# block 1

### Placement view, block 1

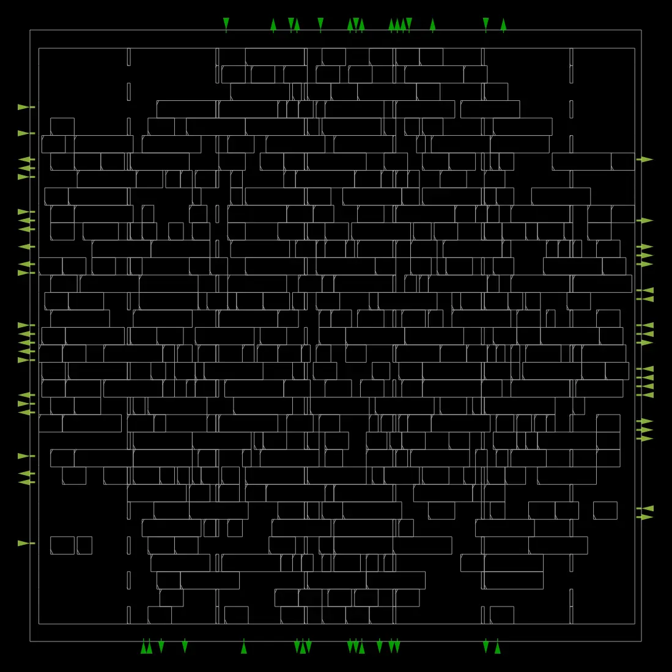

<file path="config.mk">
export PLATFORM = sky130hd
export DESIGN_NAME = gpio_bank
export DESIGN_NICKNAME = d
export VERILOG_FILES = /design/src/rtl/gpio_pkg.sv /design/src/rtl/gpio_port.sv /design/src/rtl/gpio_bank.sv
export SDC_FILE = /design/constraint.sdc
export NUM_CORES = 1
export LEC_CHECK = 0
export CORE_UTILIZATION = 50
export CTS_BUF_LIST = sky130_fd_sc_hd__clkbuf_2
export DETAILED_ROUTE_END_ITERATION = 16
export PLACE_DENSITY = 0.85
export SETUP_SLACK_MARGIN = 0.5
export SLEW_MARGIN = 15
export SYNTH_ARGS = -nofsm -noshare
export SYNTH_HDL_FRONTEND = slang
export SYNTH_SLANG_ARGS = --single-unit
</file>
<file path="constraint.sdc">
create_clock -name clk -period 7.05 [get_ports clk]
set_clock_uncertainty 0.05 [all_clocks]
set_input_delay 1.41 -clock clk [delete_from_list [all_inputs] [get_ports clk]]
set_output_delay 1.41 -clock clk [all_outputs]
set_load 0.02 [all_outputs]
</file>
<file path="src/rtl/gpio_pkg.sv">
// gpio_bank shared definitions: register offsets and address-width helper.
// Optional input synchroniser is selected with the GPIO_SYNC_EN macro.
package gpio_pkg;

  localparam logic [1:0] REG_DATA = 2'd0;
  localparam logic [1:0] REG_DDR  = 2'd1;
  localparam logic [1:0] REG_IER  = 2'd2;
  localparam logic [1:0] REG_IFR  = 2'd3;

  function automatic int calc_aw(input int n);
    return $clog2(n) + 2;
  endfunction

endpackage

</file>
<file path="src/rtl/gpio_port.sv">
// One GPIO port: PO/DDR/IER/IFR, pin sampler, rising-edge detect, read mux.
// GPIO_SYNC_EN selects a SYNC_STAGES-deep synchroniser instead of one sample flop.
module gpio_port
  import gpio_pkg::*;
#(
  parameter int WIDTH       = 8,
  parameter int SYNC_STAGES = 2
) (
  input  logic             clk,
  input  logic             rst,
  input  logic             wr,
  input  logic [1:0]       off,
  input  logic [WIDTH-1:0] wdata,
  input  logic [WIDTH-1:0] pin,
  output logic [WIDTH-1:0] po,
  output logic [WIDTH-1:0] ddr,
  output logic [WIDTH-1:0] rdata,
  output logic             irq
);

`ifdef GPIO_SYNC_EN
  localparam int DEPTH = SYNC_STAGES;
`else
  // pins already synchronous: stage count is deliberately ignored
  localparam int DEPTH = 1 + 0 * SYNC_STAGES;
`endif

  logic [WIDTH-1:0] sync_q [DEPTH];
  logic [WIDTH-1:0] cur;
  logic [WIDTH-1:0] prev;
  logic [WIDTH-1:0] rise;
  logic [WIDTH-1:0] ier;
  logic [WIDTH-1:0] ifr;
  logic [WIDTH-1:0] ifr_keep;

  assign cur  = sync_q[DEPTH-1];
  assign rise = cur & ~prev & ~ddr;

  always_comb begin
    ifr_keep = ifr;
    if (wr && off == REG_IFR)
      ifr_keep = ifr & ~wdata;
  end

  always_ff @(posedge clk or posedge rst) begin
    if (rst) begin
      for (int i = 0; i < DEPTH; i++)
        sync_q[i] <= '0;
      prev <= '0;
      po   <= '0;
      ddr  <= '0;
      ier  <= '0;
      ifr  <= '0;
    end else begin
      sync_q[0] <= pin;
      for (int i = 1; i < DEPTH; i++)
        sync_q[i] <= sync_q[i-1];
      prev <= cur;
      // a new edge beats a same-cycle clear
      ifr  <= ifr_keep | rise;
      if (wr) begin
        case (off)
          REG_DATA: po  <= wdata;
          REG_DDR:  ddr <= wdata;
          REG_IER:  ier <= wdata;
          default:  ;
        endcase
      end
    end
  end

  always_comb begin
    rdata = '0;
    unique case (off)
      REG_DATA: rdata = (ddr & po) | (~ddr & cur);
      REG_DDR:  rdata = ddr;
      REG_IER:  rdata = ier;
      REG_IFR:  rdata = ifr;
    endcase
  end

  assign irq = |(ifr & ier);

endmodule

</file>
<file path="src/rtl/gpio_bank.sv">
// gpio_bank top: address decode, read mux, registered DO/OE, irq OR.
// Build with GPIO_SYNC_EN to synchronise pins through SYNC_STAGES flops.
module gpio_bank
  import gpio_pkg::*;
#(
  parameter  int NUM_PORTS   = 2,
  parameter  int WIDTH       = 8,
  parameter  int SYNC_STAGES = 2,
  localparam int AW          = calc_aw(NUM_PORTS)
) (
  input  logic                       clk,
  input  logic                       rst,
  input  logic                       enable,
  input  logic                       we_n,
  input  logic [AW-1:0]              A,
  input  logic [WIDTH-1:0]           DI,
  output logic [WIDTH-1:0]           DO,
  output logic                       OE,
  output logic [NUM_PORTS*WIDTH-1:0] PO,
  input  logic [NUM_PORTS*WIDTH-1:0] PI,
  output logic [NUM_PORTS*WIDTH-1:0] DDR,
  output logic                       irq
);

  logic [AW-1:0]    idx;
  logic             hit;
  logic             wr;
  logic             rd;
  logic [WIDTH-1:0] rsel;
  logic [WIDTH-1:0] rdata_v [NUM_PORTS];
  logic [NUM_PORTS-1:0] irq_v;

  assign idx = A >> 2;
  assign hit = int'(idx) < NUM_PORTS;
  assign wr  = enable & ~we_n & hit;
  assign rd  = enable & we_n & hit;

  for (genvar p = 0; p < NUM_PORTS; p++) begin : g_port
    gpio_port #(
      .WIDTH       (WIDTH),
      .SYNC_STAGES (SYNC_STAGES)
    ) u_port (
      .clk   (clk),
      .rst   (rst),
      .wr    (wr && int'(idx) == p),
      .off   (A[1:0]),
      .wdata (DI),
      .pin   (PI[p*WIDTH +: WIDTH]),
      .po    (PO[p*WIDTH +: WIDTH]),
      .ddr   (DDR[p*WIDTH +: WIDTH]),
      .rdata (rdata_v[p]),
      .irq   (irq_v[p])
    );
  end

  always_comb begin
    rsel = '0;
    for (int p = 0; p < NUM_PORTS; p++)
      if (int'(idx) == p)
        rsel = rdata_v[p];
  end

  always_ff @(posedge clk or posedge rst) begin
    if (rst) begin
      DO <= '0;
      OE <= 1'b0;
    end else begin
      OE <= rd;
      if (rd)
        DO <= rsel;
    end
  end

  assign irq = |irq_v;

endmodule

</file>
# block 2

==> config.mk <==
export PLATFORM = sky130hd
export DESIGN_NAME = multiplicacao_matrizes_seq
export DESIGN_NICKNAME = d
export VERILOG_FILES = /design/src/rtl/multiplicacao_pkg.sv /design/src/rtl/multiplicacao_matrizes_seq_saturador.sv /design/src/rtl/multiplicacao_matrizes_seq.sv
export SDC_FILE = /design/constraint.sdc
export NUM_CORES = 2
export LEC_CHECK = 0
export CAP_MARGIN = 20
export CORE_ASPECT_RATIO = 0.9
export CORE_UTILIZATION = 48
export DETAILED_ROUTE_END_ITERATION = 16
export PLACE_DENSITY_LB_ADDON = 0.12
export SETUP_SLACK_MARGIN = 0.15
export SYNTH_ARGS = -nofsm -noshare
export SYNTH_HDL_FRONTEND = slang
export SYNTH_SLANG_ARGS = --single-unit
==> constraint.sdc <==
create_clock -name clk -period 8.55 [get_ports clk]
set_input_delay 1.71 -clock clk [delete_from_list [all_inputs] [get_ports clk]]
set_output_delay 1.71 -clock clk [all_outputs]
set_load 0.01 [all_outputs]
==> src/rtl/multiplicacao_pkg.sv <==
// Shared types and helpers for the sequential matrix multiplier and its
// future vector siblings: FSM states, element range limits, packing helpers.
package multiplicacao_pkg;

  localparam int DATA_W_DEF = 8;
  localparam int MAX_N_DEF  = 5;

  typedef enum logic [1:0] {
    IDLE    = 2'd0,
    COMPUTE = 2'd1,
    DONE    = 2'd2
  } state_t;

  function automatic int data_max(int w);
    return (1 << (w - 1)) - 1;
  endfunction

  function automatic int data_min(int w);
    return -(1 << (w - 1));
  endfunction

  localparam int DATA_MAX = data_max(DATA_W_DEF);
  localparam int DATA_MIN = data_min(DATA_W_DEF);

  // Bit offset of element (i,j) inside a row-major packed matrix bus.
  function automatic int idx(int i, int j, int max_n = MAX_N_DEF,
                             int data_w = DATA_W_DEF);
    return (i * max_n + j) * data_w;
  endfunction

  // matrix_size encodes N-2; anything beyond the supported maximum clamps.
  function automatic int decode_n(int size, int max_n = MAX_N_DEF);
    return (size + 2 > max_n) ? max_n : size + 2;
  endfunction

endpackage

==> src/rtl/multiplicacao_matrizes_seq_saturador.sv <==
// Reduces a wide signed accumulator to DATA_W bits, either clamping or
// keeping the low bits, and flags values outside the signed DATA_W range.
module saturador
  import multiplicacao_pkg::*;
#(
  parameter int ACC_W  = 19,
  parameter int DATA_W = 8
) (
  input  logic signed [ACC_W-1:0]  acc,
  input  logic                     sat_en,
  output logic        [DATA_W-1:0] y,
  output logic                     ovf
);

  localparam logic signed [ACC_W-1:0] HI = ACC_W'(data_max(DATA_W));
  localparam logic signed [ACC_W-1:0] LO = ACC_W'(data_min(DATA_W));

  logic above;
  logic below;

  always_comb begin
    above = (acc > HI);
    below = (acc < LO);
    ovf   = above | below;
    y     = acc[DATA_W-1:0];
    if (sat_en && above) begin
      y = HI[DATA_W-1:0];
    end else if (sat_en && below) begin
      y = LO[DATA_W-1:0];
    end
  end

endmodule

==> src/rtl/multiplicacao_matrizes_seq.sv <==
// Sequential N x N signed matrix multiplier: one multiply-accumulate per
// clock, start/busy/done handshake, per-element saturate or wrap.
//
//   state   | meaning
//   IDLE    | waiting for start; C and overflow_flag held
//   COMPUTE | one MAC per cycle over i, j, k
//   DONE    | one-cycle done pulse, start ignored
module multiplicacao_matrizes_seq
  import multiplicacao_pkg::*;
#(
  parameter int DATA_W = DATA_W_DEF,
  parameter int MAX_N  = MAX_N_DEF,
  parameter int SIZE_W = $clog2(MAX_N - 1),
  parameter int ACC_W  = 2 * DATA_W + $clog2(MAX_N)
) (
  input  logic                            clk,
  input  logic                            rst_n,
  input  logic                            start,
  input  logic                            sat_en,
  input  logic [SIZE_W-1:0]               matrix_size,
  input  logic [MAX_N*MAX_N*DATA_W-1:0]   A,
  input  logic [MAX_N*MAX_N*DATA_W-1:0]   B,
  output logic                            busy,
  output logic                            done,
  output logic [MAX_N*MAX_N*DATA_W-1:0]   C,
  output logic                            overflow_flag
);

  localparam int IDX_W = (MAX_N > 2) ? $clog2(MAX_N) : 1;
  localparam int VEC_W = MAX_N * MAX_N * DATA_W;
  localparam int OFF_W = $clog2(VEC_W);

  state_t state_q;
  state_t state_d;

  logic [VEC_W-1:0]        a_q;
  logic [VEC_W-1:0]        b_q;
  logic [VEC_W-1:0]        c_q;
  logic                    ovf_q;
  logic                    sat_q;
  logic [IDX_W-1:0]        last_q;
  logic [IDX_W-1:0]        i_q;
  logic [IDX_W-1:0]        j_q;
  logic [IDX_W-1:0]        k_q;
  logic signed [ACC_W-1:0] acc_q;

  logic [OFF_W-1:0]         a_off;
  logic [OFF_W-1:0]         b_off;
  logic [OFF_W-1:0]         c_off;
  logic signed [DATA_W-1:0] a_el;
  logic signed [DATA_W-1:0] b_el;
  logic signed [2*DATA_W-1:0] prod;
  logic signed [ACC_W-1:0]  prod_ext;
  logic signed [ACC_W-1:0]  acc_next;
  logic [DATA_W-1:0]        elem;
  logic                     elem_ovf;
  logic                     k_last;
  logic                     j_last;
  logic                     i_last;
  logic                     final_mac;

  always_comb begin
    a_off    = OFF_W'(idx(int'(i_q), int'(k_q), MAX_N, DATA_W));
    b_off    = OFF_W'(idx(int'(k_q), int'(j_q), MAX_N, DATA_W));
    c_off    = OFF_W'(idx(int'(i_q), int'(j_q), MAX_N, DATA_W));
    a_el     = a_q[a_off +: DATA_W];
    b_el     = b_q[b_off +: DATA_W];
    prod     = a_el * b_el;
    prod_ext = ACC_W'(prod);
    acc_next = acc_q + prod_ext;
    k_last   = (k_q == last_q);
    j_last   = (j_q == last_q);
    i_last   = (i_q == last_q);
    final_mac = k_last && j_last && i_last;
  end

  saturador #(
    .ACC_W  (ACC_W),
    .DATA_W (DATA_W)
  ) u_saturador (
    .acc    (acc_next),
    .sat_en (sat_q),
    .y      (elem),
    .ovf    (elem_ovf)
  );

  always_ff @(posedge clk or negedge rst_n) begin
    if (!rst_n) begin
      state_q <= IDLE;
    end else begin
      state_q <= state_d;
    end
  end

  always_comb begin
    state_d = state_q;
    busy    = 1'b0;
    done    = 1'b0;
    case (state_q)
      IDLE: begin
        if (start) state_d = COMPUTE;
      end
      COMPUTE: begin
        busy = 1'b1;
        if (final_mac) state_d = DONE;
      end
      DONE: begin
        done    = 1'b1;
        state_d = IDLE;
      end
      default: state_d = IDLE;
    endcase
  end

  always_ff @(posedge clk or negedge rst_n) begin
    if (!rst_n) begin
      a_q    <= '0;
      b_q    <= '0;
      c_q    <= '0;
      ovf_q  <= 1'b0;
      sat_q  <= 1'b0;
      last_q <= '0;
      i_q    <= '0;
      j_q    <= '0;
      k_q    <= '0;
      acc_q  <= '0;
    end else begin
      case (state_q)
        IDLE: begin
          if (start) begin
            a_q    <= A;
            b_q    <= B;
            sat_q  <= sat_en;
            last_q <= IDX_W'(decode_n(int'(matrix_size), MAX_N) - 1);
            c_q    <= '0;
            ovf_q  <= 1'b0;
            i_q    <= '0;
            j_q    <= '0;
            k_q    <= '0;
            acc_q  <= '0;
          end
        end
        COMPUTE: begin
          if (k_last) begin
            c_q[c_off +: DATA_W] <= elem;
            if (elem_ovf) ovf_q <= 1'b1;
            acc_q <= '0;
            k_q   <= '0;
            if (j_last) begin
              j_q <= '0;
              i_q <= i_last ? '0 : i_q + 1'b1;
            end else begin
              j_q <= j_q + 1'b1;
            end
          end else begin
            acc_q <= acc_next;
            k_q   <= k_q + 1'b1;
          end
        end
        default: ;
      endcase
    end
  end

  assign C             = c_q;
  assign overflow_flag = ovf_q;

endmodule

# block 3

## src/rtl/cla_sequencer_pkg.sv

```systemverilog
// Shared definitions for the carry_look_ahead sequencer: FSM encoding and counter sizing.
package cla_sequencer_pkg;

    typedef enum logic [1:0] {
        S_IDLE   = 2'd0,
        S_LOAD_B = 2'd1,
        S_WAIT   = 2'd2
    } state_t;

    // Settle counter covers SETTLE_CYCLES up to 15.
    localparam int CNT_W = 4;

endpackage

```

## src/rtl/cla_sequencer_carry_look_ahead.sv

```systemverilog
// Combinational carry-lookahead adder: sum and carry-out of two WIDTH-bit operands, no carry-in.
module carry_look_ahead #(
    parameter int WIDTH = 7
) (
    input  logic [WIDTH-1:0] a,
    input  logic [WIDTH-1:0] b,
    output logic [WIDTH-1:0] s,
    output logic             c
);

    logic [WIDTH-1:0] g;
    logic [WIDTH-1:0] p;
    logic [WIDTH:0]   cy;
    logic             term;

    // Each carry is the OR of every lower generate propagated through the bits above it.
    always_comb begin
        g    = a & b;
        p    = a ^ b;
        cy   = '0;
        term = 1'b0;
        for (int unsigned i = 0; i < WIDTH; i++) begin
            for (int unsigned j = 0; j <= i; j++) begin
                term = g[j];
                for (int unsigned k = j + 1; k <= i; k++) begin
                    term = term & p[k];
                end
                cy[i+1] = cy[i+1] | term;
            end
        end
        s = p ^ cy[WIDTH-1:0];
        c = cy[WIDTH];
    end

endmodule

```

## src/rtl/cla_sequencer.sv

```systemverilog
// Multi-cycle controller: captures A then B over one bus, holds them on the shared
// carry_look_ahead for a settle window, then registers the sum/carry and pulses out_valid.
module cla_sequencer
    import cla_sequencer_pkg::*;
#(
    parameter int WIDTH         = 7,
    parameter int SETTLE_CYCLES = 2
) (
    input  logic             clk,
    input  logic             rst,
    input  logic             in_valid,
    input  logic [WIDTH-1:0] in_data,
    input  logic             acc_mode,
    output logic             busy,
    output logic             phase_b,
    output logic             out_valid,
    output logic [WIDTH-1:0] out_sum,
    output logic             out_carry
);

    state_t           state;
    logic [WIDTH-1:0] a_reg;
    logic [WIDTH-1:0] b_reg;
    logic [CNT_W-1:0] counter;
    logic [WIDTH-1:0] s;
    logic             c;

    carry_look_ahead #(.WIDTH(WIDTH)) u_cla (
        .a (a_reg),
        .b (b_reg),
        .s (s),
        .c (c)
    );

    always_ff @(posedge clk) begin
        if (rst) begin
            state     <= S_IDLE;
            a_reg     <= '0;
            b_reg     <= '0;
            counter   <= '0;
            out_sum   <= '0;
            out_carry <= 1'b0;
            out_valid <= 1'b0;
        end else begin
            out_valid <= 1'b0;
            case (state)
                S_IDLE: begin
                    if (in_valid) begin
                        a_reg <= acc_mode ? out_sum : in_data;
                        state <= S_LOAD_B;
                    end
                end
                S_LOAD_B: begin
                    if (in_valid) begin
                        b_reg   <= in_data;
                        counter <= CNT_W'(SETTLE_CYCLES - 1);
                        state   <= S_WAIT;
                    end
                end
                S_WAIT: begin
                    if (counter != '0) begin
                        counter <= counter - 1'b1;
                    end else begin
                        out_sum   <= s;
                        out_carry <= c;
                        out_valid <= 1'b1;
                        state     <= S_IDLE;
                    end
                end
                default: state <= S_IDLE;
            endcase
        end
    end

    assign busy    = (state == S_WAIT);
    assign phase_b = (state == S_LOAD_B);

endmodule

```

## config.mk

```make
export PLATFORM = sky130hd
export DESIGN_NAME = cla_sequencer
export DESIGN_NICKNAME = d
export VERILOG_FILES = /design/src/rtl/cla_sequencer_pkg.sv /design/src/rtl/cla_sequencer_carry_look_ahead.sv /design/src/rtl/cla_sequencer.sv
export SDC_FILE = /design/constraint.sdc
export NUM_CORES = 1
export LEC_CHECK = 0
export CAP_MARGIN = 20
export CORE_ASPECT_RATIO = 0.8
export CORE_MARGIN = 3
export CORE_UTILIZATION = 35
export CTS_CLUSTER_SIZE = 24
export DETAILED_ROUTE_END_ITERATION = 6
export PLACE_DENSITY = 0.63
export SYNTH_ARGS = -nofsm -noshare
export SYNTH_HDL_FRONTEND = slang
export SYNTH_SLANG_ARGS = --single-unit
```

## constraint.sdc

```tcl
create_clock -name clk -period 3 [get_ports clk]
set_input_delay 0.3 -clock clk [delete_from_list [all_inputs] [get_ports clk]]
set_output_delay 0.3 -clock clk [all_outputs]
set_load 0.1 [all_outputs]
```

# block 4

==> config.mk <==
export PLATFORM = sky130hd
export DESIGN_NAME = dmem_arbiter
export DESIGN_NICKNAME = d
export VERILOG_FILES = /design/src/rtl/dmem_arbiter.sv
export SDC_FILE = /design/constraint.sdc
export NUM_CORES = 1
export LEC_CHECK = 0
export CORE_ASPECT_RATIO = 1.1
export CORE_MARGIN = 3
export CORE_UTILIZATION = 35
export DETAILED_ROUTE_END_ITERATION = 6
export PLACE_DENSITY = 0.86
export SYNTH_ARGS = -nofsm -noshare
export SYNTH_HDL_FRONTEND = slang
export SYNTH_SLANG_ARGS = --single-unit
==> constraint.sdc <==
create_clock -name clk -period 1.7 [get_ports clk]
set_input_delay 0.51 -clock clk [delete_from_list [all_inputs] [get_ports clk]]
set_output_delay 0.51 -clock clk [all_outputs]
set_load 0.01 [all_outputs]
==> src/rtl/dmem_arbiter.sv <==
// Two-requester arbiter in front of a single-port data memory: IDLE -> ACCESS -> RESP, one access per 3 cycles.
// Tie-break is round-robin unless DMEM_ARB_FIXED_PRIO_EN is defined, in which case A always wins.
module dmem_arbiter #(
  parameter int DATA_W = 16,
  parameter int ADDR_W = 16,
  parameter int DEPTH  = 8
) (
  input  logic              clk,
  input  logic              rst_n,
  input  logic              a_req,
  input  logic              a_we,
  input  logic [ADDR_W-1:0] a_addr,
  input  logic [DATA_W-1:0] a_wdata,
  output logic              a_ack,
  output logic [DATA_W-1:0] a_rdata,
  output logic              a_err,
  input  logic              b_req,
  input  logic              b_we,
  input  logic [ADDR_W-1:0] b_addr,
  input  logic [DATA_W-1:0] b_wdata,
  output logic              b_ack,
  output logic [DATA_W-1:0] b_rdata,
  output logic              b_err,
  output logic [ADDR_W-1:0] mem_access_addr,
  output logic [DATA_W-1:0] mem_write_data,
  output logic              mem_write_en,
  output logic              mem_read,
  input  logic [DATA_W-1:0] mem_read_data,
  output logic              busy
);

  typedef enum logic [1:0] {IDLE, ACCESS, RESP} state_t;

  localparam logic [ADDR_W-1:0] DEPTH_A = ADDR_W'(DEPTH);

  state_t            state, state_nxt;
  logic              lat_we;
  logic              lat_port;   // 0 = A, 1 = B
  logic [ADDR_W-1:0] lat_addr;
  logic [DATA_W-1:0] lat_wdata;
  logic [DATA_W-1:0] rdata_q;
  logic              err_q;
  logic              grant_any;
  logic              grant_b;
  logic              in_range;

  assign grant_any = a_req | b_req;
  assign in_range  = (lat_addr < DEPTH_A);

`ifdef DMEM_ARB_FIXED_PRIO_EN
  assign grant_b = b_req & ~a_req;
`else
  logic pref_b;  // 1 when B should win the next tie

  assign grant_b = b_req & (~a_req | pref_b);

  always_ff @(posedge clk or negedge rst_n) begin
    if (!rst_n) begin
      pref_b <= 1'b0;
    end else if (state == IDLE && grant_any) begin
      pref_b <= ~grant_b;
    end
  end
`endif

  always_ff @(posedge clk or negedge rst_n) begin
    if (!rst_n) begin
      state <= IDLE;
    end else begin
      state <= state_nxt;
    end
  end

  always_comb begin
    state_nxt = state;
    case (state)
      IDLE:    if (grant_any) state_nxt = ACCESS;
      ACCESS:  state_nxt = RESP;
      RESP:    state_nxt = IDLE;
      default: state_nxt = IDLE;
    endcase
  end

  always_comb begin
    mem_access_addr = '0;
    mem_write_data  = '0;
    mem_write_en    = 1'b0;
    mem_read        = 1'b0;
    a_ack           = 1'b0;
    a_rdata         = '0;
    a_err           = 1'b0;
    b_ack           = 1'b0;
    b_rdata         = '0;
    b_err           = 1'b0;
    busy            = (state != IDLE);
    case (state)
      ACCESS: begin
        mem_access_addr = lat_addr;
        mem_write_data  = lat_wdata;
        mem_write_en    = lat_we & in_range;
        mem_read        = ~lat_we & in_range;
      end
      RESP: begin
        if (lat_port) begin
          b_ack   = 1'b1;
          b_rdata = rdata_q;
          b_err   = err_q;
        end else begin
          a_ack   = 1'b1;
          a_rdata = rdata_q;
          a_err   = err_q;
        end
      end
      default: ;
    endcase
  end

  // Request latch in IDLE, response capture on the edge that ends ACCESS.
  always_ff @(posedge clk or negedge rst_n) begin
    if (!rst_n) begin
      lat_we    <= 1'b0;
      lat_port  <= 1'b0;
      lat_addr  <= '0;
      lat_wdata <= '0;
      rdata_q   <= '0;
      err_q     <= 1'b0;
    end else begin
      if (state == IDLE && grant_any) begin
        lat_port  <= grant_b;
        lat_we    <= grant_b ? b_we    : a_we;
        lat_addr  <= grant_b ? b_addr  : a_addr;
        lat_wdata <= grant_b ? b_wdata : a_wdata;
      end
      if (state == ACCESS) begin
        rdata_q <= (!lat_we && in_range) ? mem_read_data : '0;
        err_q   <= ~in_range;
      end
    end
  end

endmodule

### Nets reached from selected ports, block 1

Drawn at 4 px/um.
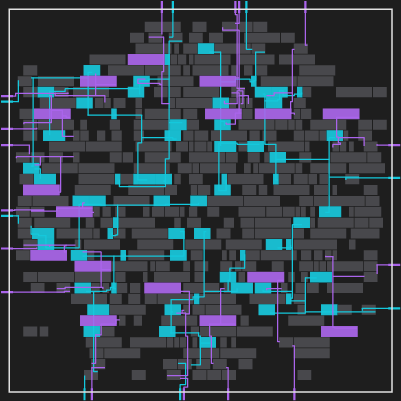
- PO: purple (bits 16; direction output; end cells 16; buffers 16; wire 546 um)
- DI: cyan (bits 8; direction input; end cells 64; buffers 8; wire 705 um)
I/O pins: 73
Port Buffers: 72

Notes on 'Placement view' of block 1 above:
filler-free cell count of the finished design: 508
tap cells: 105
fraction of area in registers: 50.2%
Core Area: 0.00834 mm2
row cnt: 33

==> flow_metrics.py, block 1 <==
# Metrics from the implementation run
metrics = {
    "run_status": {
        "outcome": "finished, final reports clean",
    },
    "yosys": {
        "synth_cell_types": 29,
        "aoi_share_pct": 12.9,
        "ys_dominant_reg_cell": "dfrtp_1",
        "synth_flop_count": 105,
        "mux_share_pct": 16.8,
        "yosys.area.top_type_share_pct": 60.3,
        "yosysTopAreaCell": "dfrtp_1",
        "synthesis.nets": 359,
        "yosys_warnings": 0,
        "simple_gate_share_pct": 7.96,
        "synth.most_common_cell": "dfrtp_1",
    },
    "hold_path": {
        "hold_start": "g_port[1].u_port.cur[3]",
        "min-delay-path-class": "flop to flop",
    },
    "global_route": {
        "grt_max_degree": 60,
        "track_usage_pct": 22.9,
        "grt_pass1_wl_um": 15200,
        "met2_usage_pct": 34.8,
        "antenna_found_initial": 0,
        "top_usage_layer": "met2",
    },
    "detailed_routing": {
        "met2_length_um": 4570,
        "via_per_inst": 5.80,
        "highest_layer": "met4",
        "drc": 0,
        "wl_met3_um": 673,
        "firstDrtPassIters": 4,
    },
    "setup_path": {
        "cp_cell_sequence": "a22o_1 -> a221oi_1 -> nand4_1 -> clkdlybuf4s50_1",
        "cp_num_buf_inv": 1,
        "cp_max_fo": 3,
        "crit_start": "g_port[0].u_port.ifr[1]",
        "start_kind": "flop",
        "reg2reg_to": "DO[4]",
        "worstSetupPathType": "flop to primary output",
    },
    "layout": {
        "diodes": 0,
        "drive_above_1_share_pct": 18.1,
        "final_util_pct": 62.8,
        "biggestCellCategory": "sequential cells",
        "seq_cells": 105,
        "seq_area_mm2": 0.00263,
        "n_all_buffers": 73,
        "logic_gates": 206,
    },
    "placement": {
        "dpl_cell_area_mm2": 0.00513,
        "dpl.hpwl_um": 6410,
        "pre_cts_ws_ns": 3.15,
    },
    "clock_network": {
        "cts_resized": 0,
        "cts_sinks": 105,
        "clkLatencyLatePin_ns": 0.55,
        "path_clk_slew_ns": 0.23,
        "numCtsBuffers": 9,
    },
    "sta": {
        "tns_ns": 0,
        "setup_slack_ns": 3.26,
        "finalHoldViolCount": 0,
        "rsz0062_at_grt": "no",
    },
    "floorplan": {
        "die-height_um": 95.3,
        "die_x_um": 95.3,
    },
}
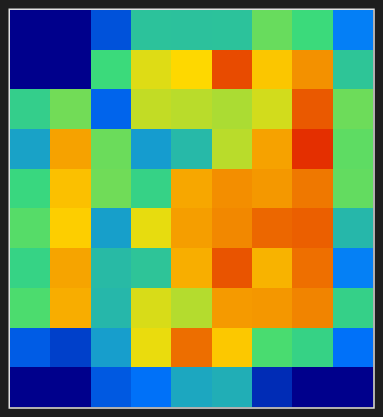
*Local utilization, block 4*
Drawn at 4 px/um. 9 x 10 tiles, from dark blue (low) to red (high), 0 to 100% covered.
- tiles over 75% full: 32%
- emptiest ninth of the die: upper left
- mean over tiles: 54%
- nearly empty tiles: 8.9%

### Nets reached from selected ports, block 4

Drawn at 4 px/um.
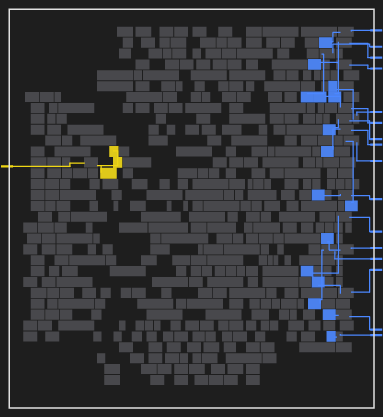
- a_rdata: blue (bits 16; direction output; end cells 16; buffers 16; wire 273 um)
- a_req: yellow (bits 1; direction input; end cells 3; buffers 1; wire 30.6 um)
Port Buffers: 156
I/O pins: 157

==> flow_metrics.py, block 4 <==
# Metrics from the implementation run
metrics = {
    "run_status": {
        "outcome": "finished with violations",
        "violations": "negative setup slack",
    },
    "clock_network": {
        "root_buffer": "clkbuf_8",
        "htreeDepth": 2,
        "clk_path_buf_depth": 2,
        "post_cts_buffers": 11,
        "tritoncts": "built",
    },
    "layout": {
        "drive_above_1_share_pct": 37.0,
        "clockNetworkAreaShare_pct": 1.69,
        "instances_no_fill": 545,
        "seq_cells": 54,
        "area_growth_pct": 79.6,
        "n_fill_cell": 578,
        "final_area_mm2": 0.00497,
        "inverters": 3,
        "nets": 526,
        "largestRegisters": "lat_addr (16), lat_wdata (16), rdata_q (16)",
    },
    "detailed_routing": {
        "wl_per_cell_um": 18.2,
        "met1_length_um": 3890,
        "drt_iter0_drc": 166,
        "highest_layer": "met4",
        "wl_met3_um": 663,
    },
    "floorplan": {
        "die_x_um": 90.8,
        "core_area_mm2": 0.00756,
        "initial_core_util_pct": 36.6,
        "nWellTaps": 105,
    },
    "global_route": {
        "top_usage_layer": "met2",
        "met2_usage_pct": 40.4,
        "grt.met3_usage_pct": 5.60,
        "grt_max_degree": 28,
    },
    "setup_path": {
        "r2r_setup_slack_ns": 0.06,
        "reg2reg_to": "lat_addr[1]",
        "crit_path_end_kind": "primary output",
        "cp_data_required_time_ns": 1.19,
        "cp_cell_sequence": "buf_6 -> nor3b_4 -> buf_6 -> buf_6 -> buf_6 -> and2_4 -> buf_6",
        "endpoint": "a_rdata[6]",
    },
    "yosys": {
        "synth.avg_cell_area_um2": 11.0,
        "fa_ha_area_share_pct": 0,
        "yosys-top-cells-area": "dfrtp_1, and2_1, a221o_1, a21boi_0, a22o_1",
        "synthCells": 252,
        "mux_share_pct": 0,
        "syn-cell-area_mm2": 0.00277,
        "synth.most_common_cell": "and2_1",
        "ys_seq_share_pct": 48.8,
    },
    "sta": {
        "fin_worst_skew_ns": 0.0123,
        "setup-violations-final": 71,
        "setup_slack_ns": -0.456,
        "finalHoldViolCount": 0,
        "fin_crit_sh_pct": 127,
    },
    "job": {
        "maxCapViolCount": 0,
    },
    "placement": {
        "place_inst": 520,
        "dpl.hpwl_um": 6680,
    },
}
### Local utilization, block 3

Drawn at 4 px/um. 8 x 6 tiles, from dark blue (low) to red (high), 0 to 100% covered.
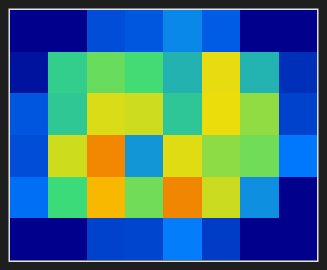
- densest ninth of the die: center
- emptiest ninth of the die: lower right
- fullest tile: 85%

### Nets reached from selected ports, block 3

Drawn at 4 px/um.
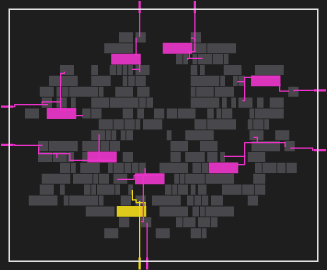
- out_carry: yellow (bits 1; direction output; end cells 1; buffers 1; wire 22.1 um)
- out_sum: magenta (bits 7; direction output; end cells 7; buffers 7; wire 197 um)

==> flow_metrics.py, block 3 <==
# Metrics from the implementation run
metrics = {
    "sta": {
        "finalHoldViolCount": 0,
        "fin_crit_sh_pct": 67.0,
        "slew_headroom_pct": 35.2,
        "min_period_ns": 2.01,
        "fin_worst_skew_ns": 0.00756,
    },
    "layout": {
        "seq_cells": 29,
        "nonClkBufAreaFrac_pct": 11.5,
        "layout_top_cell": "dfxtp_1",
        "n_fill_cell": 354,
        "sh_seq_area_pct": 33.5,
    },
    "yosys": {
        "yosys.area.top_type_share_pct": 41.4,
        "edf_count": 0,
    },
    "placement": {
        "gp_congestion": 0.803,
        "place_inst": 226,
        "io_buffers": 21,
        "pre_cts_ws_ns": 1.05,
    },
    "detailed_routing": {
        "drt_iter0_drc": 107,
        "antenna_left": 0,
        "highest_layer": "met4",
    },
    "clock_network": {
        "path_clk_slew_ns": 0.06,
        "clkLatencyLatePin_ns": 0.28,
    },
    "setup_path": {
        "cp_data_required_time_ns": 2.70,
        "worstPathArrival_ns": 1.71,
        "start_kind": "flop",
        "endpoint": "out_valid",
        "cp_max_fo": 1,
    },
    "hold_path": {
        "hold_start": "b_reg[6]",
        "min_to": "b_reg[6]",
        "min-delay-path-class": "flop to flop",
    },
    "run_status": {
        "outcome": "finished, final reports clean",
    },
    "floorplan": {
        "rows": 19,
        "die-area_mm2": 0.00480,
        "io_pins": 22,
    },
    "job": {
        "maxCapViolCount": 0,
    },
    "global_route": {
        "track_usage_pct": 14.0,
        "grt_max_degree": 23,
    },
}
### Signal wires on met1, block 2

Drawn at 2 px/um. Supply wires on this layer in gray.
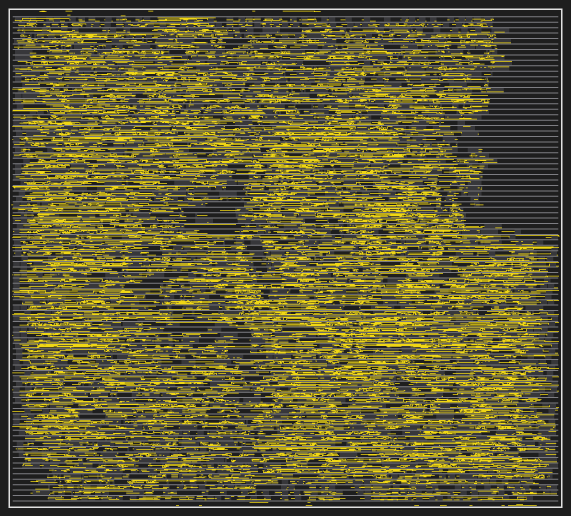
- longest straight run: 102 um
- nets with wire on the layer: 4055
- share of all routed wire: 43%
- wire length on this layer: 44.2 mm
- main direction: horizontal
overall routed net length: 103000 um
M1 GR Usage: 43.0%

==> flow_metrics.py, block 2 <==
# Metrics from the implementation run
metrics = {
    "yosys": {
        "yosys.area.top_type_share_pct": 49.2,
        "synth_cell_types": 77,
        "ys_sh_xor_pct": 1.06,
        "synth.avg_cell_area_um2": 9.80,
        "yosys_warnings": 0,
        "synthTopCellsByCount": "nand2_1, dfrtp_1, inv_1",
        "yosysCellCount": 3298,
    },
    "setup_path": {
        "worstSetupPathType": "flop to flop",
        "cp_slowest_cell": "fa_1",
        "crit_start": "k_q[0]",
        "r2r_start": "k_q[0]",
        "crit_cells": 28,
        "worstPathArrival_ns": 8.66,
        "cp_max_fo": 10,
    },
    "layout": {
        "final_area_mm2": 0.0427,
        "drive_above_1_share_pct": 11.0,
        "logic_area_mm2": 0.0151,
        "nonClkBufAreaFrac_pct": 17.3,
        "diodes": 1,
        "layout_top_cell": "nand2_1",
        "comb_share_pct": 35.4,
        "nClkBuffers": 96,
        "final_util_pct": 64.7,
        "seq_area_mm2": 0.0159,
    },
    "placement": {
        "dpl_cell_area_mm2": 0.0399,
        "io_buffers": 608,
    },
    "detailed_routing": {
        "met1_length_um": 44200,
        "wl_per_cell_um": 21.4,
    },
    "floorplan": {
        "die-area_mm2": 0.0684,
        "die-height_um": 248,
        "nWellTaps": 864,
    },
    "hold_path": {
        "holdPathStages": 2,
    },
    "sta": {
        "worst_hold_slack_ns": 0.468,
        "tns_ns": 0,
        "slew_violations": 0,
        "finalHoldViolCount": 0,
    },
    "global_route": {
        "track_usage_pct": 30.2,
        "grt-ovfl-total": 0,
        "grt.met3_usage_pct": 4.62,
        "antenna_found_initial": 5,
    },
    "clock_network": {
        "cts_sinks": 635,
        "cts_resized": 5,
        "path_clk_slew_ns": 0.06,
    },
    "run_status": {
        "outcome": "finished, final reports clean",
    },
}

# block 5

### Nets reached from selected ports, block 5

Drawn at 4 px/um.
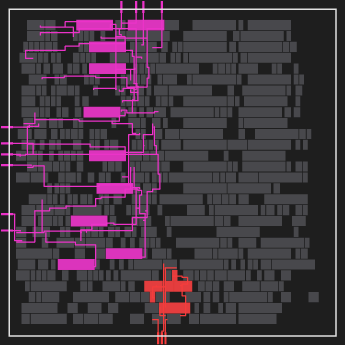

==> config.mk <==
export PLATFORM = sky130hd
export DESIGN_NAME = prog_ctr_ras_flat
export DESIGN_NICKNAME = d
export VERILOG_FILES = /design/src/rtl/prog_ctr_pkg.sv /design/src/rtl/prog_ctr_ras_if.sv /design/src/rtl/prog_ctr_ras_ret_stack.sv /design/src/rtl/prog_ctr_ras.sv /design/src/flat_wrapper.sv
export SDC_FILE = /design/constraint.sdc
export NUM_CORES = 1
export LEC_CHECK = 0
export ABC_AREA = 1
export CAP_MARGIN = 20
export CORE_UTILIZATION = 56
export DETAILED_ROUTE_END_ITERATION = 8
export PLACE_DENSITY = 0.79
export SLEW_MARGIN = 0
export SYNTH_ARGS = -nofsm -noshare
export SYNTH_HDL_FRONTEND = slang
export SYNTH_SLANG_ARGS = --single-unit
==> constraint.sdc <==
create_clock -name Clk -period 2.6 [get_ports Clk]
set_input_delay 0.65 -clock Clk [delete_from_list [all_inputs] [get_ports Clk]]
set_output_delay 0.65 -clock Clk [all_outputs]
set_load 0.1 [all_outputs]
==> src/rtl/prog_ctr_pkg.sv <==
// rtl/prog_ctr_pkg.sv - shared types and default parameters for the program counter
package prog_ctr_pkg;

  localparam int A_DEF    = 10;
  localparam int OFFW_DEF = 8;
  localparam int D_DEF    = 4;

  typedef enum logic [2:0] {
    BR_NONE = 3'd0,
    BR_REL  = 3'd1,
    BR_ABS  = 3'd2,
    BR_CALL = 3'd3,
    BR_RET  = 3'd4
  } br_op_e;

  typedef enum logic [1:0] {
    ST_IDLE   = 2'd0,
    ST_ARMED  = 2'd1,
    ST_RUN    = 2'd2,
    ST_HALTED = 2'd3
  } pc_state_e;

endpackage

==> src/rtl/prog_ctr_ras_if.sv <==
// rtl/prog_ctr_ras_if.sv - control and status bundle between decode and the program counter
interface prog_ctr_ras_if import prog_ctr_pkg::*; #(
  parameter int A    = A_DEF,
  parameter int OFFW = OFFW_DEF,
  parameter int D    = D_DEF
);
  logic                     Start;
  logic                     Halt;
  logic                     Stall;
  logic [2:0]               BrOp;
  logic [OFFW-1:0]          Offset;
  logic [A-1:0]             Target;
  logic [A-1:0]             ProgCtr;
  logic                     Going;
  logic                     Done;
  logic [$clog2(D+1)-1:0]   Depth;
  logic                     StackErr;

  modport master (
    output Start, Halt, Stall, BrOp, Offset, Target,
    input  ProgCtr, Going, Done, Depth, StackErr
  );

  modport slave (
    input  Start, Halt, Stall, BrOp, Offset, Target,
    output ProgCtr, Going, Done, Depth, StackErr
  );
endinterface

==> src/rtl/prog_ctr_ras_ret_stack.sv <==
// rtl/prog_ctr_ras_ret_stack.sv - return-address LIFO; caller guards against overflow/underflow
module ret_stack import prog_ctr_pkg::*; #(
  parameter int A = A_DEF,
  parameter int D = D_DEF
) (
  input  logic                   Clk,
  input  logic                   ResetN,
  input  logic                   clear,
  input  logic                   push,
  input  logic                   pop,
  input  logic [A-1:0]           din,
  output logic [A-1:0]           dout,
  output logic [$clog2(D+1)-1:0] count,
  output logic                   full,
  output logic                   empty
);
  localparam int CW = $clog2(D + 1);
  localparam int IW = (D > 1) ? $clog2(D) : 1;

  logic [A-1:0]  mem [D];
  logic [CW-1:0] top_idx;

  // Entry contents need no reset: a zero count makes them unreachable.
  assign top_idx = count - CW'(1);
  assign dout    = mem[top_idx[IW-1:0]];
  assign full    = (count == CW'(D));
  assign empty   = (count == '0);

  always_ff @(posedge Clk) begin
    if (push && !clear) begin
      mem[count[IW-1:0]] <= din;
    end
  end

  always_ff @(posedge Clk or negedge ResetN) begin
    if (!ResetN) begin
      count <= '0;
    end else if (clear) begin
      count <= '0;
    end else if (push && !pop) begin
      count <= count + CW'(1);
    end else if (pop && !push) begin
      count <= count - CW'(1);
    end
  end
endmodule

==> src/rtl/prog_ctr_ras.sv <==
// rtl/prog_ctr_ras.sv - program counter with run/halt FSM and return-address stack
module prog_ctr_ras import prog_ctr_pkg::*; #(
  parameter int A    = A_DEF,
  parameter int OFFW = OFFW_DEF,
  parameter int D    = D_DEF
) (
  input logic          Clk,
  input logic          ResetN,
  prog_ctr_ras_if.slave bus
);
  localparam int CW = $clog2(D + 1);

  pc_state_e     state, state_nxt;
  logic [A-1:0]  pc_q, pc_nxt;
  logic          err_q, err_nxt;
  logic          going_q, done_q;
  logic          push, pop, clr;
  logic [A-1:0]  off_ext;
  logic [A-1:0]  stk_dout;
  logic [CW-1:0] stk_count;
  logic          stk_full, stk_empty;

  assign off_ext = A'($signed(bus.Offset));

  ret_stack #(.A(A), .D(D)) u_stack (
    .Clk    (Clk),
    .ResetN (ResetN),
    .clear  (clr),
    .push   (push),
    .pop    (pop),
    .din    (pc_q + A'(1)),
    .dout   (stk_dout),
    .count  (stk_count),
    .full   (stk_full),
    .empty  (stk_empty)
  );

  always_comb begin
    state_nxt = state;
    pc_nxt    = pc_q;
    err_nxt   = err_q;
    push      = 1'b0;
    pop       = 1'b0;
    clr       = 1'b0;
    case (state)
      ST_IDLE:  if (bus.Start) state_nxt = ST_ARMED;
      ST_ARMED: if (!bus.Start) state_nxt = ST_RUN;
      ST_RUN: begin
        // Halt outranks Stall and any branch in the same cycle.
        if (bus.Halt) begin
          state_nxt = ST_HALTED;
        end else if (!bus.Stall) begin
          case (bus.BrOp)
            BR_REL: pc_nxt = pc_q + off_ext;
            BR_ABS: pc_nxt = bus.Target;
            BR_CALL: begin
              pc_nxt = bus.Target;
              if (stk_full) err_nxt = 1'b1;
              else          push    = 1'b1;
            end
            BR_RET: begin
              if (stk_empty) begin
                pc_nxt  = pc_q + A'(1);
                err_nxt = 1'b1;
              end else begin
                pc_nxt = stk_dout;
                pop    = 1'b1;
              end
            end
            default: pc_nxt = pc_q + A'(1);
          endcase
        end
      end
      ST_HALTED: begin
        if (bus.Start) begin
          state_nxt = ST_ARMED;
          pc_nxt    = '0;
          err_nxt   = 1'b0;
          clr       = 1'b1;
        end
      end
      default: state_nxt = ST_IDLE;
    endcase
  end

  always_ff @(posedge Clk or negedge ResetN) begin
    if (!ResetN) begin
      state   <= ST_IDLE;
      pc_q    <= '0;
      err_q   <= 1'b0;
      going_q <= 1'b0;
      done_q  <= 1'b0;
    end else begin
      state   <= state_nxt;
      pc_q    <= pc_nxt;
      err_q   <= err_nxt;
      going_q <= (state_nxt == ST_RUN);
      done_q  <= (state_nxt == ST_HALTED);
    end
  end

  assign bus.ProgCtr  = pc_q;
  assign bus.Going    = going_q;
  assign bus.Done     = done_q;
  assign bus.Depth    = stk_count;
  assign bus.StackErr = err_q;
endmodule

==> src/flat_wrapper.sv <==
// flat-port wrapper written by rule: the top's interface ports become plain ports
module prog_ctr_ras_flat import prog_ctr_pkg::*;
#(
  parameter int A    = A_DEF,
  parameter int OFFW = OFFW_DEF,
  parameter int D    = D_DEF
)
  (Clk, ResetN, bus_Start, bus_Halt, bus_Stall, bus_BrOp, bus_Offset, bus_Target, bus_ProgCtr, bus_Going, bus_Done, bus_Depth, bus_StackErr);
  prog_ctr_ras_if #(.A(A), .OFFW(OFFW), .D(D)) bus_i ();
  input logic Clk;
  input logic ResetN;
  input wire logic [$bits(bus_i.Start)-1:0] bus_Start;
  input wire logic [$bits(bus_i.Halt)-1:0] bus_Halt;
  input wire logic [$bits(bus_i.Stall)-1:0] bus_Stall;
  input wire logic [$bits(bus_i.BrOp)-1:0] bus_BrOp;
  input wire logic [$bits(bus_i.Offset)-1:0] bus_Offset;
  input wire logic [$bits(bus_i.Target)-1:0] bus_Target;
  output wire logic [$bits(bus_i.ProgCtr)-1:0] bus_ProgCtr;
  output wire logic [$bits(bus_i.Going)-1:0] bus_Going;
  output wire logic [$bits(bus_i.Done)-1:0] bus_Done;
  output wire logic [$bits(bus_i.Depth)-1:0] bus_Depth;
  output wire logic [$bits(bus_i.StackErr)-1:0] bus_StackErr;
  assign bus_i.Start = bus_Start;
  assign bus_i.Halt = bus_Halt;
  assign bus_i.Stall = bus_Stall;
  assign bus_i.BrOp = bus_BrOp;
  assign bus_i.Offset = bus_Offset;
  assign bus_i.Target = bus_Target;
  assign bus_ProgCtr = bus_i.ProgCtr;
  assign bus_Going = bus_i.Going;
  assign bus_Done = bus_i.Done;
  assign bus_Depth = bus_i.Depth;
  assign bus_StackErr = bus_i.StackErr;
  prog_ctr_ras #(.A(A), .OFFW(OFFW), .D(D)) u_core (.Clk(Clk), .ResetN(ResetN), .bus(bus_i));
endmodule
# block 6

--- src/rtl/mdu_pkg.sv ---
// Shared definitions for the multiply/divide unit controller:
// op codes, FSM encodings, default latencies and op classification.
package mdu_pkg;

    localparam logic [3:0] OP_MULTU = 4'd0;
    localparam logic [3:0] OP_MULT  = 4'd1;
    localparam logic [3:0] OP_DIVU  = 4'd2;
    localparam logic [3:0] OP_DIV   = 4'd3;
    localparam logic [3:0] OP_MADDU = 4'd4;
    localparam logic [3:0] OP_MADD  = 4'd5;
    localparam logic [3:0] OP_MSUBU = 4'd6;
    localparam logic [3:0] OP_MSUB  = 4'd7;

    localparam int MUL_LAT_DEF = 5;
    localparam int DIV_LAT_DEF = 10;

    typedef enum logic [1:0] {
        ST_IDLE = 2'd0,
        ST_MUL  = 2'd1,
        ST_DIV  = 2'd2
    } mdu_state_e;

    function automatic logic is_div(input logic [3:0] op);
        return (op == OP_DIVU) || (op == OP_DIV);
    endfunction

    // Codes 8-15 are illegal; only the top bit distinguishes them.
    function automatic logic is_legal(input logic [3:0] op);
        return ~op[3];
    endfunction

endpackage

--- src/rtl/mdu_lat_counter.sv ---
// Loadable 4-bit down-counter tracking the remaining busy cycles of an op.
module mdu_lat_counter
    import mdu_pkg::*;
(
    input  logic       clk,
    input  logic       reset,
    input  logic       load_i,
    input  logic       clear_i,
    input  logic       dec_i,
    input  logic [3:0] load_val_i,
    output logic [3:0] value_o,
    output logic       is_one_o
);

    logic [3:0] cnt_q;
    logic [3:0] cnt_d;

    always_comb begin
        cnt_d = cnt_q;
        if (clear_i) begin
            cnt_d = 4'd0;
        end else if (load_i) begin
            cnt_d = load_val_i;
        end else if (dec_i && (cnt_q != 4'd0)) begin
            cnt_d = cnt_q - 4'd1;
        end
    end

    always_ff @(posedge clk or negedge reset) begin
        if (!reset) begin
            cnt_q <= 4'd0;
        end else begin
            cnt_q <= cnt_d;
        end
    end

    assign value_o  = cnt_q;
    assign is_one_o = (cnt_q == 4'd1);

endmodule

--- src/rtl/mdu_ctrl.sv ---
// Multiply/divide unit control: accepts mult/div ops from D, sequences the
// fixed latency, stalls dependent F/D traffic and raises the HI/LO commit.
module mdu_ctrl
    import mdu_pkg::*;
#(
    parameter int MUL_LAT = MUL_LAT_DEF,
    parameter int DIV_LAT = DIV_LAT_DEF
) (
    input  logic       clk,
    input  logic       reset,
    input  logic       issue_valid,
    input  logic [3:0] issue_op,
    input  logic       issue_div0,
    input  logic       hilo_acc,
    input  logic       flush,
    output logic       start,
    output logic [3:0] start_op,
    output logic       busy,
    output logic       stall,
    output logic       commit,
    output logic [1:0] state
);

    localparam logic [3:0] MUL_LAT4 = MUL_LAT[3:0];
    localparam logic [3:0] DIV_LAT4 = DIV_LAT[3:0];

    mdu_state_e state_q, state_d;
    logic       busy_q, busy_d;
    logic       commit_q, commit_d;
    logic       sup_q, sup_d;

    logic       accept;
    logic       op_div;
    logic [3:0] lat_sel;
    logic       cnt_load, cnt_clear, cnt_dec;
    logic [3:0] cnt_val;
    logic       cnt_is_one;

    mdu_lat_counter u_cnt (
        .clk        (clk),
        .reset      (reset),
        .load_i     (cnt_load),
        .clear_i    (cnt_clear),
        .dec_i      (cnt_dec),
        .load_val_i (lat_sel),
        .value_o    (cnt_val),
        .is_one_o   (cnt_is_one)
    );

    // Reset gates acceptance so nothing starts while the block is held.
    assign op_div  = is_div(issue_op);
    assign lat_sel = op_div ? DIV_LAT4 : MUL_LAT4;
    assign accept  = reset && (state_q == ST_IDLE) && issue_valid
                     && is_legal(issue_op) && !flush;

    assign start    = accept;
    assign start_op = accept ? issue_op : 4'd0;
    assign stall    = reset && busy_q && (issue_valid || hilo_acc);
    assign busy     = busy_q;
    assign commit   = commit_q;
    assign state    = state_q;

    always_comb begin
        state_d   = state_q;
        sup_d     = sup_q;
        commit_d  = 1'b0;
        cnt_load  = 1'b0;
        cnt_clear = 1'b0;
        cnt_dec   = 1'b0;
        unique case (state_q)
            ST_IDLE: begin
                if (accept) begin
                    state_d  = op_div ? ST_DIV : ST_MUL;
                    cnt_load = 1'b1;
                    sup_d    = op_div && issue_div0;
                    commit_d = (lat_sel == 4'd1) && !(op_div && issue_div0);
                end
            end
            ST_MUL, ST_DIV: begin
                // A commit already registered for this cycle still completes under flush.
                if (flush || cnt_is_one) begin
                    state_d   = ST_IDLE;
                    cnt_clear = 1'b1;
                    sup_d     = 1'b0;
                end else begin
                    cnt_dec  = 1'b1;
                    commit_d = (cnt_val == 4'd2) && !sup_q;
                end
            end
            default: begin
                state_d   = ST_IDLE;
                cnt_clear = 1'b1;
                sup_d     = 1'b0;
            end
        endcase
        busy_d = (state_d != ST_IDLE);
    end

    always_ff @(posedge clk or negedge reset) begin
        if (!reset) begin
            state_q  <= ST_IDLE;
            busy_q   <= 1'b0;
            commit_q <= 1'b0;
            sup_q    <= 1'b0;
        end else begin
            state_q  <= state_d;
            busy_q   <= busy_d;
            commit_q <= commit_d;
            sup_q    <= sup_d;
        end
    end

endmodule

--- config.mk ---
export PLATFORM = sky130hd
export DESIGN_NAME = mdu_ctrl
export DESIGN_NICKNAME = d
export VERILOG_FILES = /design/src/rtl/mdu_pkg.sv /design/src/rtl/mdu_lat_counter.sv /design/src/rtl/mdu_ctrl.sv
export SDC_FILE = /design/constraint.sdc
export NUM_CORES = 1
export LEC_CHECK = 0
export CAP_MARGIN = 5
export CORE_MARGIN = 2
export CORE_UTILIZATION = 47
export CTS_BUF_LIST = sky130_fd_sc_hd__clkbuf_4 sky130_fd_sc_hd__clkbuf_8
export CTS_CLUSTER_SIZE = 24
export DETAILED_ROUTE_END_ITERATION = 10
export PLACE_DENSITY = 0.8
export REMOVE_ABC_BUFFERS = 1
export SLEW_MARGIN = 20
export SYNTH_ARGS = -nofsm -noshare
export SYNTH_HDL_FRONTEND = slang
export SYNTH_SLANG_ARGS = --single-unit
--- constraint.sdc ---
create_clock -name clk -period 1.8 [get_ports clk]
set_input_delay 0.54 -clock clk [delete_from_list [all_inputs] [get_ports clk]]
set_output_delay 0.54 -clock clk [all_outputs]
set_load 0.05 [all_outputs]
# block 7

**src/rtl/pe_row_sequencer.sv**
```systemverilog
// pe_row_sequencer: loads PE_DIM weight beats into a PE row, then
// broadcasts feature beats, pulsing acc after each one. After the last
// feature it pulses done, captures each column's sum on its out_vd, and
// drains the sums one per valid/ready handshake.
//
// Ports:
//   clk, reset (async, active-low)
//   in_valid/in_ready, in_data, in_addr, in_nnz, in_last  upstream beats
//   data_bus, non_zero_add_bus, non_zero_num, weight_enable_top,
//   broad_cast_enable, acc, done, psum_rd                 row-facing (registered)
//   sum_out_bus, out_vd                                   per-column sums from row
//   out_valid/out_ready, out_data, out_col                result stream
//   busy, timeout_err, perf_cycles                        status
//
// Optional: define PE_ROW_SEQ_PERF_EN to build the perf_cycles counter;
// without it perf_cycles is tied to 0.
module pe_row_sequencer #(
    parameter int MAC_DIM         = 4,
    parameter int FEAT_WIDTH      = 1,
    parameter int PE_OUT_WIDTH    = 8,
    parameter int SPAD_WIDTH      = 64,
    parameter int PE_DIM          = 16,
    parameter int LOG_PE_DIM      = $clog2(PE_DIM),
    parameter int ADDR_WIDTH      = $clog2(SPAD_WIDTH),
    parameter int COLLECT_TIMEOUT = 1024
) (
    input  logic                           clk,
    input  logic                           reset,
    input  logic                           in_valid,
    output logic                           in_ready,
    input  logic [FEAT_WIDTH*SPAD_WIDTH-1:0] in_data,
    input  logic [ADDR_WIDTH*MAC_DIM-1:0]  in_addr,
    input  logic [1:0]                     in_nnz,
    input  logic                           in_last,
    output logic [FEAT_WIDTH*SPAD_WIDTH-1:0] data_bus,
    output logic [ADDR_WIDTH*MAC_DIM-1:0]  non_zero_add_bus,
    output logic [1:0]                     non_zero_num,
    output logic [LOG_PE_DIM-1:0]          weight_enable_top,
    output logic                           broad_cast_enable,
    output logic                           acc,
    output logic                           done,
    output logic                           psum_rd,
    input  logic [PE_OUT_WIDTH*PE_DIM-1:0] sum_out_bus,
    input  logic [PE_DIM-1:0]              out_vd,
    output logic                           out_valid,
    input  logic                           out_ready,
    output logic [PE_OUT_WIDTH-1:0]        out_data,
    output logic [LOG_PE_DIM-1:0]          out_col,
    output logic                           busy,
    output logic                           timeout_err,
    output logic [31:0]                    perf_cycles
);

    localparam int DW = FEAT_WIDTH * SPAD_WIDTH;
    localparam int AW = ADDR_WIDTH * MAC_DIM;
    localparam int TW = $clog2(COLLECT_TIMEOUT + 1);

    typedef enum logic [2:0] {
        S_IDLE,
        S_LOAD_W,
        S_FEAT,
        S_ACC,
        S_DONE,
        S_COLLECT,
        S_DRAIN
    } state_t;

    state_t                  state_q, state_d;
    logic [LOG_PE_DIM-1:0]   col_cnt_q, col_cnt_d;
    logic                    last_q, last_d;
    logic [TW-1:0]           timer_q, timer_d;
    logic [PE_DIM-1:0]       vd_mask_q, vd_mask_d;
    logic [PE_OUT_WIDTH-1:0] res_q [PE_DIM];
    logic [PE_OUT_WIDTH-1:0] res_d [PE_DIM];
    logic [LOG_PE_DIM-1:0]   idx_q, idx_d;
    logic                    in_ready_q, in_ready_d;
    logic [DW-1:0]           data_bus_q, data_bus_d;
    logic [AW-1:0]           nz_add_q, nz_add_d;
    logic [1:0]              nz_num_q, nz_num_d;
    logic [LOG_PE_DIM-1:0]   wen_q, wen_d;
    logic                    bce_q, bce_d;
    logic                    acc_q, acc_d;
    logic                    done_q, done_d;
    logic                    psum_rd_q, psum_rd_d;
    logic                    out_valid_q, out_valid_d;
    logic                    busy_q, busy_d;
    logic                    terr_q, terr_d;

    logic accept;
    logic hs;

    assign accept = in_valid && in_ready_q;
    assign hs     = out_valid_q && out_ready;

    always_comb begin
        state_d   = state_q;
        col_cnt_d = col_cnt_q;
        last_d    = last_q;
        timer_d   = timer_q;
        vd_mask_d = vd_mask_q;
        res_d     = res_q;
        idx_d     = idx_q;
        data_bus_d = data_bus_q;
        nz_add_d  = nz_add_q;
        nz_num_d  = nz_num_q;
        wen_d     = wen_q;
        bce_d     = 1'b0;
        terr_d    = terr_q;

        case (state_q)
            S_IDLE: begin
                if (accept) begin
                    data_bus_d = in_data;
                    wen_d      = '0;
                    col_cnt_d  = LOG_PE_DIM'(1);
                    state_d    = S_LOAD_W;
                end
            end
            S_LOAD_W: begin
                if (accept) begin
                    data_bus_d = in_data;
                    wen_d      = col_cnt_q;
                    col_cnt_d  = col_cnt_q + 1'b1;
                    if (col_cnt_q == LOG_PE_DIM'(PE_DIM - 1)) begin
                        state_d = S_FEAT;
                    end
                end
            end
            S_FEAT: begin
                if (accept) begin
                    data_bus_d = in_data;
                    nz_add_d   = in_addr;
                    nz_num_d   = in_nnz;
                    bce_d      = 1'b1;
                    last_d     = in_last;
                    state_d    = S_ACC;
                end
            end
            S_ACC: begin
                state_d = last_q ? S_DONE : S_FEAT;
            end
            S_DONE: begin
                vd_mask_d = '0;
                timer_d   = '0;
                res_d     = '{default: '0};
                state_d   = S_COLLECT;
            end
            S_COLLECT: begin
                // First out_vd per column wins; later pulses are masked.
                for (int i = 0; i < PE_DIM; i++) begin
                    if (out_vd[i] && !vd_mask_q[i]) begin
                        res_d[i]     = sum_out_bus[i*PE_OUT_WIDTH +: PE_OUT_WIDTH];
                        vd_mask_d[i] = 1'b1;
                    end
                end
                if (&vd_mask_d) begin
                    state_d = S_DRAIN;
                end else if (timer_q == TW'(COLLECT_TIMEOUT - 1)) begin
                    terr_d  = 1'b1;
                    state_d = S_DRAIN;
                end else begin
                    timer_d = timer_q + 1'b1;
                end
            end
            S_DRAIN: begin
                if (hs) begin
                    if (idx_q == LOG_PE_DIM'(PE_DIM - 1)) begin
                        idx_d   = '0;
                        state_d = S_IDLE;
                    end else begin
                        idx_d = idx_q + 1'b1;
                    end
                end
            end
            default: state_d = S_IDLE;
        endcase

        // Strobes and status are registered from the next state so they
        // line up exactly with the state they describe.
        in_ready_d  = (state_d == S_IDLE) || (state_d == S_LOAD_W) ||
                      (state_d == S_FEAT);
        acc_d       = (state_d == S_ACC);
        done_d      = (state_d == S_DONE);
        psum_rd_d   = (state_d == S_DONE) || (state_d == S_COLLECT) ||
                      (state_d == S_DRAIN);
        out_valid_d = (state_d == S_DRAIN);
        busy_d      = (state_d != S_IDLE);
    end

    always_ff @(posedge clk or negedge reset) begin
        if (!reset) begin
            state_q     <= S_IDLE;
            col_cnt_q   <= '0;
            last_q      <= 1'b0;
            timer_q     <= '0;
            vd_mask_q   <= '0;
            res_q       <= '{default: '0};
            idx_q       <= '0;
            in_ready_q  <= 1'b0;
            data_bus_q  <= '0;
            nz_add_q    <= '0;
            nz_num_q    <= '0;
            wen_q       <= '0;
            bce_q       <= 1'b0;
            acc_q       <= 1'b0;
            done_q      <= 1'b0;
            psum_rd_q   <= 1'b0;
            out_valid_q <= 1'b0;
            busy_q      <= 1'b0;
            terr_q      <= 1'b0;
        end else begin
            state_q     <= state_d;
            col_cnt_q   <= col_cnt_d;
            last_q      <= last_d;
            timer_q     <= timer_d;
            vd_mask_q   <= vd_mask_d;
            res_q       <= res_d;
            idx_q       <= idx_d;
            in_ready_q  <= in_ready_d;
            data_bus_q  <= data_bus_d;
            nz_add_q    <= nz_add_d;
            nz_num_q    <= nz_num_d;
            wen_q       <= wen_d;
            bce_q       <= bce_d;
            acc_q       <= acc_d;
            done_q      <= done_d;
            psum_rd_q   <= psum_rd_d;
            out_valid_q <= out_valid_d;
            busy_q      <= busy_d;
            terr_q      <= terr_d;
        end
    end

    assign in_ready          = in_ready_q;
    assign data_bus          = data_bus_q;
    assign non_zero_add_bus  = nz_add_q;
    assign non_zero_num      = nz_num_q;
    assign weight_enable_top = wen_q;
    assign broad_cast_enable = bce_q;
    assign acc               = acc_q;
    assign done              = done_q;
    assign psum_rd           = psum_rd_q;
    assign out_valid         = out_valid_q;
    assign out_col           = idx_q;
    assign out_data          = out_valid_q ? res_q[idx_q] : '0;
    assign busy              = busy_q;
    assign timeout_err       = terr_q;

`ifdef PE_ROW_SEQ_PERF_EN
    logic [31:0] perf_q, perf_d;

    always_comb begin
        perf_d = perf_q;
        if (state_q == S_IDLE && accept) begin
            perf_d = '0;
        end else if (busy_q) begin
            perf_d = perf_q + 32'd1;
        end
    end

    always_ff @(posedge clk or negedge reset) begin
        if (!reset) begin
            perf_q <= '0;
        end else begin
            perf_q <= perf_d;
        end
    end

    assign perf_cycles = perf_q;
`else
    assign perf_cycles = '0;
`endif

endmodule

```
**config.mk**
```make
export PLATFORM = sky130hd
export DESIGN_NAME = pe_row_sequencer
export DESIGN_NICKNAME = d
export VERILOG_FILES = /design/src/rtl/pe_row_sequencer.sv
export SDC_FILE = /design/constraint.sdc
export NUM_CORES = 1
export LEC_CHECK = 0
export CAP_MARGIN = 40
export CORE_ASPECT_RATIO = 0.6
export CORE_UTILIZATION = 43
export CTS_CLUSTER_DIAMETER = 60
export DETAILED_ROUTE_END_ITERATION = 12
export PLACE_DENSITY = 0.83
export SLEW_MARGIN = 0
export SYNTH_ARGS = -nofsm -noshare
export SYNTH_HDL_FRONTEND = slang
export SYNTH_SLANG_ARGS = --single-unit
```
**constraint.sdc**
```tcl
create_clock -name clk -period 2.1 [get_ports clk]
set_input_delay 0.42 -clock clk [delete_from_list [all_inputs] [get_ports clk]]
set_output_delay 0.42 -clock clk [all_outputs]
set_load 0.005 [all_outputs]
```

## Gallery

Placement view.
shot_01.png
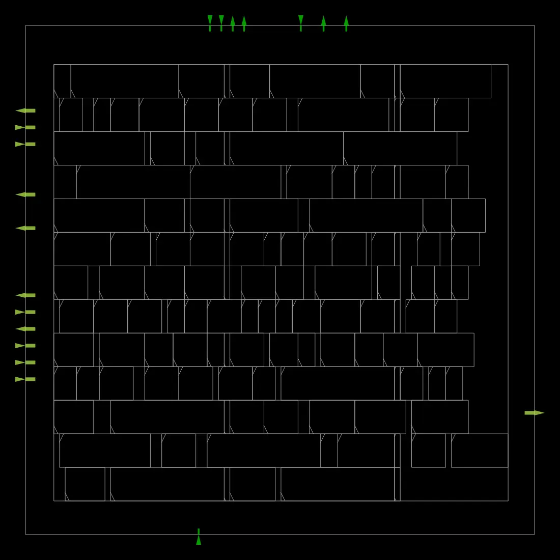
shot_02.png
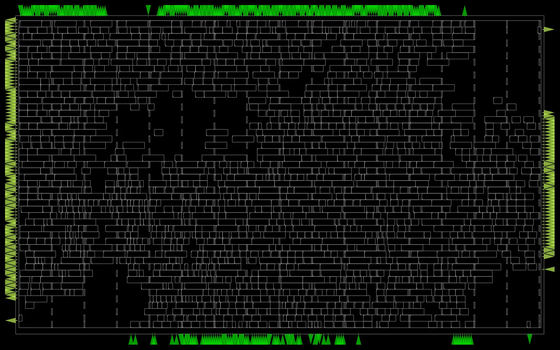
shot_03.png
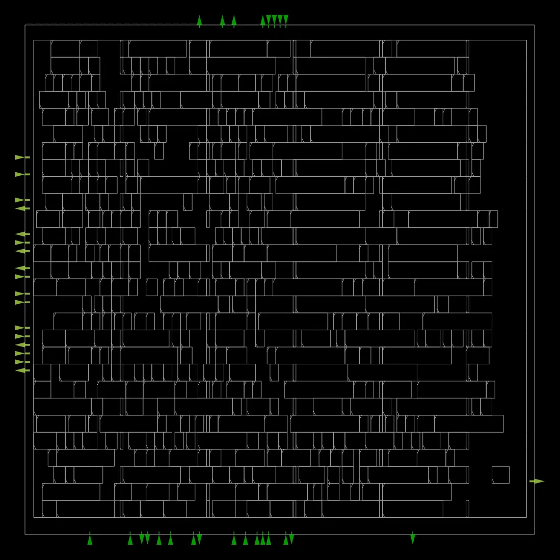
block 6: shot_01.png
block 5: shot_03.png
block 7: shot_02.png
The one with the fewest cells is shot_01.png.
The one with the fewest sequential cells is shot_01.png.

### Signal wires on met1, block 6

Drawn at 12 px/um. Supply wires on this layer in gray.
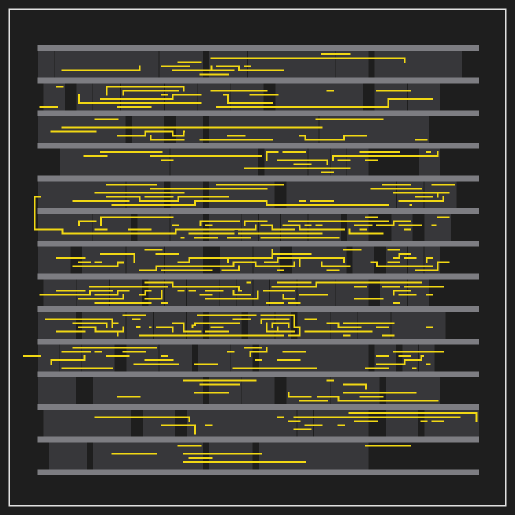
- longest straight run: 21.6 um
- share of all routed wire: 37%
- nets with wire on the layer: 107
- main direction: horizontal
- wire length on this layer: 811 um
M1 GR Usage: 29.4%
overall routed net length: 2160 um
Via Count: 767

==> flow_metrics.py, block 6 <==
# Metrics from the implementation run
metrics = {
    "yosys": {
        "yosysCellCount": 73,
        "ys_async_sr_fraction_pct": 100,
        "synth_flop_count": 9,
        "ys_seq_share_pct": 34.5,
        "edf_count": 0,
        "fa_ha_area_share_pct": 9.60,
        "synthTopCellsByCount": "dfrtp_1, a21oi_1, ha_1, inv_1, nor2_1",
        "synth.avg_cell_area_um2": 8.93,
        "aoi_share_pct": 18.6,
    },
    "run_status": {
        "outcome": "finished with violations",
        "violations": "negative setup slack",
    },
    "layout": {
        "largest_reg_flops": 4,
        "logic_area_um2": 415,
        "biggestCellCategory": "multi-input combinational cells",
        "sh_seq_area_pct": 20.5,
        "instances_no_fill": 129,
        "nonClkBufAreaFrac_pct": 34.7,
        "diodes": 0,
        "area_growth_pct": 68.5,
        "final_area_mm2": 0.00110,
        "logic_gates": 57,
        "layout_top_cell": "buf_4",
        "seq_area_um2": 225,
        "nClkBuffers": 4,
    },
    "sta": {
        "fin_crit_sh_pct": 118,
        "finalHoldViolCount": 0,
        "worst_hold_slack_ns": 0.214,
        "min_period_ns": 2.13,
        "setup-violations-final": 4,
        "fmax_mhz": 470,
        "setup_slack_ns": -0.330,
    },
    "placement": {
        "dpl.hpwl_um": 1420,
        "io_buffers": 18,
    },
    "setup_path": {
        "crit_start": "state[1]",
        "crit_path_end_kind": "primary output",
        "crit_family": "simple AND/OR/NAND/NOR gates",
        "worstSetupPathType": "flop to primary output",
        "reg2reg_to": "u_cnt.value_o[1]",
        "crit_cells": 7,
        "r2r_start": "state[1]",
        "reg2regPathDepth": 8,
        "cp_max_fo": 5,
        "r2r_setup_slack_ns": 0.05,
        "slowest_delay_ns": 0.38,
        "cp_slowest_cell": "dfrtp_1",
    },
    "detailed_routing": {
        "firstDrtPassIters": 4,
        "drt_iter0_drc": 27,
        "highest_layer": "met4",
    },
    "power": {
        "power.switching_w": 0.000635,
        "p_leak_nw": 0.540,
        "p_total_w": 0.00143,
        "pg_clk_w": 0.000179,
        "powerDensity_mw_per_mm2": 1300,
        "swShare_pct": 44.4,
        "seqPwrFrac_pct": 22.9,
    },
    "clock_network": {
        "cts_resized": 16,
        "post_cts_buffers": 2,
        "clk_path_buf_depth": 2,
        "root_buffer": "clkbuf_4",
        "path_clk_slew_ns": 0.06,
    },
    "global_route": {
        "grt_pass1_vias": 688,
        "grt_pass1_wl_um": 2920,
        "grt_max_degree": 9,
    },
    "floorplan": {
        "nWellTaps": 15,
        "die_x_um": 41.2,
        "rows": 13,
    },
    "job": {
        "maxCapViolCount": 0,
    },
}
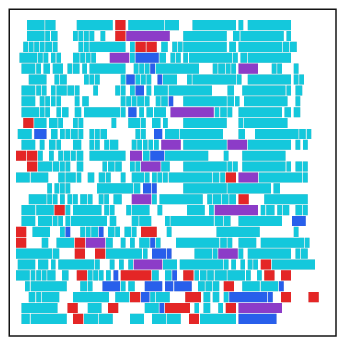
*Sizing map, block 5*
Drawn at 4 px/um.
- _6 and larger: purple (cells 15; most used clkbuf_8)
- _3 and _4 cells: red (cells 34; most used buf_4)
- _2 cells: blue (cells 30; most used inv_2)
- _0 and _1 cells: cyan (cells 405; most used nand2_1)
final worst setup slack: 0.353 ns
design area: 0.00432 mm2
Area Growth Syn to Fin: 22.6%
number of non-clock buffers in the layout: 54

### Signal wires on met1, block 5

Drawn at 8 px/um. Supply wires on this layer in gray.
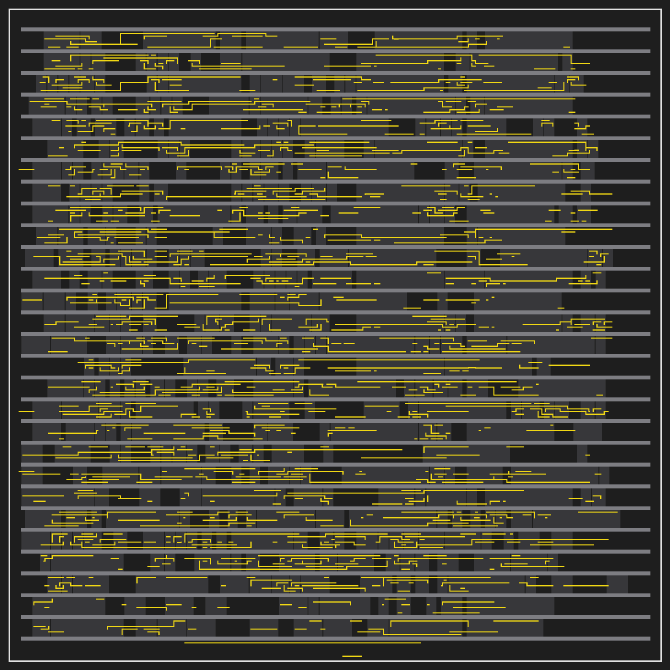
- main direction: horizontal
- share of all routed wire: 42%

## Picture notes: 'Nets reached from selected ports' of block 5
- bus_BrOp: red (bits 3; direction input; end cells 7; buffers 3; wire 67.8 um)
- bus_ProgCtr: magenta (bits 10; direction output; end cells 10; buffers 11; wire 683 um)
Port Buffers: 41
I/O pins: 42

==> flow_metrics.py, block 5 <==
# Metrics from the implementation run
metrics = {
    "layout": {
        "nClkBuffers": 9,
        "seq_cells": 58,
        "diodes": 0,
        "clockNetworkAreaShare_pct": 6.11,
        "logic_area_mm2": 0.00164,
        "instances_no_fill": 559,
        "inverters": 53,
        "layout_top_cell": "nand2_1",
        "nonClkBufAreaFrac_pct": 10.8,
    },
    "yosys": {
        "top_logic_kind": "simple AND/OR/NAND/NOR gates",
        "fa_ha_area_share_pct": 7.32,
        "ys_dominant_reg_cell": "edfxtp_1",
        "yosys.area.top_type_share_pct": 34.1,
        "synth_cell_types": 39,
        "syn-cell-area_mm2": 0.00352,
        "yosysCellCount": 420,
        "aoi_share_pct": 7.50,
        "yosysTopAreaCell": "edfxtp_1",
    },
    "clock_network": {
        "cts_sinks": 58,
        "tritoncts": "built",
        "ctsHoldBuffers": 0,
        "numCtsBuffers": 9,
        "cts_resized": 0,
    },
    "placement": {
        "dpl.hpwl_um": 5920,
        "dpl_cell_area_mm2": 0.00405,
    },
    "setup_path": {
        "cp_data_required_time_ns": 2.84,
        "crit_cells": 14,
        "timing.critical_path.mode_cell": "nand2_1",
        "crit_family": "simple AND/OR/NAND/NOR gates",
        "crit_start": "bus_Offset[0]",
        "cp_slowest_cell": "clkdlybuf4s50_1",
    },
    "detailed_routing": {
        "highest_layer": "met4",
        "drt_iter0_drc": 195,
        "via_per_inst": 5.34,
    },
    "sta": {
        "fin_crit_sh_pct": 86.4,
        "finalHoldViolCount": 0,
        "fin_worst_skew_ns": 0.00750,
        "worst_hold_slack_ns": 0.493,
        "rsz0062_at_grt": "no",
    },
    "global_route": {
        "grt_pass1_wl_um": 13500,
        "grt.met3_usage_pct": 6.63,
        "grt_max_degree": 25,
        "grt-ovfl-total": 0,
    },
    "power": {
        "swShare_pct": 48.8,
        "power.group.top": "combinational cells",
        "powerDensity_mw_per_mm2": 1240,
        "power_sequential_w": 0.00137,
        "seqPwrFrac_pct": 25.7,
    },
    "hold_path": {
        "hold_start": "u_core.bus.StackErr",
        "min-delay-path-class": "flop to flop",
    },
    "job": {
        "maxCapViolCount": 0,
    },
    "floorplan": {
        "core_area_mm2": 0.00599,
        "die-area_mm2": 0.00661,
        "initial_core_util_pct": 58.8,
    },
    "run_status": {
        "outcome": "finished, final reports clean",
    },
}
### Nets reached from selected ports, block 7

Drawn at 2 px/um.
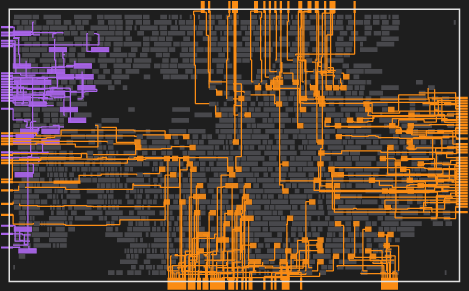
- non_zero_add_bus: purple (bits 24; direction output; end cells 24; buffers 24; wire 1040 um)
- sum_out_bus: orange (bits 128; direction input; end cells 128; buffers 128; wire 6910 um)

==> flow_metrics.py, block 7 <==
# Metrics from the implementation run
metrics = {
    "run_status": {
        "outcome": "finished with violations",
        "violations": "negative setup slack",
    },
    "setup_path": {
        "r2r_start": "out_col[0]",
        "worstSetupPathType": "flop to primary output",
        "cp_data_required_time_ns": 1.68,
        "start_kind": "flop",
        "cp_max_fo": 5,
    },
    "sta": {
        "worst_hold_slack_ns": 0.379,
        "fmax_mhz": 325,
        "setup-violations-final": 8,
        "slew_violations": 0,
        "tightest_slew_ns": 0.764,
        "setup_slack_ns": -0.979,
        "slew_headroom_pct": 48.9,
        "fin_worst_skew_ns": 0.00913,
        "finalHoldViolCount": 0,
    },
    "yosys": {
        "top_logic_kind": "AND-OR/OR-AND gates",
        "synthCells": 993,
        "aoi_share_pct": 20.5,
        "yosysChipArea_mm2": 0.0128,
        "synth_flop_count": 269,
        "fa_ha_area_share_pct": 0.294,
        "syn-cell-area_mm2": 0.0128,
    },
    "clock_network": {
        "cts_resized": 57,
        "ctsHoldBuffers": 1,
        "post_cts_buffers": 15,
        "cts_sinks": 269,
    },
    "detailed_routing": {
        "antenna_left": 0,
        "drt_iter0_drc": 1103,
        "wl_per_cell_um": 23.0,
        "met2_length_um": 20700,
    },
    "power": {
        "ir_worst_vdd_uv": 797,
        "swShare_pct": 32.9,
        "powerDensity_mw_per_mm2": 1340,
        "intPower_w": 0.0173,
        "pg_clk_w": 0.00500,
        "p_leak_nw": 8.60,
        "combPwrFrac_pct": 45.7,
    },
    "floorplan": {
        "nWellTaps": 400,
        "core_area_mm2": 0.0289,
        "rows": 48,
    },
    "layout": {
        "final_area_mm2": 0.0192,
        "seq_cells": 269,
        "diodes": 3,
        "seq_area_mm2": 0.00674,
        "biggestCellCategory": "sequential cells",
    },
    "placement": {
        "place_inst": 1865,
        "io_buffers": 352,
        "dpl.hpwl_um": 32300,
        "dpl_cell_area_mm2": 0.0180,
    },
    "global_route": {
        "grt.met3_usage_pct": 10.6,
        "met2_usage_pct": 45.5,
    },
}


## Gallery

Signal wires on met1.
panel A
Drawn at 8 px/um. Supply wires on this layer in gray.
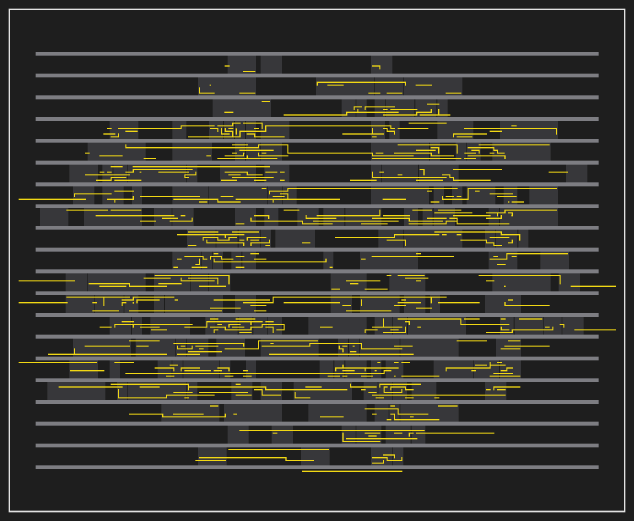
panel B
Drawn at 3 px/um. Supply wires on this layer in gray.
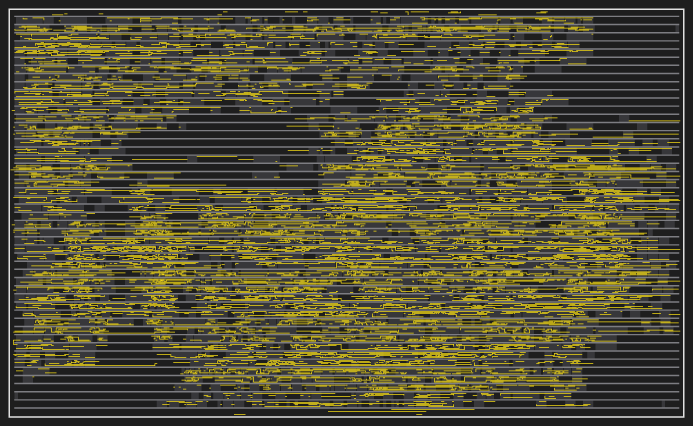
panel C
Drawn at 6 px/um. Supply wires on this layer in gray.
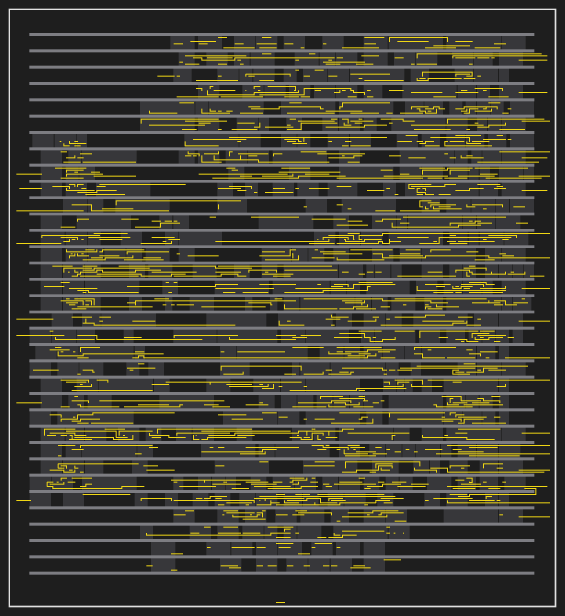
panel D
Drawn at 6 px/um. Supply wires on this layer in gray.
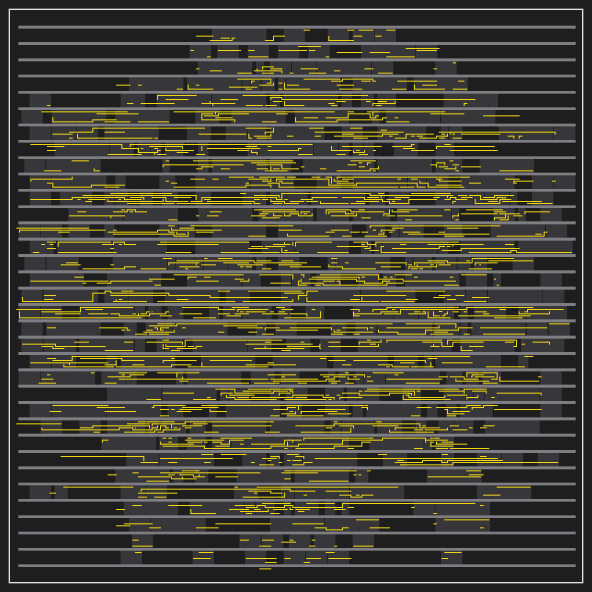
Block 3 is panel A.
Block 1 is panel D.
Block 4 is panel C.
Block 7 is panel B.

Key to panel D:
- wire length on this layer: 4220 um
- nets with wire on the layer: 367


==> screenshots <==
Sizing map.
(a)
Drawn at 2 px/um.
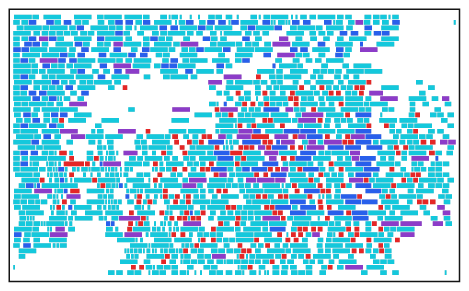
(b)
Drawn at 1.5 px/um.
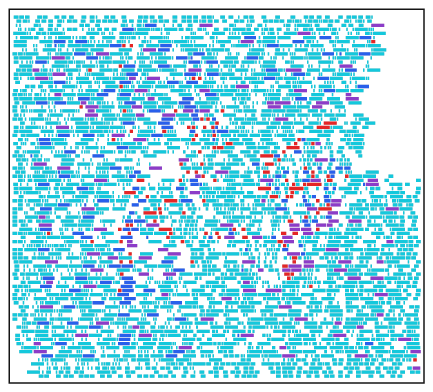
(c)
Drawn at 10 px/um.
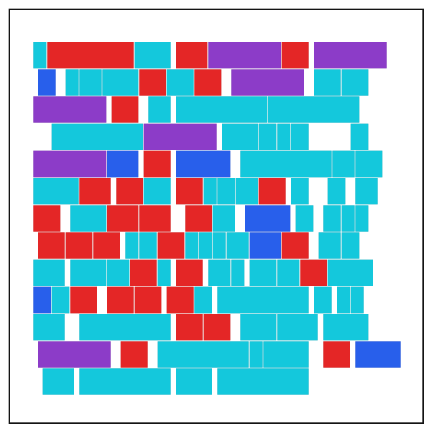
(d)
Drawn at 4 px/um.
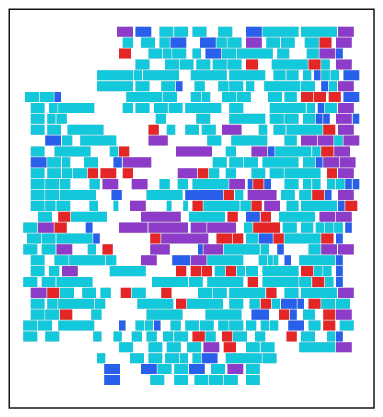
(e)
Drawn at 4 px/um.
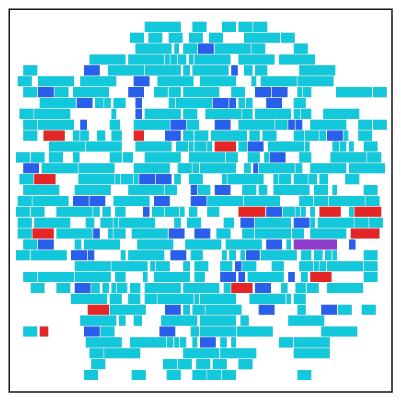
(f)
Drawn at 4 px/um.
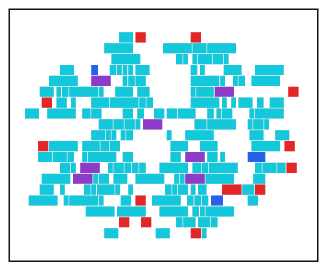
For block 4, see (d).
For block 2, see (b).
For block 6, see (c).
For block 1, see (e).
For block 7, see (a).
For block 3, see (f).
The one with the smallest die is (c).
The one with the most cells is (b).

Power and IR drop assume default switching activity.
